# ---- countdown_timer ----
countdown_timer, routed metal, one color a layer:
Scale: 12 px per um. Only two layers are drawn.
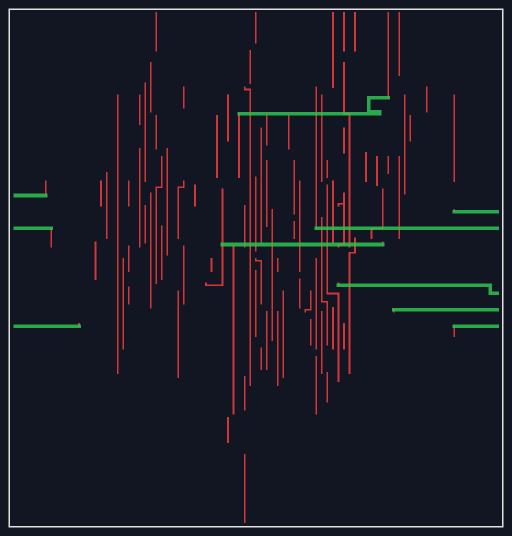

**config.mk**
```make
export PLATFORM = sky130hd
export DESIGN_NAME = countdown_timer
export DESIGN_NICKNAME = d
export VERILOG_FILES = /design/src/rtl/countdown_pkg.sv /design/src/rtl/countdown_timer_borrow_slice.sv /design/src/rtl/countdown_timer.sv
export SDC_FILE = /design/constraint.sdc
export NUM_CORES = 1
export LEC_CHECK = 0
export CAP_MARGIN = 20
export CORE_AREA = 2 2 39 41
export DETAILED_ROUTE_END_ITERATION = 16
export DIE_AREA = 0 0 41 43
export GPL_ROUTABILITY_DRIVEN = 0
export GPL_TIMING_DRIVEN = 0
export PLACE_DENSITY = 0.77
export SYNTH_ARGS = -nofsm -noshare
export SYNTH_HDL_FRONTEND = slang
export SYNTH_SLANG_ARGS = --single-unit
```
**constraint.sdc**
```tcl
create_clock -name clk -period 4.35 [get_ports clk]
set_clock_uncertainty 0.1 [all_clocks]
set_input_delay 0.435 -clock clk [delete_from_list [all_inputs] [get_ports clk]]
set_output_delay 0.435 -clock clk [all_outputs]
set_load 0.01 [all_outputs]
```
**src/rtl/countdown_pkg.sv**
```systemverilog
// rtl/countdown_pkg.sv - shared types and defaults for the countdown timer
package countdown_pkg;

  localparam int COUNTDOWN_WIDTH = 4;

  typedef enum logic [1:0] {
    IDLE = 2'd0,
    RUN  = 2'd1,
    HOLD = 2'd2
  } state_e;

endpackage

```
**src/rtl/countdown_timer_borrow_slice.sv**
```systemverilog
// rtl/countdown_timer_borrow_slice.sv - one bit of the count: full subtractor plus its register
module borrow_slice (
  input  logic clk,
  input  logic res,
  input  logic hold,
  input  logic load,
  input  logic load_bit,
  input  logic b,
  input  logic borrow_in,
  output logic q,
  output logic borrow_out
);

  logic q_q;
  logic q_d;
  logic diff;

  // Full subtractor: q_q - b - borrow_in
  always_comb begin
    diff       = q_q ^ b ^ borrow_in;
    borrow_out = (~q_q & b) | (~(q_q ^ b) & borrow_in);
  end

  // Load beats decrement; hold keeps the bit when the counter is not stepping
  always_comb begin
    q_d = q_q;
    if (load) begin
      q_d = load_bit;
    end else if (!hold) begin
      q_d = diff;
    end
  end

  // Bit register with synchronous reset
  always_ff @(posedge clk) begin
    if (res) begin
      q_q <= 1'b0;
    end else begin
      q_q <= q_d;
    end
  end

  assign q = q_q;

endmodule

```
**src/rtl/countdown_timer.sv**
```systemverilog
// rtl/countdown_timer.sv - loadable down-counter with run/hold control; COUNTDOWN_AUTO_RELOAD_EN enables periodic reload
module countdown_timer
  import countdown_pkg::*;
#(
  parameter int WIDTH = COUNTDOWN_WIDTH
) (
  input  logic             clk,
  input  logic             res,
  input  logic             load,
  input  logic [WIDTH-1:0] load_value,
  input  logic             start,
  input  logic             pause,
  input  logic             stop,
  output logic [WIDTH-1:0] count,
  output logic             busy,
  output logic             done
);

  localparam logic [WIDTH-1:0] ONE = {{(WIDTH-1){1'b0}}, 1'b1};

  state_e           state_q, state_d;
  logic             busy_q, busy_d;
  logic             done_q, done_d;
  logic [WIDTH-1:0] count_w;
  logic             count_zero, count_one;
  logic             dec_en, term;
  logic             slice_load;
  logic [WIDTH-1:0] slice_load_val;
  logic [WIDTH:0]   borrow;
  logic             borrow_unused;

  assign count_zero = (count_w == '0);
  assign count_one  = (count_w == ONE);

`ifdef COUNTDOWN_AUTO_RELOAD_EN
  logic [WIDTH-1:0] reload_q, reload_d;

  // Reload register follows every explicit load
  always_comb begin
    reload_d = reload_q;
    if (load) begin
      reload_d = load_value;
    end
  end

  // Reload register storage
  always_ff @(posedge clk) begin
    if (res) begin
      reload_q <= '0;
    end else begin
      reload_q <= reload_d;
    end
  end
`endif

  // State register
  always_ff @(posedge clk) begin
    if (res) begin
      state_q <= IDLE;
    end else begin
      state_q <= state_d;
    end
  end

  // Next-state: load and stop both abort to IDLE ahead of start/pause
  always_comb begin
    state_d = state_q;
    if (load || stop) begin
      state_d = IDLE;
    end else begin
      case (state_q)
        IDLE: if (start && !count_zero) state_d = RUN;
        RUN: begin
          if (pause) begin
            state_d = HOLD;
          end else if (count_zero) begin
            state_d = IDLE;
          end else if (count_one) begin
`ifdef COUNTDOWN_AUTO_RELOAD_EN
            state_d = RUN;
`else
            state_d = IDLE;
`endif
          end
        end
        HOLD: if (!pause) state_d = RUN;
        default: state_d = IDLE;
      endcase
    end
  end

  // Outputs: decrement enable, terminal detect and the slice load path
  always_comb begin
    dec_en         = (state_q == RUN) && !load && !stop && !pause && !count_zero;
    term           = dec_en && count_one;
    slice_load     = load;
    slice_load_val = load_value;
`ifdef COUNTDOWN_AUTO_RELOAD_EN
    if (term) begin
      slice_load     = 1'b1;
      slice_load_val = reload_q;
    end
`endif
    done_d = term;
    busy_d = (state_d != IDLE);
  end

  // Registered status outputs
  always_ff @(posedge clk) begin
    if (res) begin
      busy_q <= 1'b0;
      done_q <= 1'b0;
    end else begin
      busy_q <= busy_d;
      done_q <= done_d;
    end
  end

  assign borrow[0] = 1'b0;

  // Ripple chain: only bit 0 subtracts 1, higher bits just absorb the borrow
  for (genvar i = 0; i < WIDTH; i++) begin : g_slice
    borrow_slice u_slice (
      .clk        (clk),
      .res        (res),
      .hold       (~dec_en),
      .load       (slice_load),
      .load_bit   (slice_load_val[i]),
      .b          ((i == 0) ? 1'b1 : 1'b0),
      .borrow_in  (borrow[i]),
      .q          (count_w[i]),
      .borrow_out (borrow[i+1])
    );
  end

  // Borrow out of the MSB never matters: the counter stops before 0 wraps
  assign borrow_unused = borrow[WIDTH];

  assign count = count_w;
  assign busy  = busy_q;
  assign done  = done_q;

endmodule

```
# ---- trap_report_arbiter ----
[src/rtl/trap_report_arbiter.sv]
// trap_report_arbiter
//
// Collects good/bad trap events from up to 8 harts and serialises them onto
// the single simulation-monitor trap-report port. It also keeps the global
// cycle counter and the per-hart committed-instruction counters, and runs a
// no-commit watchdog. The end of simulation is sequenced here too.
//
// State table:
//   state    | meaning
//   ---------+---------------------------------------------------------------
//   S_RUN    | counting; arbitrating trap requests; watchdog armed
//   S_REPORT | one-cycle mon_valid pulse carrying the captured report
//   S_DONE   | simulation finished; counters frozen until reset
//
// Ports:
//   clk, reset      clock; synchronous active-high reset
//   trap_valid      per-hart trap request, held until accepted
//   trap_code       per-hart 32-bit trap code (0 = good trap)
//   trap_pc         per-hart 64-bit trap PC
//   commit_cnt      per-hart 2-bit commit count for this cycle
//   trap_ready      one-hot accept toward the granted hart
//   mon_valid       one-cycle pulse, report fields valid
//   mon_hart        reporting hart (4'hF = watchdog)
//   mon_code/pc     captured trap code and PC
//   mon_cycle       cycle counter value at capture
//   mon_instr       reporting hart's instruction count at capture
//   done            simulation finished, sticky until reset
module trap_report_arbiter #(
    parameter int unsigned NUM_HARTS     = 2,
    parameter int unsigned TIMEOUT       = 5000,
    parameter bit          ABORT_ON_FAIL = 1'b1
) (
    input  logic                      clk,
    input  logic                      reset,
    input  logic [NUM_HARTS-1:0]      trap_valid,
    input  logic [32*NUM_HARTS-1:0]   trap_code,
    input  logic [64*NUM_HARTS-1:0]   trap_pc,
    input  logic [2*NUM_HARTS-1:0]    commit_cnt,
    output logic [NUM_HARTS-1:0]      trap_ready,
    output logic                      mon_valid,
    output logic [3:0]                mon_hart,
    output logic [31:0]               mon_code,
    output logic [63:0]               mon_pc,
    output logic [63:0]               mon_cycle,
    output logic [63:0]               mon_instr,
    output logic                      done
);

    localparam int unsigned PTR_W    = (NUM_HARTS > 1) ? $clog2(NUM_HARTS) : 1;
    localparam logic [31:0] WD_LIMIT = 32'(TIMEOUT);

    typedef enum logic [1:0] {
        S_RUN    = 2'd0,
        S_REPORT = 2'd1,
        S_DONE   = 2'd2
    } state_e;

    state_e               state_q, state_d;
    logic [63:0]          cycle_q, cycle_d;
    logic [63:0]          instr_q [NUM_HARTS];
    logic [63:0]          instr_d [NUM_HARTS];
    logic [NUM_HARTS-1:0] trapped_q, trapped_d;
    logic [PTR_W-1:0]     ptr_q, ptr_d;
    logic [31:0]          wd_q, wd_d;
    logic                 exit_q, exit_d;
    logic [3:0]           cap_hart_q, cap_hart_d;
    logic [31:0]          cap_code_q, cap_code_d;
    logic [63:0]          cap_pc_q, cap_pc_d;
    logic [63:0]          cap_cycle_q, cap_cycle_d;
    logic [63:0]          cap_instr_q, cap_instr_d;

    logic [NUM_HARTS-1:0] eligible;
    logic                 grant_vld;
    logic [PTR_W-1:0]     grant_idx;
    logic                 handshake;

    assign eligible = trap_valid & ~trapped_q;

    // Round-robin search: first eligible hart at or after the pointer.
    always_comb begin
        int unsigned idx;
        logic [PTR_W-1:0] idx_w;
        grant_vld = 1'b0;
        grant_idx = '0;
        idx       = 0;
        idx_w     = '0;
        for (int k = 0; k < int'(NUM_HARTS); k++) begin
            idx = 32'(ptr_q) + 32'(k);
            if (idx >= NUM_HARTS) begin
                idx = idx - NUM_HARTS;
            end
            idx_w = PTR_W'(idx);
            if (!grant_vld && eligible[idx_w]) begin
                grant_vld = 1'b1;
                grant_idx = idx_w;
            end
        end
    end

    assign handshake = (state_q == S_RUN) && grant_vld && !reset;

    always_comb begin
        trap_ready = '0;
        if (handshake) begin
            trap_ready[grant_idx] = 1'b1;
        end
    end

    always_comb begin
        state_d     = state_q;
        cycle_d     = cycle_q;
        instr_d     = instr_q;
        trapped_d   = trapped_q;
        ptr_d       = ptr_q;
        wd_d        = wd_q;
        exit_d      = exit_q;
        cap_hart_d  = cap_hart_q;
        cap_code_d  = cap_code_q;
        cap_pc_d    = cap_pc_q;
        cap_cycle_d = cap_cycle_q;
        cap_instr_d = cap_instr_q;

        if (state_q != S_DONE) begin
            cycle_d = cycle_q + 64'd1;
            for (int i = 0; i < int'(NUM_HARTS); i++) begin
                if (!trapped_q[i]) begin
                    instr_d[i] = instr_q[i] + 64'(commit_cnt[2*i +: 2]);
                end
            end
            // wd_d counts the current cycle, so the watchdog fires in the
            // cycle where the idle run first reaches TIMEOUT.
            if (|commit_cnt) begin
                wd_d = '0;
            end else if (wd_q < WD_LIMIT) begin
                wd_d = wd_q + 32'd1;
            end
        end

        case (state_q)
            S_RUN: begin
                if (handshake) begin
                    cap_hart_d  = 4'(grant_idx);
                    cap_code_d  = trap_code[32*grant_idx +: 32];
                    cap_pc_d    = trap_pc[64*grant_idx +: 64];
                    cap_cycle_d = cycle_q;
                    // The granted hart is not yet trapped, so instr_d
                    // already includes its commits from this cycle.
                    cap_instr_d = instr_d[grant_idx];
                    trapped_d[grant_idx] = 1'b1;
                    if (32'(grant_idx) == NUM_HARTS - 1) begin
                        ptr_d = '0;
                    end else begin
                        ptr_d = grant_idx + 1'b1;
                    end
                    exit_d  = 1'b0;
                    state_d = S_REPORT;
                end else if ((TIMEOUT != 0) && (wd_d == WD_LIMIT)) begin
                    cap_hart_d  = 4'hF;
                    cap_code_d  = 32'hFFFF_FFFE;
                    cap_pc_d    = '0;
                    cap_cycle_d = cycle_q;
                    cap_instr_d = '0;
                    exit_d      = 1'b1;
                    state_d     = S_REPORT;
                end
            end
            S_REPORT: begin
                if ((&trapped_q) || exit_q || (ABORT_ON_FAIL && (cap_code_q != '0))) begin
                    state_d = S_DONE;
                end else begin
                    state_d = S_RUN;
                end
            end
            S_DONE: begin
                state_d = S_DONE;
            end
            default: begin
                state_d = S_RUN;
            end
        endcase
    end

    always_ff @(posedge clk) begin
        if (reset) begin
            state_q     <= S_RUN;
            cycle_q     <= '0;
            for (int i = 0; i < int'(NUM_HARTS); i++) begin
                instr_q[i] <= '0;
            end
            trapped_q   <= '0;
            ptr_q       <= '0;
            wd_q        <= '0;
            exit_q      <= 1'b0;
            cap_hart_q  <= '0;
            cap_code_q  <= '0;
            cap_pc_q    <= '0;
            cap_cycle_q <= '0;
            cap_instr_q <= '0;
        end else begin
            state_q     <= state_d;
            cycle_q     <= cycle_d;
            instr_q     <= instr_d;
            trapped_q   <= trapped_d;
            ptr_q       <= ptr_d;
            wd_q        <= wd_d;
            exit_q      <= exit_d;
            cap_hart_q  <= cap_hart_d;
            cap_code_q  <= cap_code_d;
            cap_pc_q    <= cap_pc_d;
            cap_cycle_q <= cap_cycle_d;
            cap_instr_q <= cap_instr_d;
        end
    end

    assign mon_valid = (state_q == S_REPORT);
    assign done      = (state_q == S_DONE);
    assign mon_hart  = cap_hart_q;
    assign mon_code  = cap_code_q;
    assign mon_pc    = cap_pc_q;
    assign mon_cycle = cap_cycle_q;
    assign mon_instr = cap_instr_q;

endmodule

[config.mk]
export PLATFORM = sky130hd
export DESIGN_NAME = trap_report_arbiter
export DESIGN_NICKNAME = d
export VERILOG_FILES = /design/src/rtl/trap_report_arbiter.sv
export SDC_FILE = /design/constraint.sdc
export NUM_CORES = 1
export LEC_CHECK = 0
export ABC_AREA = 1
export CAP_MARGIN = 20
export CORE_MARGIN = 2
export CORE_UTILIZATION = 23
export DETAILED_ROUTE_END_ITERATION = 8
export HOLD_SLACK_MARGIN = 0.03
export MAX_ROUTING_LAYER = met4
export SLEW_MARGIN = 20
export SYNTH_ARGS = -nofsm -noshare
export SYNTH_HDL_FRONTEND = slang
export SYNTH_SLANG_ARGS = --single-unit
[constraint.sdc]
create_clock -name clk -period 2.8 [get_ports clk]
set_input_delay 0.42 -clock clk [delete_from_list [all_inputs] [get_ports clk]]
set_output_delay 0.42 -clock clk [all_outputs]
set_load 0.1 [all_outputs]
# ---- frame_capture_ctrl ----
===== config.mk =====
export PLATFORM = sky130hd
export DESIGN_NAME = frame_capture_ctrl
export DESIGN_NICKNAME = d
export VERILOG_FILES = /design/src/rtl/frame_capture_ctrl.sv
export SDC_FILE = /design/constraint.sdc
export NUM_CORES = 1
export LEC_CHECK = 0
export CORE_MARGIN = 8
export CORE_UTILIZATION = 53
export CTS_CLUSTER_SIZE = 25
export DETAILED_ROUTE_END_ITERATION = 10
export MAX_ROUTING_LAYER = met4
export PLACE_DENSITY = 0.81
export RECOVER_POWER = 50
export SYNTH_ARGS = -nofsm -noshare
export SYNTH_HDL_FRONTEND = slang
export SYNTH_SLANG_ARGS = --single-unit

===== constraint.sdc =====
create_clock -name aclk -period 3.14 [get_ports aclk]
set_input_delay 0.628 -clock aclk [delete_from_list [all_inputs] [get_ports aclk]]
set_output_delay 0.628 -clock aclk [all_outputs]
set_load 0.02 [all_outputs]

===== src/rtl/frame_capture_ctrl.sv =====
// Frame sequencer between the camera AXI4-Stream and the DMA S2MM slave.
// Aligns to SOF, gates single/N-frame/continuous capture, checks geometry and reports status.
//
// state    | meaning
// IDLE     | not capturing; stream accepted and discarded
// WAIT_SOF | capture armed; junk dropped until a tuser beat starts a frame
// STREAM   | zero-latency pass-through of the frame, geometry checked per beat
module frame_capture_ctrl #(
    parameter int          H_ACTIVE       = 640,
    parameter int          V_ACTIVE       = 480,
    parameter logic [23:0] TIMEOUT_CYCLES = 24'd10_000_000
) (
    input  logic        aclk,
    input  logic        aresetn,
    input  logic        cfg_start,
    input  logic        cfg_stop,
    input  logic        cfg_continuous,
    input  logic [15:0] cfg_num_frames,
    output logic        o_start_capture,
    input  logic [23:0] s_tdata,
    input  logic        s_tvalid,
    input  logic        s_tlast,
    input  logic        s_tuser,
    output logic        s_tready,
    output logic [23:0] m_tdata,
    output logic        m_tvalid,
    output logic        m_tlast,
    output logic        m_tuser,
    input  logic        m_tready,
    output logic        o_busy,
    output logic        o_frame_done,
    output logic [15:0] o_frames_done,
    output logic        o_err_short,
    output logic        o_err_long,
    output logic        o_err_sof,
    output logic        o_timeout
);

    localparam int PW = $clog2(H_ACTIVE + 2);
    localparam int LW = $clog2(V_ACTIVE + 1);
    localparam logic [PW-1:0] H_LAST    = PW'(H_ACTIVE - 1);
    localparam logic [PW-1:0] PIX_MAX   = PW'(H_ACTIVE + 1);
    localparam logic [LW-1:0] LINE_LAST = LW'(V_ACTIVE - 1);

    typedef enum logic [1:0] {IDLE, WAIT_SOF, STREAM} state_t;

    state_t        state, state_nxt;
    logic          rst_meta, rst_n;
    logic [PW-1:0] pix_cnt;
    logic [LW-1:0] line_cnt;
    logic [23:0]   to_cnt, to_next;
    logic          cont_mode, stop_pending;
    logic [15:0]   num_frames, new_count;
    logic          fwd, beat, sof_beat, frame_end, last_frame, to_clear, timeout_hit;

    // Reset asserts asynchronously but releases on a clock edge.
    always_ff @(posedge aclk or negedge aresetn) begin
        if (!aresetn) begin
            rst_meta <= 1'b0;
            rst_n    <= 1'b0;
        end else begin
            rst_meta <= 1'b1;
            rst_n    <= rst_meta;
        end
    end

    always_comb begin
        fwd      = 1'b0;
        s_tready = 1'b1;
        case (state)
            WAIT_SOF: if (s_tuser) begin
                fwd      = 1'b1;
                s_tready = m_tready;
            end
            STREAM: begin
                fwd      = 1'b1;
                s_tready = m_tready;
            end
            default: ;
        endcase
    end

    assign m_tvalid = fwd & s_tvalid;
    assign m_tdata  = fwd ? s_tdata : 24'd0;
    assign m_tlast  = fwd & s_tlast;
    assign m_tuser  = fwd & s_tuser;

    assign beat        = s_tvalid & s_tready;
    assign sof_beat    = beat & s_tuser & (state != IDLE);
    assign frame_end   = (state == STREAM) & beat & s_tlast & ~s_tuser & (line_cnt == LINE_LAST);
    assign new_count   = o_frames_done + 16'd1;
    assign last_frame  = ~cont_mode | stop_pending | cfg_stop |
                         ((num_frames != 16'd0) & (new_count == num_frames));
    // DMA backpressure in STREAM holds the watchdog off, it is not a stalled camera.
    assign to_clear    = beat | ((state == STREAM) & ~m_tready);
    assign to_next     = to_cnt + 24'd1;
    assign timeout_hit = (state != IDLE) & ~to_clear & (to_next == TIMEOUT_CYCLES);

    always_comb begin
        state_nxt = state;
        case (state)
            IDLE:     if (cfg_start && !cfg_stop) state_nxt = WAIT_SOF;
            WAIT_SOF: if (cfg_stop || timeout_hit) state_nxt = IDLE;
                      else if (sof_beat)           state_nxt = STREAM;
            STREAM:   if (timeout_hit)             state_nxt = IDLE;
                      else if (frame_end)          state_nxt = last_frame ? IDLE : WAIT_SOF;
            default:  state_nxt = IDLE;
        endcase
    end

    always_ff @(posedge aclk or negedge rst_n) begin
        if (!rst_n) begin
            state         <= IDLE;
            pix_cnt       <= '0;
            line_cnt      <= '0;
            to_cnt        <= '0;
            cont_mode     <= 1'b0;
            num_frames    <= '0;
            stop_pending  <= 1'b0;
            o_frame_done  <= 1'b0;
            o_frames_done <= '0;
            o_err_short   <= 1'b0;
            o_err_long    <= 1'b0;
            o_err_sof     <= 1'b0;
            o_timeout     <= 1'b0;
        end else begin
            state        <= state_nxt;
            o_frame_done <= frame_end;
            if (state == IDLE) begin
                pix_cnt  <= '0;
                line_cnt <= '0;
                to_cnt   <= '0;
                if (cfg_start && !cfg_stop) begin
                    cont_mode     <= cfg_continuous;
                    num_frames    <= cfg_num_frames;
                    stop_pending  <= 1'b0;
                    o_frames_done <= '0;
                    o_err_short   <= 1'b0;
                    o_err_long    <= 1'b0;
                    o_err_sof     <= 1'b0;
                    o_timeout     <= 1'b0;
                end
            end else begin
                if (to_clear || timeout_hit) to_cnt <= '0;
                else                         to_cnt <= to_next;
                if (timeout_hit) o_timeout <= 1'b1;
                if (cfg_stop && state == STREAM) stop_pending <= 1'b1;

                if (sof_beat) begin
                    // A restart mid-frame abandons the partial frame uncounted.
                    if (state == STREAM && (pix_cnt != '0 || line_cnt != '0)) o_err_sof <= 1'b1;
                    pix_cnt  <= PW'(1);
                    line_cnt <= '0;
                end else if (state == STREAM && beat) begin
                    if (s_tlast) begin
                        if (pix_cnt < H_LAST) o_err_short <= 1'b1;
                        if (pix_cnt > H_LAST) o_err_long  <= 1'b1;
                        pix_cnt <= '0;
                        if (line_cnt == LINE_LAST) begin
                            line_cnt      <= '0;
                            o_frames_done <= new_count;
                        end else begin
                            line_cnt <= line_cnt + 1'b1;
                        end
                    end else if (pix_cnt != PIX_MAX) begin
                        pix_cnt <= pix_cnt + 1'b1;
                    end
                end
            end
        end
    end

    assign o_busy          = (state != IDLE);
    assign o_start_capture = (state != IDLE);

endmodule


# ---- if_prefetch ----
[src/rtl/if_prefetch_pkg.sv]
// Shared constants and types for the instruction-fetch front end.
package if_prefetch_pkg;

  // Fetch controller states.
  localparam logic [0:0] ST_FETCH = 1'b0;
  localparam logic [0:0] ST_FLUSH = 1'b1;

  localparam logic [31:0] NOP_CODE         = 32'h0000_0000;
  localparam logic [31:0] WORD_BYTES       = 32'd4;
  localparam logic [31:0] DEFAULT_RESET_PC = 32'h0000_3000;

  // One prefetch-queue entry as seen by decode.
  typedef struct packed {
    logic [31:0] pc4;
    logic [31:0] code;
  } fetch_entry_t;

  // Fetch addresses are always word aligned.
  function automatic logic [31:0] word_align(input logic [31:0] addr);
    return {addr[31:2], 2'b00};
  endfunction

endpackage

[src/rtl/if_fifo.sv]
// Synchronous FIFO holding {pc4, code} entries for the fetch front end.
// Flush has priority over push and pop; pushes land one cycle later (no bypass).
module if_fifo
  import if_prefetch_pkg::*;
#(
  parameter int DEPTH = 4,
  localparam int CW = $clog2(DEPTH) + 1
) (
  input  logic          clk,
  input  logic          rst_n,
  input  logic          push_i,
  input  logic          pop_i,
  input  logic          flush_i,
  input  logic [63:0]   data_i,
  output logic [63:0]   data_o,
  output logic          full_o,
  output logic          empty_o,
  output logic [CW-1:0] count_o
);

  localparam int AW = $clog2(DEPTH);

  logic [AW-1:0] wr_ptr_q, wr_ptr_d;
  logic [AW-1:0] rd_ptr_q, rd_ptr_d;
  logic [CW-1:0] count_q, count_d;
  logic [63:0]   mem_q [DEPTH];
  logic          do_push;
  logic          do_pop;

  assign empty_o = (count_q == '0);
  assign full_o  = (count_q == CW'(DEPTH));
  assign count_o = count_q;
  assign data_o  = mem_q[rd_ptr_q];

  // A pop on empty is ignored; a push on full only proceeds if a pop frees the slot.
  assign do_pop  = pop_i && !empty_o;
  assign do_push = push_i && (!full_o || do_pop);

  // Next-state for pointers and occupancy.
  always_comb begin
    wr_ptr_d = wr_ptr_q;
    rd_ptr_d = rd_ptr_q;
    count_d  = count_q;
    if (flush_i) begin
      wr_ptr_d = '0;
      rd_ptr_d = '0;
      count_d  = '0;
    end else begin
      if (do_push) wr_ptr_d = wr_ptr_q + AW'(1);
      if (do_pop)  rd_ptr_d = rd_ptr_q + AW'(1);
      if (do_push && !do_pop) count_d = count_q + CW'(1);
      else if (!do_push && do_pop) count_d = count_q - CW'(1);
    end
  end

  // Pointer and occupancy registers.
  always_ff @(posedge clk or negedge rst_n) begin
    if (!rst_n) begin
      wr_ptr_q <= '0;
      rd_ptr_q <= '0;
      count_q  <= '0;
    end else begin
      wr_ptr_q <= wr_ptr_d;
      rd_ptr_q <= rd_ptr_d;
      count_q  <= count_d;
    end
  end

  // Storage array; contents are qualified by count, so no reset is needed.
  always_ff @(posedge clk) begin
    if (do_push && !flush_i) mem_q[wr_ptr_q] <= data_i;
  end

endmodule

[src/rtl/if_prefetch.sv]
// Instruction-fetch front end: owns the fetch PC, issues word requests to an
// in-order variable-latency memory, queues responses and hands them to decode.
// Handshake rule (both the memory request and the decode port): a transfer
// happens at a rising edge where valid and ready are both 1; the producer keeps
// valid and payload stable until that edge, except a redirect may withdraw a
// pending memory request.
module if_prefetch
  import if_prefetch_pkg::*;
#(
  parameter int          DEPTH    = 4,
  parameter logic [31:0] RESET_PC = DEFAULT_RESET_PC,
  localparam int         CW       = $clog2(DEPTH) + 1
) (
  input  logic        clk,
  input  logic        rst_n,
  output logic        imem_req_valid,
  input  logic        imem_req_ready,
  output logic [31:0] imem_req_addr,
  input  logic        imem_rsp_valid,
  input  logic [31:0] imem_rsp_data,
  input  logic        redirect_valid,
  input  logic [31:0] redirect_pc,
  output logic        out_valid,
  input  logic        out_ready,
  output logic [31:0] out_code,
  output logic [31:0] out_pc4,
  output logic [0:0]  dbg_state_o
);

  localparam logic [CW-1:0] ONE   = CW'(1);
  localparam logic [CW:0]   LIMIT = (CW + 1)'(DEPTH);

  logic [31:0]   fetch_pc_q, fetch_pc_d;
  logic [31:0]   rsp_pc_q, rsp_pc_d;
  logic [CW-1:0] inflight_q, inflight_d;
  logic [CW-1:0] drop_cnt_q, drop_cnt_d;
  logic [0:0]    state_q, state_d;

  logic [CW-1:0] fifo_count;
  logic          fifo_full;
  logic          fifo_empty;
  logic [63:0]   fifo_rd_data;
  fetch_entry_t  head;
  fetch_entry_t  push_entry;
  logic [CW:0]   budget;
  logic          req_fire;
  logic          push;
  logic          pop;
  logic [31:0]   redirect_pc_aligned;
  logic          unused_ok;

  assign redirect_pc_aligned = word_align(redirect_pc);
  assign unused_ok           = ^{redirect_pc[1:0], fifo_full};

  // Credits: queued entries plus outstanding requests never exceed DEPTH.
  // Only registered counts are used, so a dequeue frees a credit next cycle.
  assign budget = {1'b0, inflight_q} + {1'b0, fifo_count};

  // rst_n gates the request so it drops immediately on async reset.
  assign imem_req_valid = rst_n && (state_q == ST_FETCH) && (budget < LIMIT) && !redirect_valid;
  assign imem_req_addr  = fetch_pc_q;
  assign req_fire       = imem_req_valid && imem_req_ready;

  assign head      = fifo_rd_data;
  assign out_valid = (state_q == ST_FETCH) && !fifo_empty;
  assign out_code  = out_valid ? head.code : NOP_CODE;
  assign out_pc4   = out_valid ? head.pc4 : 32'h0;
  assign pop       = out_valid && out_ready;

  // Responses are enqueued only in FETCH and never in a redirect cycle.
  // rsp_pc tracks the address of the oldest outstanding live request.
  assign push       = imem_rsp_valid && (state_q == ST_FETCH) && !redirect_valid;
  assign push_entry = '{pc4: rsp_pc_q + WORD_BYTES, code: imem_rsp_data};

  assign dbg_state_o = state_q;

  if_fifo #(
    .DEPTH(DEPTH)
  ) u_fifo (
    .clk    (clk),
    .rst_n  (rst_n),
    .push_i (push),
    .pop_i  (pop),
    .flush_i(redirect_valid),
    .data_i (push_entry),
    .data_o (fifo_rd_data),
    .full_o (fifo_full),
    .empty_o(fifo_empty),
    .count_o(fifo_count)
  );

  // Next-state for fetch PC, response PC, credit counters and FSM.
  always_comb begin
    fetch_pc_d = fetch_pc_q;
    rsp_pc_d   = rsp_pc_q;
    inflight_d = inflight_q;
    drop_cnt_d = drop_cnt_q;
    state_d    = state_q;

    if (req_fire && !imem_rsp_valid) begin
      inflight_d = inflight_q + ONE;
    end else if (!req_fire && imem_rsp_valid && (inflight_q != '0)) begin
      inflight_d = inflight_q - ONE;
    end

    if (redirect_valid) begin
      // No request is accepted in a redirect cycle, so everything still
      // outstanding after this edge belongs to the old path.
      fetch_pc_d = redirect_pc_aligned;
      rsp_pc_d   = redirect_pc_aligned;
      drop_cnt_d = inflight_d;
      state_d    = (inflight_d != '0) ? ST_FLUSH : ST_FETCH;
    end else begin
      if (req_fire) fetch_pc_d = fetch_pc_q + WORD_BYTES;
      if (push)     rsp_pc_d   = rsp_pc_q + WORD_BYTES;
      if (state_q == ST_FLUSH) begin
        if (imem_rsp_valid && (drop_cnt_q != '0)) drop_cnt_d = drop_cnt_q - ONE;
        if (drop_cnt_d == '0) state_d = ST_FETCH;
      end
    end
  end

  // Fetch controller state registers.
  always_ff @(posedge clk or negedge rst_n) begin
    if (!rst_n) begin
      fetch_pc_q <= RESET_PC;
      rsp_pc_q   <= RESET_PC;
      inflight_q <= '0;
      drop_cnt_q <= '0;
      state_q    <= ST_FETCH;
    end else begin
      fetch_pc_q <= fetch_pc_d;
      rsp_pc_q   <= rsp_pc_d;
      inflight_q <= inflight_d;
      drop_cnt_q <= drop_cnt_d;
      state_q    <= state_d;
    end
  end

  a_no_rsp_when_idle: assert property (@(posedge clk) disable iff (!rst_n)
    imem_rsp_valid |-> (inflight_q != '0));

  a_no_push_when_full: assert property (@(posedge clk) disable iff (!rst_n)
    push |-> !fifo_full);

  a_req_stable: assert property (@(posedge clk) disable iff (!rst_n)
    (imem_req_valid && !imem_req_ready) |=>
      (redirect_valid || (imem_req_valid && $stable(imem_req_addr))));

endmodule

[config.mk]
export PLATFORM = sky130hd
export DESIGN_NAME = if_prefetch
export DESIGN_NICKNAME = d
export VERILOG_FILES = /design/src/rtl/if_prefetch_pkg.sv /design/src/rtl/if_fifo.sv /design/src/rtl/if_prefetch.sv
export SDC_FILE = /design/constraint.sdc
export NUM_CORES = 1
export LEC_CHECK = 0
export ABC_CLOCK_PERIOD_IN_PS = 3800
export CORE_UTILIZATION = 56
export DETAILED_ROUTE_END_ITERATION = 16
export PLACE_DENSITY = 0.8
export SYNTH_ARGS = -nofsm -noshare
export SYNTH_HDL_FRONTEND = slang
export SYNTH_SLANG_ARGS = --single-unit
[constraint.sdc]
create_clock -name clk -period 3.8 [get_ports clk]
set_input_delay 0.95 -clock clk [delete_from_list [all_inputs] [get_ports clk]]
set_output_delay 0.95 -clock clk [all_outputs]
set_load 0.005 [all_outputs]
frame_capture_ctrl, routed clock nets over the placement:
Scale: 4 px per um.
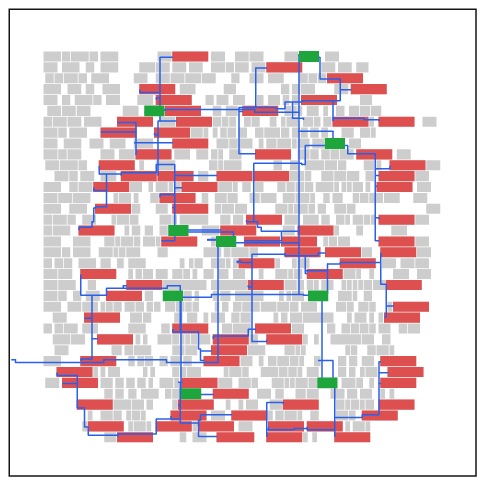
Blue stands for clock wires, length 1,100 um. Green stands for clock-net drivers, count 9. Red stands for flip-flops, count 86.
There are 10 routed clock nets. Position of the flops: all over the die.

==> notes.md, frame_capture_ctrl <==
impl run done, here's what came out: MaxCap Viol Count=1, met3 WL post-DR=~1000 um, Signal buf overhead=0.176, Hold Buf Count CTS=0, logic share of the area=0.439, final hold violations=0, placed cells=784, H-tree levels=3, maximum clock path buffer count=2, Chip Footprint=between 0.01 and 0.015 mm^2, Clock Buffer Count=13, combinational share of power=0.449, normalized max-slew margin=-0.195, ys cells=approximately 570, Max Clock Skew=0.0106 ns, crit path cell chain=ha_1 > nand3_2 > or4b_1 > a2111oi_1 > o22ai_1 > or4_4 > a22oi_1 > o211ai_2, Most Used Layer, Global Route=met2, final-report max-slew violation count=85, Seq pwr share=0.365, Die Height=116 um, Achievable Freq=332 MHz, Core ar.=0.00977 mm^2, failing checks=max-capacitance violations, max-slew violations, Seq/total area=0.318, Layout Nets=a little over 700, status=complete, but fails checks, number of global-route vias before repair=4,579, flip-flops=86, Area Growth Syn to Fin=26.7%, worst reg2reg endpoint=state[0], logic area=0.00297 mm^2, post-route ant nets=0, Root Driver=clkbuf_8, peak supply drop=0.000417 V, post-layout util=0.692, dominant class by area=combinational gates, pin count of the biggest net entering global routing=85
## frame_capture_ctrl: logic make-up (layout without fill, tap and decap cells)
family	count (synthesis)	in the layout	share of synthesized area
AND-OR/OR-AND	72	72	0.0957
XOR/XNOR	58	58	0.0952
adder cells (fa/ha/maj)	12	12	0.0281
buffers and inverters	52	148	0.0424
flip-flops	86	86	0.403
multiplexers	26	26	0.0530
other	1	1	0.000703
AND/OR/NAND/NOR	264	264	0.282
## frame_capture_ctrl: power by group through the flow
stage / combinational (W) / sequential, W / clock [W]
global placement: 0.00195 / 0.00162 / 0
global route: 0.00217 / 0.00165 / 0.000891
finish: 0.00200 / 0.00162 / 0.000829
detailed placement: 0.00201 / 0.00163 / 0
floorplan: 0.00128 / 0.00158 / 0
CTS: 0.00202 / 0.00161 / 0.000848
## frame_capture_ctrl: critical path: cells and delay by family, from the launching register on
kind	cells	cell delay [ns]
simple gates	3	1.10
flops	1	0.47
fa+ha+maj	1	0.31
compound gates	4	1.00
## frame_capture_ctrl: flip-flops by register name (all words and copies together), names as in the netlist, 2 cells and up
name,count
to_cnt,24
num_frames,16
o_frames_done,16
pix_cnt,10
line_cnt,9
state,2
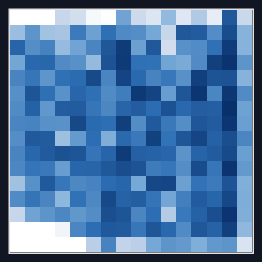
if_prefetch: local utilization
Scale: 1.5 px per um. 16 x 16 tiles, from white (low) to dark blue (high), 0 to 100% covered.
The fullest tile reaches 100%. The emptiest ninth of the die: south-west. 40% of the tiles are over 75% full. 4.7% of the tiles are nearly empty.
floorplan utilization: 0.568
post-layout util: 0.689
Core ar.: 0.0251 mm^2

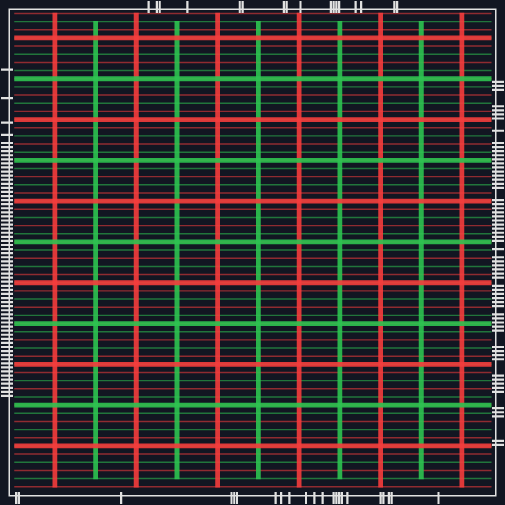
if_prefetch: power grid
Scale: 3 px per um. Pins as bars on the die edge.
Red stands for VSS. Green stands for VDD.
59 met1 rails follow the rows. 169 signal pins sit on the boundary. 11 straps on met5. The core has 58 rows.

==> notes.md, if_prefetch <==
impl run done, here's what came out: Most Used Layer, Global Route=met2, Remaining DRCs=0, sw frac=0.244, Latency at later pin=0.56 ns, status=finished clean, Post-Syn Area=0.0143 mm^2, CP Buf/Inv Count=2, H-tree levels=1, Clk. pwr=0.00296 W, first-pass GRT wire length=45,900 um, r2r setup slk=roughly 1.3 ns, # setup viols final=0, Async S/R FF share, synth=0.230, Yosys Warn Count=0, Hold Buf Count CTS=0, number of enable flip-flop cells=about 250, pin count of the biggest net entering global routing=75, Clk pwr share=0.349
-- if_prefetch: cell families after synthesis --
kind of cell               Yosys count  share of synthesized area
xor gates and xnor gates            63                     0.0387
buffers and inverters               76                     0.0234
other                                1                   0.000263
and+or+nand+nor                    312                      0.119
muxes                               79                      0.111
DFF                                322                      0.652
AOI/OAI and AO/OA                   95                     0.0431
adders and majority gates           14                     0.0128
-- if_prefetch: cell usage in the layout, fill, tap and decap left out, types with 10 or more instances in the layout --
cell type,n
clkdlybuf4s50_1,160
and2_1,70
dfrtp_1,68
nor2_1,32
and3_1,15
nor3_1,18
inv_1,16
nand2_1,65
mux2_2,10
xnor2_1,40
edfxtp_1,248
a21oi_1,10
mux4_2,62
clkbuf_16,32
nor4_1,16
buf_4,12
nand3_1,36
o21ai_0,37
ha_1,13
xor2_1,23
o311ai_0,10
nand4_1,19
-- if_prefetch: area by class of cell --
type                            instances  area, um^2  area share
Clock buffer                           40         852      0.0493
Clock inverter                         17         141     0.00817
Inverter                               17        63.8     0.00369
Multi-Input combinational cell        567        4660       0.269
Sequential cell                       322        9310       0.538
Tap cell                              330         413      0.0239
Timing Repair Buffer                  182        1860       0.108
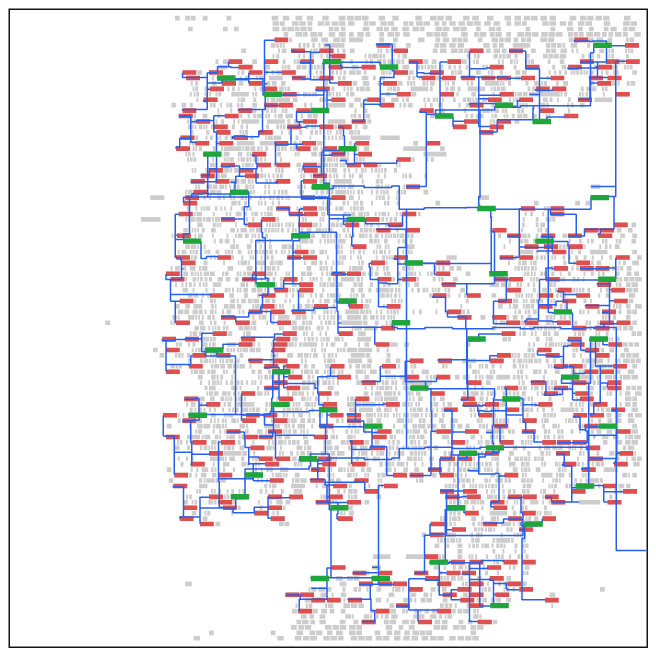
trap_report_arbiter: routed clock nets over the placement
Scale: 2 px per um.
Green stands for clock-net drivers, count 51. Red stands for flip-flops, count 455. Blue stands for clock wires, length 7,170 um.
There are 52 routed clock nets.

==> notes.md, trap_report_arbiter <==
impl run done, here's what came out: Top power group=combinational logic, Ports=432, Leakage Power=about 13 nW, met1 usage=0.202, Tapcell Cnt=around 1.3k, Die Height=~320 um, final instance area=around 0.033 mm^2, Worst Hold Path Cells=4, maximum clock path buffer count=3, status=finished clean, RSZ-0062 raised after global routing=yes, clk slew on worst S/H paths=0.06 ns, Yosys top cell by area=dfxtp_1, first-pass GRT wire length=about 130,000 um, logic share of the area=0.358, Hold Crit Start=reset, Dominant cell area share=0.401, Sum Neg Setup Slack=0 ns, worst reg-to-reg path cell count=19
## trap_report_arbiter: cells in the mapped netlist, types with 2 or more instances
library cell,n
a21oi_1,315
a31oi_1,3
buf_2,12
nor2_1,539
o21ai_1,4
buf_1,37
nor2_4,3
clkbuf_1,90
or2_2,4
nand2_2,4
inv_2,6
o22ai_1,17
o221ai_1,31
nand3b_1,6
nand2_1,565
nor3b_1,6
buf_4,38
a41oi_1,2
inv_1,384
nand4_1,70
o41ai_1,2
nor4_1,29
o21a_1,6
ha_1,6
nor3_2,2
nand3_1,315
dfxtp_1,455
nor3_1,99
buf_6,4
mux2i_1,4
nand2b_1,2
nor2_2,11
xnor2_1,23
fa_1,2
xor2_1,82
a22oi_1,75
o22a_1,2
o21ai_0,62
## trap_report_arbiter: registers in the layout, summed over array words and instances (netlist names), 2 cells and up
signal	count
state_q	2
mon_instr	64
mon_pc	64
cycle_q	64
trapped_q	2
mon_code	32
mon_cycle	64
instr_q	128
wd_q	32
mon_hart	2
## trap_report_arbiter: timing repair
item	in CTS	in global routing
pin swaps	0	34
resized	4	124
gates cloned	2	22
setup endpoints to repair	4	241
buffers inserted	1	17
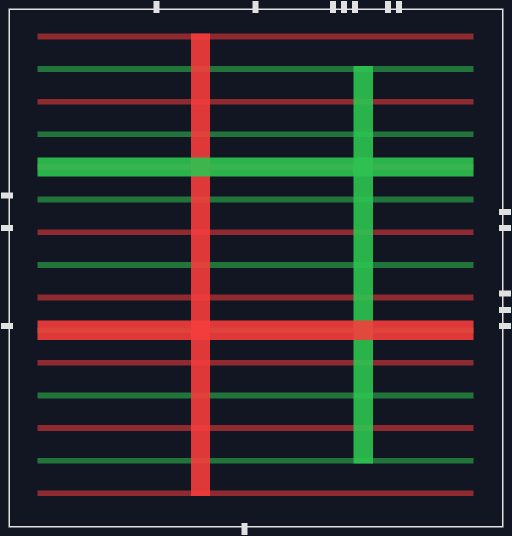
countdown_timer: power grid
Scale: 12 px per um. Pins as bars on the die edge.
Green stands for VDD. Red stands for VSS.
2 straps on met5. The core has 14 rows.
Core ar.: 0.00138 mm^2
peak supply drop: 0.000128 V

About 'routed metal, one color a layer' of countdown_timer:
Green stands for M3, wire length 84.5 um. Red stands for M2, wire length 483 um.

==> notes.md, countdown_timer <==
impl run done, here's what came out: NetSw=0.0000483 W, Most Used Layer, Global Route=met2, count leader, synth=dfxtp_1, Yosys Warn Count=0, Top power group=registers, Core Rows=14, post-layout util=0.508, # Post-CTS Setup Buffers=0, CTS tree=done, worst reg2reg endpoint=g_slice[1].u_slice.q, Initial DRC Count=9, status=finished clean, CP endpoint kind=output port, number of global-route vias before repair=396, Top non-seq family=simple AND/OR/NAND/NOR gates
countdown_timer: how the worst min path moves through the flow:
stage,slack (ns),cells past startpoint,to
2_1_floorplan,0.41,1,g_slice[3].u_slice.q
3_3_place_gp,0.50,2,busy
3_5_place_dp,0.50,2,busy
4_1_cts,0.51,2,busy
5_1_grt,0.54,2,busy
6_report,0.51,2,busy
countdown_timer: per-layer routing:
metal  up-vias  wire [um]  part of all wire
met5         -          0                 0
met4         0          0                 0
met3         0         84             0.080
met2        12        482              0.46
met1       200        481              0.46
li1        241          -                 -
countdown_timer: worst max-delay path, cell delays in order (launching register included):
cell and delay, ns:
dfxtp_1 0.43, buf_4 0.14, clkdlybuf4s50_1 0.52
countdown_timer: sequential cells by signal (all words and copies together) (netlist names):
register,count
g_slice.u_slice.q,4
state_q,2
busy,1
done,1
countdown_timer: metrics by stage:
stage               worst slack (ns)  cells  total power (W)
finish                          2.48     88         0.000183
global route                    2.42     88         0.000193
CTS                             2.48     88         0.000185
detailed placement              2.24     85         0.000128
global placement                2.28     85         0.000128
floorplan                       2.67     54         0.000107

# ---- wbs_patch_assembler ----
wbs_patch_assembler, local utilization:
Scale: 2 px per um. 11 x 11 tiles, from white (low) to dark blue (high), 0 to 100% covered.
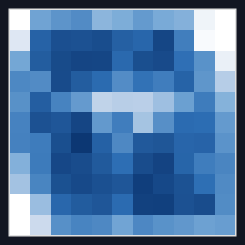

<file path="config.mk">
export PLATFORM = sky130hd
export DESIGN_NAME = wbs_patch_assembler
export DESIGN_NICKNAME = d
export VERILOG_FILES = /design/src/rtl/wbs_patch_assembler.sv
export SDC_FILE = /design/constraint.sdc
export NUM_CORES = 1
export LEC_CHECK = 0
export CORE_MARGIN = 2
export CORE_UTILIZATION = 48
export DETAILED_ROUTE_END_ITERATION = 12
export PLACE_DENSITY = 0.91
export SLEW_MARGIN = 20
export SYNTH_ARGS = -nofsm -noshare
export SYNTH_HDL_FRONTEND = slang
export SYNTH_SLANG_ARGS = --single-unit
</file>
<file path="constraint.sdc">
create_clock -name wb_clk_i -period 2.9 [get_ports wb_clk_i]
set_input_delay 0.58 -clock wb_clk_i [delete_from_list [all_inputs] [get_ports wb_clk_i]]
set_output_delay 0.58 -clock wb_clk_i [all_outputs]
set_load 0.005 [all_outputs]
</file>
<file path="src/rtl/wbs_patch_assembler.sv">
// ---------------------------------------------------------------------------
// wbs_patch_assembler
//
// Purpose:
//   Bridges 32-bit Wishbone half-word accesses from the slave controller's
//   query-patch port to a single-port query-patch SRAM holding full
//   PATCH_W-bit patches.
//   - Writes: a lower-half write is staged locally. The matching upper-half
//     write commits {upper, staged lower} to the SRAM in a single write.
//   - Reads: the whole patch is fetched and the selected half is returned,
//     zero-extended, with a one-cycle response pulse.
//   - Out-of-range patch indices never touch the SRAM or the staging
//     register. They set the sticky error flag and are acknowledged with 0.
//
// Optional feature (macro WBS_PATCH_RMW_EN):
//   undefined - an upper write without a matching stage commits
//               {upper, current stg_lo} and sets err_o.
//   defined   - an upper write without a matching stage performs a
//               read-modify-write. The stored lower half is preserved,
//               err_o is not set and staging is left unchanged.
//
// Ports:
//   wb_clk_i    in   clock
//   wb_rst_i    in   synchronous active-high reset
//   req_valid   in   request valid, held until accepted
//   req_ready   out  high only in IDLE; accept = req_valid && req_ready
//   req_we      in   1 = write, 0 = read
//   req_upper   in   0 = patch bits [31:0], 1 = bits [PATCH_W-1:32]
//   req_addr    in   patch index
//   req_wdata   in   write data (upper half uses [PATCH_W-33:0] only)
//   resp_valid  out  one-cycle acknowledge per accepted request
//   resp_rdata  out  read half, zero-extended; 0 for writes and errors
//   err_o       out  sticky error flag, cleared only by reset
//   mem_csb0    out  SRAM chip select, active low
//   mem_web0    out  SRAM write enable, active low
//   mem_addr0   out  SRAM address
//   mem_wdata0  out  SRAM write patch
//   mem_rdata0  in   SRAM read patch, valid the cycle after the read strobe
// ---------------------------------------------------------------------------
module wbs_patch_assembler #(
  parameter int DATA_WIDTH = 11,
  parameter int PATCH_SIZE = 5,
  parameter int ROW_SIZE   = 24,
  parameter int COL_SIZE   = 17,
  parameter int ADDR_W     = $clog2(ROW_SIZE * COL_SIZE),
  localparam int PATCH_W   = DATA_WIDTH * PATCH_SIZE
) (
  input  logic               wb_clk_i,
  input  logic               wb_rst_i,
  input  logic               req_valid,
  output logic               req_ready,
  input  logic               req_we,
  input  logic               req_upper,
  input  logic [ADDR_W-1:0]  req_addr,
  input  logic [31:0]        req_wdata,
  output logic               resp_valid,
  output logic [31:0]        resp_rdata,
  output logic               err_o,
  output logic               mem_csb0,
  output logic               mem_web0,
  output logic [ADDR_W-1:0]  mem_addr0,
  output logic [PATCH_W-1:0] mem_wdata0,
  input  logic [PATCH_W-1:0] mem_rdata0
);

  localparam int NUM_QUERYS = ROW_SIZE * COL_SIZE;
  // Width of the upper half of a patch
  localparam int UP_W       = PATCH_W - 32;
  localparam logic [ADDR_W:0] ADDR_LIMIT = NUM_QUERYS[ADDR_W:0];

  localparam logic [2:0] S_IDLE     = 3'd0;
  localparam logic [2:0] S_RD_ISSUE = 3'd1;
  localparam logic [2:0] S_RD_CAPT  = 3'd2;
  localparam logic [2:0] S_WR_ISSUE = 3'd3;
  localparam logic [2:0] S_RESP     = 3'd4;
`ifdef WBS_PATCH_RMW_EN
  localparam logic [2:0] S_RMW_RD   = 3'd5;
  localparam logic [2:0] S_RMW_CAPT = 3'd6;
`endif

  logic [2:0]         r_state;
  logic               r_req_ready;
  logic               r_resp_valid;
  logic [31:0]        r_resp_rdata;
  logic               r_err;
  logic               r_csb;
  logic               r_web;
  logic [ADDR_W-1:0]  r_maddr;
  logic [PATCH_W-1:0] r_mwdata;

  // Lower-half staging register
  logic               r_stg_valid;
  logic [ADDR_W-1:0]  r_stg_addr;
  logic [31:0]        r_stg_lo;

  // Per-request context captured at the accept edge
  logic               r_upper;
  logic               r_clr_stg;
`ifdef WBS_PATCH_RMW_EN
  logic [UP_W-1:0]    r_upd;
`endif

  logic               w_accept;
  logic               w_oor;
  logic               w_stg_hit;

  assign w_accept  = req_valid && (r_state == S_IDLE);
  assign w_oor     = ({1'b0, req_addr} >= ADDR_LIMIT);
  assign w_stg_hit = r_stg_valid && (r_stg_addr == req_addr);

  assign req_ready  = r_req_ready;
  assign resp_valid = r_resp_valid;
  assign resp_rdata = r_resp_rdata;
  assign err_o      = r_err;
  assign mem_csb0   = r_csb;
  assign mem_web0   = r_web;
  assign mem_addr0  = r_maddr;
  assign mem_wdata0 = r_mwdata;

  always_ff @(posedge wb_clk_i) begin
    if (wb_rst_i) begin
      r_state      <= S_IDLE;
      r_req_ready  <= 1'b1;
      r_resp_valid <= 1'b0;
      r_resp_rdata <= '0;
      r_err        <= 1'b0;
      r_csb        <= 1'b1;
      r_web        <= 1'b1;
      r_maddr      <= '0;
      r_mwdata     <= '0;
      r_stg_valid  <= 1'b0;
      r_stg_addr   <= '0;
      r_stg_lo     <= '0;
      r_upper      <= 1'b0;
      r_clr_stg    <= 1'b0;
`ifdef WBS_PATCH_RMW_EN
      r_upd        <= '0;
`endif
    end else begin
      case (r_state)
        S_IDLE: begin
          if (w_accept) begin
            r_req_ready  <= 1'b0;
            r_resp_rdata <= '0;
            r_upper      <= req_upper;
            r_clr_stg    <= 1'b0;
`ifdef WBS_PATCH_RMW_EN
            r_upd        <= req_wdata[UP_W-1:0];
`endif
            if (w_oor) begin
              r_err   <= 1'b1;
              r_state <= S_RESP;
            end else if (!req_we) begin
              r_csb   <= 1'b0;
              r_web   <= 1'b1;
              r_maddr <= req_addr;
              r_state <= S_RD_ISSUE;
            end else if (!req_upper) begin
              r_stg_valid <= 1'b1;
              r_stg_addr  <= req_addr;
              r_stg_lo    <= req_wdata;
              r_state     <= S_RESP;
            end else if (w_stg_hit) begin
              r_csb     <= 1'b0;
              r_web     <= 1'b0;
              r_maddr   <= req_addr;
              r_mwdata  <= {req_wdata[UP_W-1:0], r_stg_lo};
              r_clr_stg <= 1'b1;
              r_state   <= S_WR_ISSUE;
            end else begin
`ifdef WBS_PATCH_RMW_EN
              // Fetch the stored patch first so its lower half survives.
              r_csb   <= 1'b0;
              r_web   <= 1'b1;
              r_maddr <= req_addr;
              r_state <= S_RMW_RD;
`else
              // Unmatched upper write: commit with whatever is staged and flag it.
              r_csb    <= 1'b0;
              r_web    <= 1'b0;
              r_maddr  <= req_addr;
              r_mwdata <= {req_wdata[UP_W-1:0], r_stg_lo};
              r_err    <= 1'b1;
              r_state  <= S_WR_ISSUE;
`endif
            end
          end
        end

        S_RD_ISSUE: begin
          r_csb   <= 1'b1;
          r_state <= S_RD_CAPT;
        end

        S_RD_CAPT: begin
          if (r_upper) begin
            r_resp_rdata <= {{(32 - UP_W){1'b0}}, mem_rdata0[PATCH_W-1:32]};
          end else begin
            r_resp_rdata <= mem_rdata0[31:0];
          end
          r_resp_valid <= 1'b1;
          r_state      <= S_RESP;
        end

        S_WR_ISSUE: begin
          r_csb <= 1'b1;
          r_web <= 1'b1;
          if (r_clr_stg) begin
            r_stg_valid <= 1'b0;
          end
          r_state <= S_RESP;
        end

`ifdef WBS_PATCH_RMW_EN
        S_RMW_RD: begin
          r_csb   <= 1'b1;
          r_state <= S_RMW_CAPT;
        end

        S_RMW_CAPT: begin
          r_csb    <= 1'b0;
          r_web    <= 1'b0;
          r_mwdata <= {r_upd, mem_rdata0[31:0]};
          r_state  <= S_WR_ISSUE;
        end
`endif

        // Reads enter with the ack already raised; writes and errors raise
        // it here one cycle later. Either way, leave once it has been shown.
        S_RESP: begin
          if (r_resp_valid) begin
            r_resp_valid <= 1'b0;
            r_req_ready  <= 1'b1;
            r_state      <= S_IDLE;
          end else begin
            r_resp_valid <= 1'b1;
          end
        end

        default: begin
          r_state      <= S_IDLE;
          r_req_ready  <= 1'b1;
          r_resp_valid <= 1'b0;
          r_csb        <= 1'b1;
          r_web        <= 1'b1;
        end
      endcase
    end
  end

endmodule

</file>
# ---- mul_div_unit ----
File: src/rtl/md_pkg.sv
// Shared types and constants for the iterative multiply/divide unit.
package md_pkg;

  localparam int CPU_WORD_W = 16;
  localparam int MD_WIDTH   = CPU_WORD_W;
  localparam int MD_ADDR_W  = 2;

  typedef enum logic [1:0] {
    MD_MULLO = 2'b00,
    MD_MULHI = 2'b01,
    MD_DIVQ  = 2'b10,
    MD_DIVR  = 2'b11
  } md_op_e;

  typedef enum logic [1:0] {
    MD_IDLE = 2'b00,
    MD_RUN  = 2'b01,
    MD_DONE = 2'b10
  } md_state_e;

  function automatic logic md_is_mul(input md_op_e op);
    return (op == MD_MULLO) || (op == MD_MULHI);
  endfunction

endpackage

File: src/rtl/md_iter_core.sv
// Shift-add multiply / restoring divide datapath; one iteration per step_i.
module md_iter_core
  import md_pkg::*;
#(
  parameter int WIDTH = MD_WIDTH
) (
  input  logic             clk,
  input  logic             rst_n,
  input  logic             load_i,
  input  logic             step_i,
  input  md_op_e           op_i,
  input  logic [WIDTH-1:0] a_i,
  input  logic [WIDTH-1:0] b_i,
  output logic [WIDTH-1:0] result_nxt_o
);

  // acc: product upper half / remainder; lo: multiplier->product lower half / dividend->quotient
  logic [WIDTH-1:0] acc_q, acc_d;
  logic [WIDTH-1:0] lo_q, lo_d;
  logic [WIDTH-1:0] opnd_q, opnd_d;
  md_op_e           op_q, op_d;
  logic [WIDTH:0]   sum;
  logic [WIDTH:0]   shifted;

  always_comb begin
    acc_d   = acc_q;
    lo_d    = lo_q;
    opnd_d  = opnd_q;
    op_d    = op_q;
    sum     = {1'b0, acc_q} + (lo_q[0] ? {1'b0, opnd_q} : '0);
    shifted = {acc_q, lo_q[WIDTH-1]};
    if (load_i) begin
      op_d  = op_i;
      acc_d = '0;
      if (md_is_mul(op_i)) begin
        lo_d   = b_i;
        opnd_d = a_i;
      end else begin
        lo_d   = a_i;
        opnd_d = b_i;
      end
    end else if (step_i) begin
      if (md_is_mul(op_q)) begin
        acc_d = sum[WIDTH:1];
        lo_d  = {sum[0], lo_q[WIDTH-1:1]};
      end else if (shifted >= {1'b0, opnd_q}) begin
        acc_d = WIDTH'(shifted - {1'b0, opnd_q});
        lo_d  = {lo_q[WIDTH-2:0], 1'b1};
      end else begin
        acc_d = shifted[WIDTH-1:0];
        lo_d  = {lo_q[WIDTH-2:0], 1'b0};
      end
    end
  end

  // Result of the iteration in flight, so the top can register it on the final edge
  always_comb begin
    result_nxt_o = ((op_q == MD_MULHI) || (op_q == MD_DIVR)) ? acc_d : lo_d;
  end

  always_ff @(posedge clk or negedge rst_n) begin
    if (!rst_n) begin
      acc_q  <= '0;
      lo_q   <= '0;
      opnd_q <= '0;
      op_q   <= MD_MULLO;
    end else begin
      acc_q  <= acc_d;
      lo_q   <= lo_d;
      opnd_q <= opnd_d;
      op_q   <= op_d;
    end
  end

endmodule

File: src/rtl/mul_div_unit.sv
// Iterative 16-bit unsigned multiply/divide unit: FSM, iteration counter and
// register-file write port. Fixed 17-cycle start-to-write latency.
module mul_div_unit
  import md_pkg::*;
#(
  parameter int WIDTH  = MD_WIDTH,
  parameter int ADDR_W = MD_ADDR_W,
  parameter int CNT_W  = $clog2(WIDTH)
) (
  input  logic              clk,
  input  logic              reset_n,
  input  logic              start,
  input  logic [1:0]        op,
  input  logic [WIDTH-1:0]  a,
  input  logic [WIDTH-1:0]  b,
  input  logic [ADDR_W-1:0] dest,
  output logic              busy,
  output logic              done,
  output logic              wr_en,
  output logic [ADDR_W-1:0] wr_addr,
  output logic [WIDTH-1:0]  wr_data
);

  md_state_e         state_q;
  logic [CNT_W-1:0]  cnt_q;
  logic [ADDR_W-1:0] dest_q;
  logic              busy_q;
  logic              done_q;
  logic [ADDR_W-1:0] wr_addr_q;
  logic [WIDTH-1:0]  wr_data_q;
  logic              load;
  logic              step;
  logic              last_iter;
  logic [WIDTH-1:0]  result_nxt;

  assign load      = (state_q == MD_IDLE) && start;
  assign step      = (state_q == MD_RUN);
  assign last_iter = (cnt_q == CNT_W'(WIDTH - 1));

  md_iter_core #(
    .WIDTH(WIDTH)
  ) u_core (
    .clk         (clk),
    .rst_n       (reset_n),
    .load_i      (load),
    .step_i      (step),
    .op_i        (md_op_e'(op)),
    .a_i         (a),
    .b_i         (b),
    .result_nxt_o(result_nxt)
  );

  always_ff @(posedge clk or negedge reset_n) begin
    if (!reset_n) begin
      state_q   <= MD_IDLE;
      cnt_q     <= '0;
      dest_q    <= '0;
      busy_q    <= 1'b0;
      done_q    <= 1'b0;
      wr_addr_q <= '0;
      wr_data_q <= '0;
    end else begin
      case (state_q)
        MD_IDLE: begin
          if (start) begin
            state_q <= MD_RUN;
            cnt_q   <= '0;
            dest_q  <= dest;
            busy_q  <= 1'b1;
          end
        end
        MD_RUN: begin
          cnt_q <= cnt_q + CNT_W'(1);
          // Write port is loaded on the 16th iteration edge so it is valid throughout DONE
          if (last_iter) begin
            state_q   <= MD_DONE;
            done_q    <= 1'b1;
            wr_addr_q <= dest_q;
            wr_data_q <= result_nxt;
          end
        end
        MD_DONE: begin
          state_q <= MD_IDLE;
          done_q  <= 1'b0;
          busy_q  <= 1'b0;
        end
        default: state_q <= MD_IDLE;
      endcase
    end
  end

  assign busy    = busy_q;
  assign done    = done_q;
  assign wr_en   = done_q;
  assign wr_addr = wr_addr_q;
  assign wr_data = wr_data_q;

endmodule

File: config.mk
export PLATFORM = sky130hd
export DESIGN_NAME = mul_div_unit
export DESIGN_NICKNAME = d
export VERILOG_FILES = /design/src/rtl/md_pkg.sv /design/src/rtl/md_iter_core.sv /design/src/rtl/mul_div_unit.sv
export SDC_FILE = /design/constraint.sdc
export NUM_CORES = 1
export LEC_CHECK = 0
export CORE_ASPECT_RATIO = 1.75
export CORE_MARGIN = 3
export CORE_UTILIZATION = 30
export CTS_BUF_LIST = sky130_fd_sc_hd__clkbuf_16
export DETAILED_ROUTE_END_ITERATION = 8
export HOLD_SLACK_MARGIN = 0.02
export SLEW_MARGIN = 20
export SYNTH_ARGS = -nofsm -noshare
export SYNTH_HDL_FRONTEND = slang
export SYNTH_SLANG_ARGS = --single-unit
File: constraint.sdc
create_clock -name clk -period 7.2 [get_ports clk]
set_input_delay 0.72 -clock clk [delete_from_list [all_inputs] [get_ports clk]]
set_output_delay 0.72 -clock clk [all_outputs]
set_load 0.01 [all_outputs]
# ---- mmio_timer_core ----
`src/rtl/mmio_timer_core.sv`:
```
`default_nettype none
// ============================================================================
// Module  : mmio_timer_core
// Brief   : MMIO slot-0 responder with a 64-bit prescaled timer, compare
//           match, auto-reload and level interrupt.
// Rev     : 1.0  initial release
// ============================================================================
module mmio_timer_core #(
    parameter int PRESCALE_W   = 16,
    parameter int PRESCALE_RST = 0
) (
    input  logic        aclk,
    input  logic        rst,
    input  logic        cs,
    input  logic        read,
    input  logic        write,
    input  logic [7:0]  reg_addr,
    input  logic [31:0] wr_data,
    output logic [31:0] rd_data,
    output logic        wr_done,
    output logic        rd_done,
    output logic        idle,
    output logic        slave_error,
    output logic        decode_error,
    output logic        irq
);

    localparam logic [1:0] c_ST_IDLE    = 2'd0;
    localparam logic [1:0] c_ST_WR_CAP  = 2'd1;
    localparam logic [1:0] c_ST_WR_DONE = 2'd2;
    localparam logic [1:0] c_ST_RD_DONE = 2'd3;

    localparam logic [7:0] c_A_CTRL     = 8'h00;
    localparam logic [7:0] c_A_STATUS   = 8'h01;
    localparam logic [7:0] c_A_COUNT_LO = 8'h02;
    localparam logic [7:0] c_A_COUNT_HI = 8'h03;
    localparam logic [7:0] c_A_CMP_LO   = 8'h04;
    localparam logic [7:0] c_A_CMP_HI   = 8'h05;
    localparam logic [7:0] c_A_PRESCALE = 8'h06;

    localparam logic [PRESCALE_W-1:0] c_PRESCALE_RST = PRESCALE_W'(PRESCALE_RST);

    logic [1:0]            r_state;
    logic [1:0]            w_state_nxt;
    logic                  w_accept_wr;
    logic                  w_accept_rd;
    logic                  w_commit;

    logic [7:0]            r_addr;
    logic [31:0]           r_rd_data;
    logic                  r_wr_done;
    logic                  r_rd_done;
    logic                  r_slave_error;
    logic                  r_decode_error;
    logic                  r_irq;

    logic                  r_en;
    logic                  r_autoreload;
    logic                  r_irq_en;
    logic                  r_match;
    logic [63:0]           r_count;
    logic [63:0]           r_cmp;
    logic [31:0]           r_hi_snap;
    logic [PRESCALE_W-1:0] r_prescale;
    logic [PRESCALE_W-1:0] r_pscnt;

    logic [31:0]           w_rd_mux;
    logic                  w_rd_mapped;
    logic [31:0]           w_ps_ext;
    logic                  w_wr_mapped;
    logic                  w_wr_ro;
    logic                  w_wr_ctrl;
    logic                  w_wr_status;
    logic                  w_clr;
    logic                  w_w1c;
    logic                  w_tick;
    logic                  w_hit;

    // ------------------------------------------------------------------
    // Responder FSM
    // ------------------------------------------------------------------
    always_ff @(posedge aclk) begin
        if (rst) begin
            r_state <= c_ST_IDLE;
        end else begin
            r_state <= w_state_nxt;
        end
    end

    always_comb begin
        w_state_nxt = r_state;
        case (r_state)
            c_ST_IDLE: begin
                if (cs && write) begin
                    w_state_nxt = c_ST_WR_CAP;
                end else if (cs && read) begin
                    w_state_nxt = c_ST_RD_DONE;
                end
            end
            c_ST_WR_CAP:  w_state_nxt = c_ST_WR_DONE;
            c_ST_WR_DONE: if (!write) w_state_nxt = c_ST_IDLE;
            c_ST_RD_DONE: if (!read)  w_state_nxt = c_ST_IDLE;
            default:      w_state_nxt = c_ST_IDLE;
        endcase
    end

    always_comb begin
        idle        = (r_state == c_ST_IDLE);
        w_accept_wr = idle && cs && write;
        w_accept_rd = idle && cs && read && !write;
        w_commit    = (r_state == c_ST_WR_CAP);
    end

    // ------------------------------------------------------------------
    // Decode
    // ------------------------------------------------------------------
    generate
        if (PRESCALE_W < 32) begin : g_ps_pad
            assign w_ps_ext = {{(32-PRESCALE_W){1'b0}}, r_prescale};
        end else begin : g_ps_full
            assign w_ps_ext = r_prescale;
        end
    endgenerate

    always_comb begin
        w_rd_mux    = 32'd0;
        w_rd_mapped = 1'b1;
        case (reg_addr)
            c_A_CTRL:     w_rd_mux = {28'd0, r_irq_en, r_autoreload, 1'b0, r_en};
            c_A_STATUS:   w_rd_mux = {30'd0, r_en, r_match};
            c_A_COUNT_LO: w_rd_mux = r_count[31:0];
            c_A_COUNT_HI: w_rd_mux = r_hi_snap;
            c_A_CMP_LO:   w_rd_mux = r_cmp[31:0];
            c_A_CMP_HI:   w_rd_mux = r_cmp[63:32];
            c_A_PRESCALE: w_rd_mux = w_ps_ext;
            default:      w_rd_mapped = 1'b0;
        endcase
    end

    assign w_wr_mapped = (r_addr <= c_A_PRESCALE);
    assign w_wr_ro     = (r_addr == c_A_COUNT_LO) || (r_addr == c_A_COUNT_HI);
    assign w_wr_ctrl   = w_commit && (r_addr == c_A_CTRL);
    assign w_wr_status = w_commit && (r_addr == c_A_STATUS);
    assign w_clr       = w_wr_ctrl && wr_data[1];
    assign w_w1c       = w_wr_status && wr_data[0];

    // ------------------------------------------------------------------
    // Handshake outputs and captured access state
    // ------------------------------------------------------------------
    always_ff @(posedge aclk) begin
        if (rst) begin
            r_addr         <= 8'd0;
            r_rd_data      <= 32'd0;
            r_wr_done      <= 1'b0;
            r_rd_done      <= 1'b0;
            r_slave_error  <= 1'b0;
            r_decode_error <= 1'b0;
            r_hi_snap      <= 32'd0;
        end else begin
            r_wr_done <= (w_state_nxt == c_ST_WR_DONE);
            r_rd_done <= (w_state_nxt == c_ST_RD_DONE);
            if (w_accept_wr) begin
                r_addr         <= reg_addr;
                r_slave_error  <= 1'b0;
                r_decode_error <= 1'b0;
            end
            if (w_accept_rd) begin
                r_rd_data      <= w_rd_mux;
                r_slave_error  <= 1'b0;
                r_decode_error <= !w_rd_mapped;
                if (reg_addr == c_A_COUNT_LO) begin
                    r_hi_snap <= r_count[63:32];
                end
            end
            if (w_commit) begin
                r_slave_error  <= w_wr_ro;
                r_decode_error <= !w_wr_mapped;
            end
        end
    end

    // ------------------------------------------------------------------
    // Configuration registers
    // ------------------------------------------------------------------
    always_ff @(posedge aclk) begin
        if (rst) begin
            r_en         <= 1'b0;
            r_autoreload <= 1'b0;
            r_irq_en     <= 1'b0;
            r_cmp        <= 64'd0;
            r_prescale   <= c_PRESCALE_RST;
        end else if (w_commit) begin
            case (r_addr)
                c_A_CTRL: begin
                    r_en         <= wr_data[0];
                    r_autoreload <= wr_data[2];
                    r_irq_en     <= wr_data[3];
                end
                c_A_CMP_LO:   r_cmp[31:0]  <= wr_data;
                c_A_CMP_HI:   r_cmp[63:32] <= wr_data;
                c_A_PRESCALE: r_prescale   <= wr_data[PRESCALE_W-1:0];
                default: ;
            endcase
        end
    end

    // ------------------------------------------------------------------
    // Timer; clr overrides the tick, and a match set beats a W1C clear
    // ------------------------------------------------------------------
    assign w_tick = r_en && (r_pscnt == r_prescale);
    assign w_hit  = w_tick && !w_clr && (r_count == r_cmp);

    always_ff @(posedge aclk) begin
        if (rst) begin
            r_pscnt <= '0;
        end else if (w_clr || w_tick) begin
            r_pscnt <= '0;
        end else if (r_en) begin
            r_pscnt <= r_pscnt + 1'b1;
        end
    end

    always_ff @(posedge aclk) begin
        if (rst) begin
            r_count <= 64'd0;
        end else if (w_clr) begin
            r_count <= 64'd0;
        end else if (w_tick) begin
            r_count <= (w_hit && r_autoreload) ? 64'd0 : r_count + 64'd1;
        end
    end

    always_ff @(posedge aclk) begin
        if (rst) begin
            r_match <= 1'b0;
            r_irq   <= 1'b0;
        end else begin
            if (w_hit) begin
                r_match <= 1'b1;
            end else if (w_w1c) begin
                r_match <= 1'b0;
            end
            r_irq <= r_match && r_irq_en;
        end
    end

    assign rd_data      = r_rd_data;
    assign wr_done      = r_wr_done;
    assign rd_done      = r_rd_done;
    assign slave_error  = r_slave_error;
    assign decode_error = r_decode_error;
    assign irq          = r_irq;

endmodule
`default_nettype wire

```
`config.mk`:
```
export PLATFORM = sky130hd
export DESIGN_NAME = mmio_timer_core
export DESIGN_NICKNAME = d
export VERILOG_FILES = /design/src/rtl/mmio_timer_core.sv
export SDC_FILE = /design/constraint.sdc
export NUM_CORES = 1
export LEC_CHECK = 0
export CAP_MARGIN = 40
export CORE_ASPECT_RATIO = 1.25
export CORE_MARGIN = 8
export CORE_UTILIZATION = 55
export CTS_BUF_LIST = sky130_fd_sc_hd__clkbuf_8
export DETAILED_ROUTE_END_ITERATION = 12
export GPL_TIMING_DRIVEN = 0
export MAX_ROUTING_LAYER = met4
export PLACE_DENSITY = 0.77
export SLEW_MARGIN = 25
export SYNTH_ARGS = -nofsm -noshare
export SYNTH_HDL_FRONTEND = slang
export SYNTH_SLANG_ARGS = --single-unit
export TNS_END_PERCENT = 10
```
`constraint.sdc`:
```
create_clock -name aclk -period 2.3 [get_ports aclk]
set_input_delay 0.23 -clock aclk [delete_from_list [all_inputs] [get_ports aclk]]
set_output_delay 0.23 -clock aclk [all_outputs]
set_load 0.01 [all_outputs]
```
# ---- time_field_editor ----
**config.mk**
```make
export PLATFORM = sky130hd
export DESIGN_NAME = time_field_editor
export DESIGN_NICKNAME = d
export VERILOG_FILES = /design/src/rtl/time_field_editor.sv
export SDC_FILE = /design/constraint.sdc
export NUM_CORES = 1
export LEC_CHECK = 0
export ABC_AREA = 1
export CAP_MARGIN = 20
export CORE_MARGIN = 2
export CORE_UTILIZATION = 50
export CTS_CLUSTER_SIZE = 20
export DETAILED_ROUTE_END_ITERATION = 12
export GPL_TIMING_DRIVEN = 0
export PLACE_DENSITY = 0.71
export SYNTH_ARGS = -nofsm -noshare
export SYNTH_HDL_FRONTEND = slang
export SYNTH_SLANG_ARGS = --single-unit
```
**constraint.sdc**
```tcl
create_clock -name clk -period 4.7 [get_ports clk]
set_input_delay 1.41 -clock clk [delete_from_list [all_inputs] [get_ports clk]]
set_output_delay 1.41 -clock clk [all_outputs]
set_load 0.01 [all_outputs]
```
**src/rtl/time_field_editor.sv**
```systemverilog
// time_field_editor: cursor-driven BCD field editor with per-digit limits, commit/cancel and auto-repeat
module time_field_editor #(
  parameter int NUM_DIGITS = 4,
  parameter logic [4*NUM_DIGITS-1:0] MAX_VEC = 16'h5959,
  parameter int REPEAT_DELAY = 50_000_000,
  parameter int REPEAT_PERIOD = 10_000_000,
  parameter int BLINK_HALF = 25_000_000
) (
  input  logic                    clk,
  input  logic                    reset,
  input  logic                    edit_en,
  input  logic                    cancel,
  input  logic                    btn_u,
  input  logic                    btn_d,
  input  logic                    btn_l,
  input  logic                    btn_r,
  input  logic                    load_valid,
  input  logic [4*NUM_DIGITS-1:0] load_data,
  output logic [4*NUM_DIGITS-1:0] value,
  output logic [4*NUM_DIGITS-1:0] edit_value,
  output logic [NUM_DIGITS-1:0]   digit_en,
  output logic                    blink,
  output logic                    editing,
  output logic                    done,
  output logic                    aborted
);
  localparam int W = 4*NUM_DIGITS;
  localparam int CW = $clog2(NUM_DIGITS);
  localparam int RMAX = REPEAT_DELAY > REPEAT_PERIOD ? REPEAT_DELAY : REPEAT_PERIOD;
  localparam int RW = $clog2(RMAX+1);
  localparam int BW = $clog2(BLINK_HALF+1);
  localparam logic [CW-1:0] TOP = CW'(NUM_DIGITS-1);
  typedef enum logic {IDLE, EDIT} state_t;
  state_t state, state_n;
  logic edit_q, u_q, d_q, l_q, r_q;
  logic u_rep, d_rep, u_fire, d_fire;
  logic [RW-1:0] u_cnt, d_cnt;
  logic [BW-1:0] b_cnt;
  logic blink_q;
  logic [CW-1:0] cursor, cur_n;
  logic [3:0] dig, lim, dig_n;
  logic [W-1:0] ev_n;
  logic edit_rise, ev_u, ev_d, ev_l, ev_r;
  assign edit_rise = edit_en & ~edit_q;
  assign u_fire = btn_u & u_q & (u_cnt == (u_rep ? RW'(REPEAT_PERIOD) : RW'(REPEAT_DELAY)));
  assign d_fire = btn_d & d_q & (d_cnt == (d_rep ? RW'(REPEAT_PERIOD) : RW'(REPEAT_DELAY)));
  assign ev_u = (btn_u & ~u_q) | u_fire;
  assign ev_d = (btn_d & ~d_q) | d_fire;
  assign ev_l = btn_l & ~l_q;
  assign ev_r = btn_r & ~r_q;
  always_ff @(posedge clk)
    if (reset) state <= IDLE;
    else state <= state_n;
  always_comb
    state_n = (state == IDLE) ? (edit_rise ? EDIT : IDLE) : ((cancel | ~edit_en) ? IDLE : EDIT);
  always_comb begin
    editing = (state == EDIT);
    digit_en = editing ? (NUM_DIGITS'(1) << cursor) : '1;
    blink = blink_q & editing;
  end
  always_ff @(posedge clk)
    if (reset) {edit_q, u_q, d_q, l_q, r_q} <= '0;
    else {edit_q, u_q, d_q, l_q, r_q} <= {edit_en, btn_u, btn_d, btn_l, btn_r};
  // Repeat counters restart at each edge; the first interval is REPEAT_DELAY, later ones REPEAT_PERIOD.
  always_ff @(posedge clk) begin
    if (reset || state != EDIT || !btn_u) {u_rep, u_cnt} <= '0;
    else if (!u_q) {u_rep, u_cnt} <= {1'b0, RW'(1)};
    else if (u_fire) {u_rep, u_cnt} <= {1'b1, RW'(1)};
    else u_cnt <= u_cnt + RW'(1);
    if (reset || state != EDIT || !btn_d) {d_rep, d_cnt} <= '0;
    else if (!d_q) {d_rep, d_cnt} <= {1'b0, RW'(1)};
    else if (d_fire) {d_rep, d_cnt} <= {1'b1, RW'(1)};
    else d_cnt <= d_cnt + RW'(1);
  end
  always_ff @(posedge clk)
    if (reset || state != EDIT) {blink_q, b_cnt} <= '0;
    else if (b_cnt == BW'(BLINK_HALF-1)) {blink_q, b_cnt} <= {~blink_q, BW'(0)};
    else b_cnt <= b_cnt + BW'(1);
  // Out-of-range digits (from load) snap to 0 on up and to the limit on down.
  always_comb begin
    dig = edit_value[{cursor, 2'b00} +: 4];
    lim = MAX_VEC[{cursor, 2'b00} +: 4];
    dig_n = ev_d ? ((dig == 4'd0 || dig > lim) ? lim : dig - 4'd1) : ((dig >= lim) ? 4'd0 : dig + 4'd1);
    ev_n = edit_value;
    ev_n[{cursor, 2'b00} +: 4] = dig_n;
    cur_n = ev_l ? ((cursor == TOP) ? '0 : cursor + CW'(1)) : ((cursor == '0) ? TOP : cursor - CW'(1));
  end
  always_ff @(posedge clk)
    if (reset) begin
      value <= '0;
      edit_value <= '0;
      cursor <= TOP;
      done <= 1'b0;
      aborted <= 1'b0;
    end else begin
      done <= 1'b0;
      aborted <= 1'b0;
      if (state == IDLE) begin
        if (edit_rise) begin
          edit_value <= value;
          cursor <= TOP;
        end else if (load_valid) value <= load_data;
      end else if (cancel) aborted <= 1'b1;
      else if (!edit_en) begin
        value <= edit_value;
        done <= 1'b1;
      end else if (ev_d | ev_u) edit_value <= ev_n;
      else if (ev_l | ev_r) cursor <= cur_n;
    end
endmodule
```
wbs_patch_assembler, power grid:
Scale: 4 px per um. Pins as bars on the die edge.
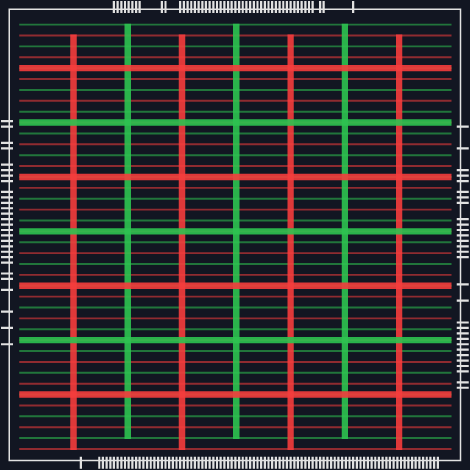
Red stands for VSS. Green stands for VDD.
202 signal pins sit on the boundary. The core has 39 rows.
Die Height: 112 um
width of the die: 112 um
peak supply drop: 0.000461 V
Core ar.: 0.0115 mm^2

About 'local utilization' of wbs_patch_assembler:
4.1% of the tiles are nearly empty. The mean over all tiles is 65%. 44% of the tiles are over 75% full.
floorplan utilization: 0.492
post-layout util: 0.734

==> notes.md, wbs_patch_assembler <==
impl run done, here's what came out: yosys adder share=0, H-tree levels=4, Final Critical Period=2.39 ns, worst reg-to-reg path cell count=5, Worst Max-Slew Pin Slew=between 0.7 and 0.8 ns, CP startpoint=req_valid, hold endpoint=mem_wdata0[12], mi-comb count=463, worst reg2reg endpoint=mem_wdata0[38], Area Growth Syn to Fin=49.0%, pin count of the biggest net entering global routing=between 70 and 80, tool warning count=26, normalized max-slew margin=0.478, Startpoint Class=input pin, Sum Neg Setup Slack=0 ns, Top non-seq family=simple AND/OR/NAND/NOR gates, Mux area share=0.0618, Yosys top cell by area=dfxtp_1, Dominant flop cell=dfxtp_1, number of flip-flops in the largest register=55, via count=between 5k and 6k, drt first pass iters=5, CTS Buf Count=17, Post-Syn Area=around 0.0056 mm^2, status=finished clean, DR vias/cell=5.28, Met1 Wirelength=6320 um
[wbs_patch_assembler: critical path: stages]
cell	delay, ns
clkdlybuf4s50_1	0.47
or4b_1	0.69
a311oi_4	0.40
buf_12	0.29
nand2_1	0.10
a21oi_1	0.16
[wbs_patch_assembler: cell usage after synthesis (2+ instances only)]
master      n
nand2_1   202
dfxtp_1   148
a21oi_1   102
nor2_1     45
clkbuf_1   38
a22oi_1    33
mux2_2     23
mux2i_1     9
xnor2_1     9
buf_6       8
nor3_1      6
buf_2       4
o21ai_0     4
nor3b_1     3
a211oi_1    2
inv_1       2
nand4_1     2
nor2b_1     2
nor4_1      2
[wbs_patch_assembler: report_power, final]
| group | switching, W | total (W) | internal, W |
|---|---|---|---|
| clock | 0.000905 | 0.00228 | 0.00138 |
| combinational | 0.000276 | 0.000597 | 0.000321 |
| sequential | 0.0000421 | 0.00214 | 0.00210 |
[wbs_patch_assembler: cells by family (layout without fill, tap and decap cells)]
kind of cell    count (synthesis)  in the layout
flops                         148            148
simple gates                  268            268
compound gates                154            154
buf+inv                        54            253
mux                            32             32
xor+xnor                        9              9
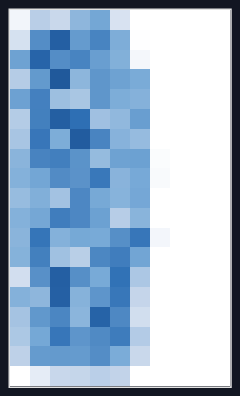
mul_div_unit: local utilization
Scale: 2 px per um. 11 x 19 tiles, from white (low) to dark blue (high), 0 to 100% covered.
3.8% of the tiles are over 75% full. The fullest tile reaches 84%. 37% of the tiles are nearly empty.

==> notes.md, mul_div_unit <==
impl run done, here's what came out: width of the die=110 um, gpl congestion=0.898, WL/cell=18.5 um, MaxCap Viol Count=0, clk slew on worst S/H paths=0.06 ns, Dominant cell area share=0.343, mean post-synth cell area=8.67 um^2, crit path DAT=3.93 ns, status=finished clean, H-tree levels=3, fin crit share=0.507, pwr/cell area=just under 600 mW/mm^2, Post-Route WL=17,500 um, number of fill cells=1,929, CTS resizes=0, RSZ-0062 raised after global routing=no, Initial DRC Count=361
[mul_div_unit: metal layers]
| layer | vias to the layer above | share of wire |
|---|---|---|
| li1 | 2493 | - |
| met3 | 42 | 0.036 |
| met5 | - | 0 |
| met2 | 160 | 0.54 |
| met1 | 2547 | 0.39 |
| met4 | 0 | 0.033 |
[mul_div_unit: critical path, cell delays in order, from the launching register on]
cell	delay, ns
dfrtp_1	0.42
ha_1	0.42
a211oi_4	0.34
nor2_2	0.09
or4b_4	0.51
o21bai_4	0.30
and2_1	0.51
mux2i_1	0.20
a2111oi_0	0.56
o22a_1	0.23
[mul_div_unit: flip-flops by register name, summed over array words and instances, names as in the netlist, 2 cells and up]
name           count
wr_addr            2
u_core.acc_q      16
u_core.lo_q       16
cnt_q              4
u_core.opnd_q     16
u_core.op_q        2
state_q            2
wr_data           16
dest_q             2
[mul_div_unit: metrics by stage]
stage          worst slack, ns   util  total power (W)
3_5_place_dp              3.57  0.349          0.00348
3_3_place_gp              3.58  0.349          0.00348
5_1_grt                   3.34  0.366          0.00435
2_1_floorplan             4.26      -          0.00275
4_1_cts                   3.54  0.366          0.00400
6_report                  3.55  0.366          0.00400
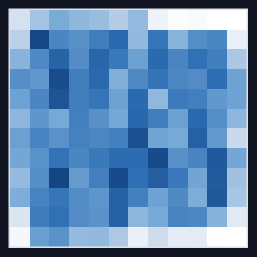
time_field_editor: local utilization
Scale: 2 px per um. 12 x 12 tiles, from white (low) to dark blue (high), 0 to 100% covered.
The fullest tile reaches 91%. The mean over all tiles is 56%. 3.5% of the tiles are nearly empty. 17% of the tiles are over 75% full. The densest ninth of the die: center.
floorplan utilization: 0.515
Core ar.: 0.0127 mm^2
post-layout util: 0.633

==> notes.md, time_field_editor <==
impl run done, here's what came out: top cells by count, synth=nand2_1 (229), nor2_1 (144), inv_1 (131), dfxtp_1 (122), nand3_1 (50), Hold Crit Start=u_cnt[20], CTS resizes=0, CP max FO=10, status=finished clean, top cells by area, synth=dfxtp_1 (37%), nand2_1 (13%), nor2_1 (8.3%), inv_1 (7.5%), nand3_1 (3.8%), yosys xor share=0.0188, Synth cell types=~42, hold endpoint=u_cnt[20], Critical path destination=blink, Remaining DRCs=0, Hold Buf Count CTS=0, r2r startpoint=cursor[0], CP startpoint=editing, H-tree levels=4, initial antenna violation count=0, # Post-CTS Setup Buffers=0, number of enable flip-flop cells=0, Ports=65, crit-path most repeated cell=clkbuf_1, Dominant flop cell=dfxtp_1, Root Driver=clkbuf_16
-- time_field_editor: per-layer routing --
| metal | GRT usage | vias to the layer above | wire length, um |
|---|---|---|---|
| met1 | 0.309 | 2744 | 7580 |
| met2 | 0.384 | 122 | 7130 |
| met5 | 0 | - | 0 |
| li1 | - | 3293 | - |
| met4 | 0.0813 | 0 | 274 |
| met3 | 0.0598 | 24 | 790 |
-- time_field_editor: area by class of cell --
cell class | instances | area (um^2)
repair buffers | 63 | 631
well taps | 172 | 215
multi-input cells | 692 | 3460
inverters | 135 | 507
plain buffers | 23 | 114
clock buffers | 22 | 484
fillers | 1192 | 4650
flip-flops and latches | 122 | 2440
clock inverters | 10 | 163
-- time_field_editor: sequential cells by signal, summed over array words and instances, names as in the netlist --
name and count:
aborted 1, b_cnt 25, blink_q 1, cursor 2, d_cnt 26, d_q 1
d_rep 1, done 1, edit_q 1, edit_value 16, editing 1, l_q 1
r_q 1, u_cnt 26, u_q 1, u_rep 1, value 16
-- time_field_editor: where the power goes --
group	leakage, nW	switching, W	total [W]	internal, W
Sequential	0.991	0.0000416	0.00112	0.00108
Clock	0.313	0.000473	0.00142	0.000944
Combinational	1.85	0.000297	0.000502	0.000205
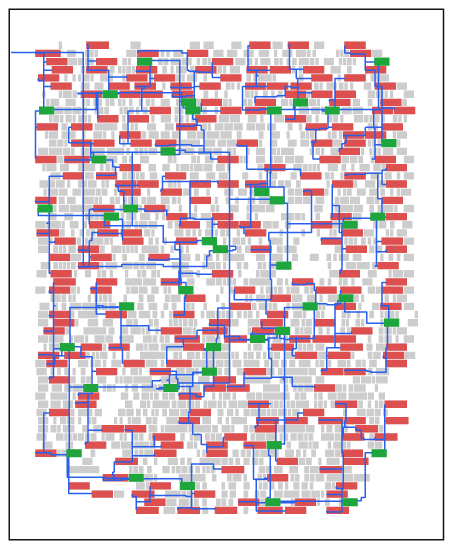
mmio_timer_core: routed clock nets over the placement
Scale: 3 px per um.
Green stands for clock-net drivers, count 41. Blue stands for clock wires, length 3,250 um. Red stands for flip-flops, count 243.
There are 42 routed clock nets. Position of the flops: all over the die.
Clk pwr share: 0.448
Max Clock Skew: 0.0258 ns
Latency at later pin: 0.57 ns
Clk. pwr: 0.00396 W

==> notes.md, mmio_timer_core <==
impl run done, here's what came out: placed cells=around 1.8k, pwr/cell area=around 620 mW/mm^2, share of cells above drive strength 1=0.158, status=complete, but fails checks, post-route ant nets=0, Worst Max-Slew Pin Slew=0.902 ns, via count=between 10k and 15k, combinational share of power=0.070, clk sinks=243, mean post-synth cell area=8.02 um^2, failing checks=negative setup slack, # setup viols final=3, Sum Neg Setup Slack=-0.0540 ns, Top power group=registers, drt first pass iters=7, Async S/R FF share, synth=0, Synthesized registers=243, Achievable Freq=~430 MHz, r2r setup slk=-0.03 ns, ys cells=between 1k and 1.5k, RSZ-0062 raised after global routing=yes, normalized max-slew margin=0.399, synthesis area per yosys=0.0113 mm^2, hold crit path type=in2reg, n_diodes=0, mi-comb count=1,046, Synth cell types=around 60, Top cell excl fill/tap=nand2_1, Core ar.=0.0202 mm^2, post-route setup slack=-0.0331 ns, dominant class by area=combinational gates, Root Driver=clkbuf_8, Comb group=slightly above 0.0006 W, Post-Route WL=41,200 um
mmio_timer_core: logic make-up (layout without fill, tap and decap cells):
| group | Yosys count | count (layout) | share of synthesized area |
|---|---|---|---|
| xor+xnor | 134 | 134 | 0.104 |
| fa+ha+maj | 2 | 2 | 0.00221 |
| mux | 25 | 25 | 0.0223 |
| flops | 243 | 243 | 0.430 |
| compound gates | 283 | 283 | 0.149 |
| simple gates | 602 | 602 | 0.249 |
| buf+inv | 121 | 284 | 0.0434 |
mmio_timer_core: per-layer routing:
layer	share of wire	GRT usage
met4	0.089	0.238
met5	0	-
met3	0.083	0.0489
met2	0.46	0.512
met1	0.37	0.359
mmio_timer_core: Yosys cell counts, types with 16 or more instances:
| cell type | number |
|---|---|
| o21ai_0 | 30 |
| a222oi_1 | 17 |
| or3_1 | 21 |
| dfxtp_1 | 243 |
| nand4_1 | 24 |
| a21oi_1 | 164 |
| nor3_1 | 32 |
| nor2_1 | 110 |
| nor4_1 | 37 |
| inv_1 | 16 |
| nand3_1 | 36 |
| xnor2_1 | 40 |
| nand2_1 | 283 |
| a211oi_1 | 16 |
| clkbuf_1 | 86 |
| mux2i_1 | 23 |
| xor2_1 | 94 |


==> layout pictures side by side <==
Local utilization.
panel A
Scale: 2 px per um. 12 x 12 tiles, from white (low) to dark blue (high), 0 to 100% covered.
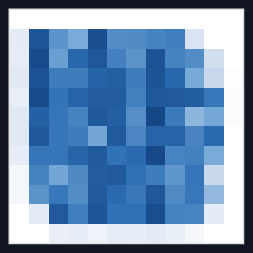
panel B
Scale: 1.5 px per um. 14 x 18 tiles, from white (low) to dark blue (high), 0 to 100% covered.
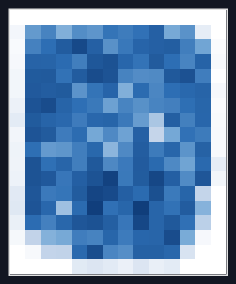
panel C
32 x 32 tiles, from white (low) to dark blue (high), 0 to 100% covered.
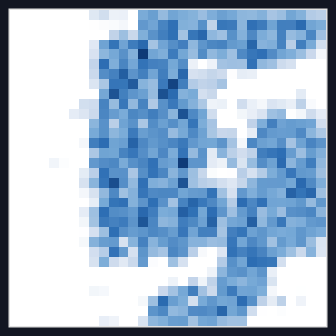
panel D
Scale: 6 px per um. 8 x 9 tiles, from white (low) to dark blue (high), 0 to 100% covered.
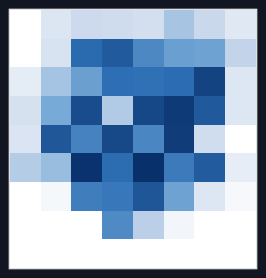
frame_capture_ctrl is panel A.
trap_report_arbiter is panel C.
countdown_timer is panel D.
mmio_timer_core is panel B.


==> gallery <==
Congestion heat map.
image #1
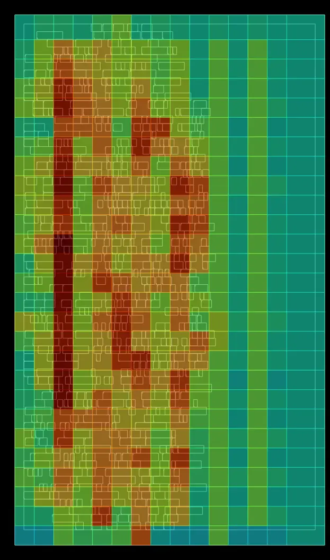
image #2
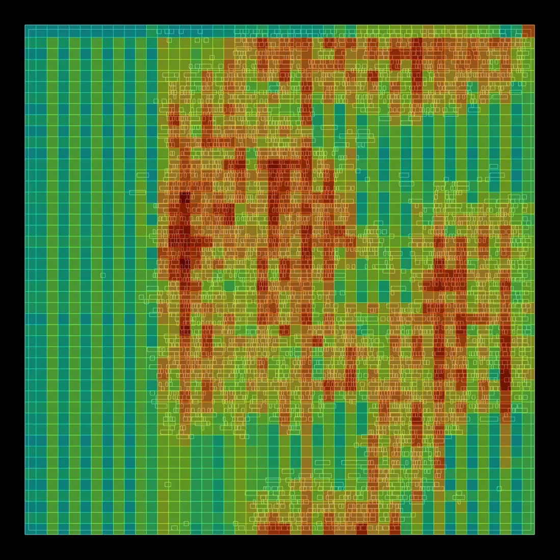
image #3
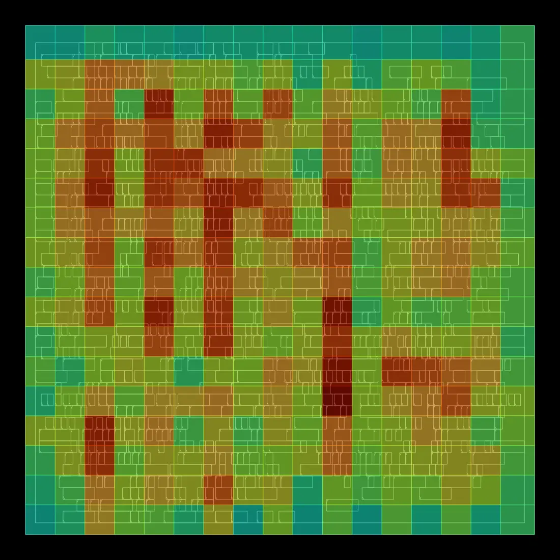
image #4
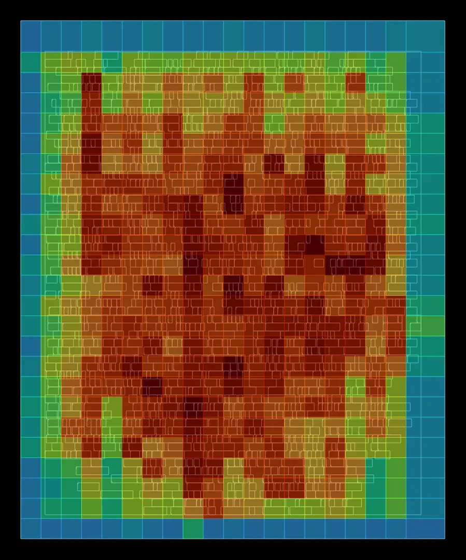
image #5
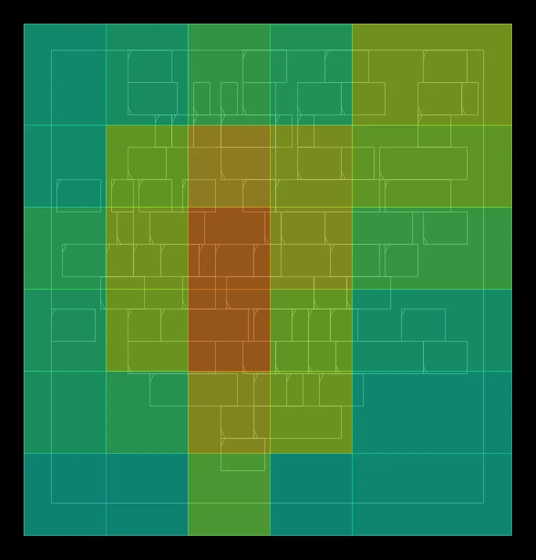
image #6
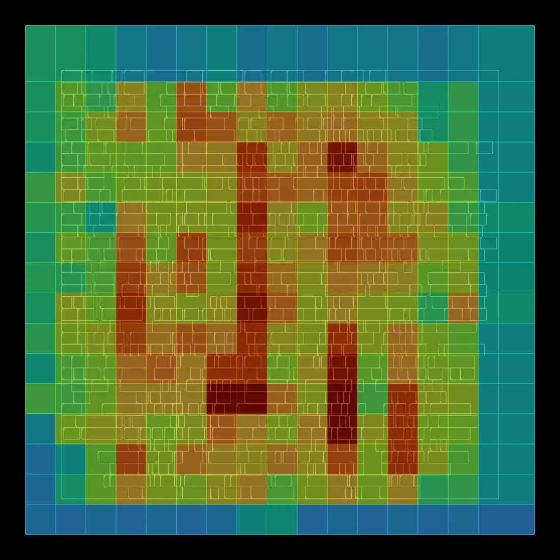
frame_capture_ctrl: image #6
mul_div_unit: image #1
time_field_editor: image #3
countdown_timer: image #5
mmio_timer_core: image #4
trap_report_arbiter: image #2
Of these, highest track usage: image #4
Of these, lowest track usage: image #5

No activity file was given, so power comes from the tool's default toggle rates.
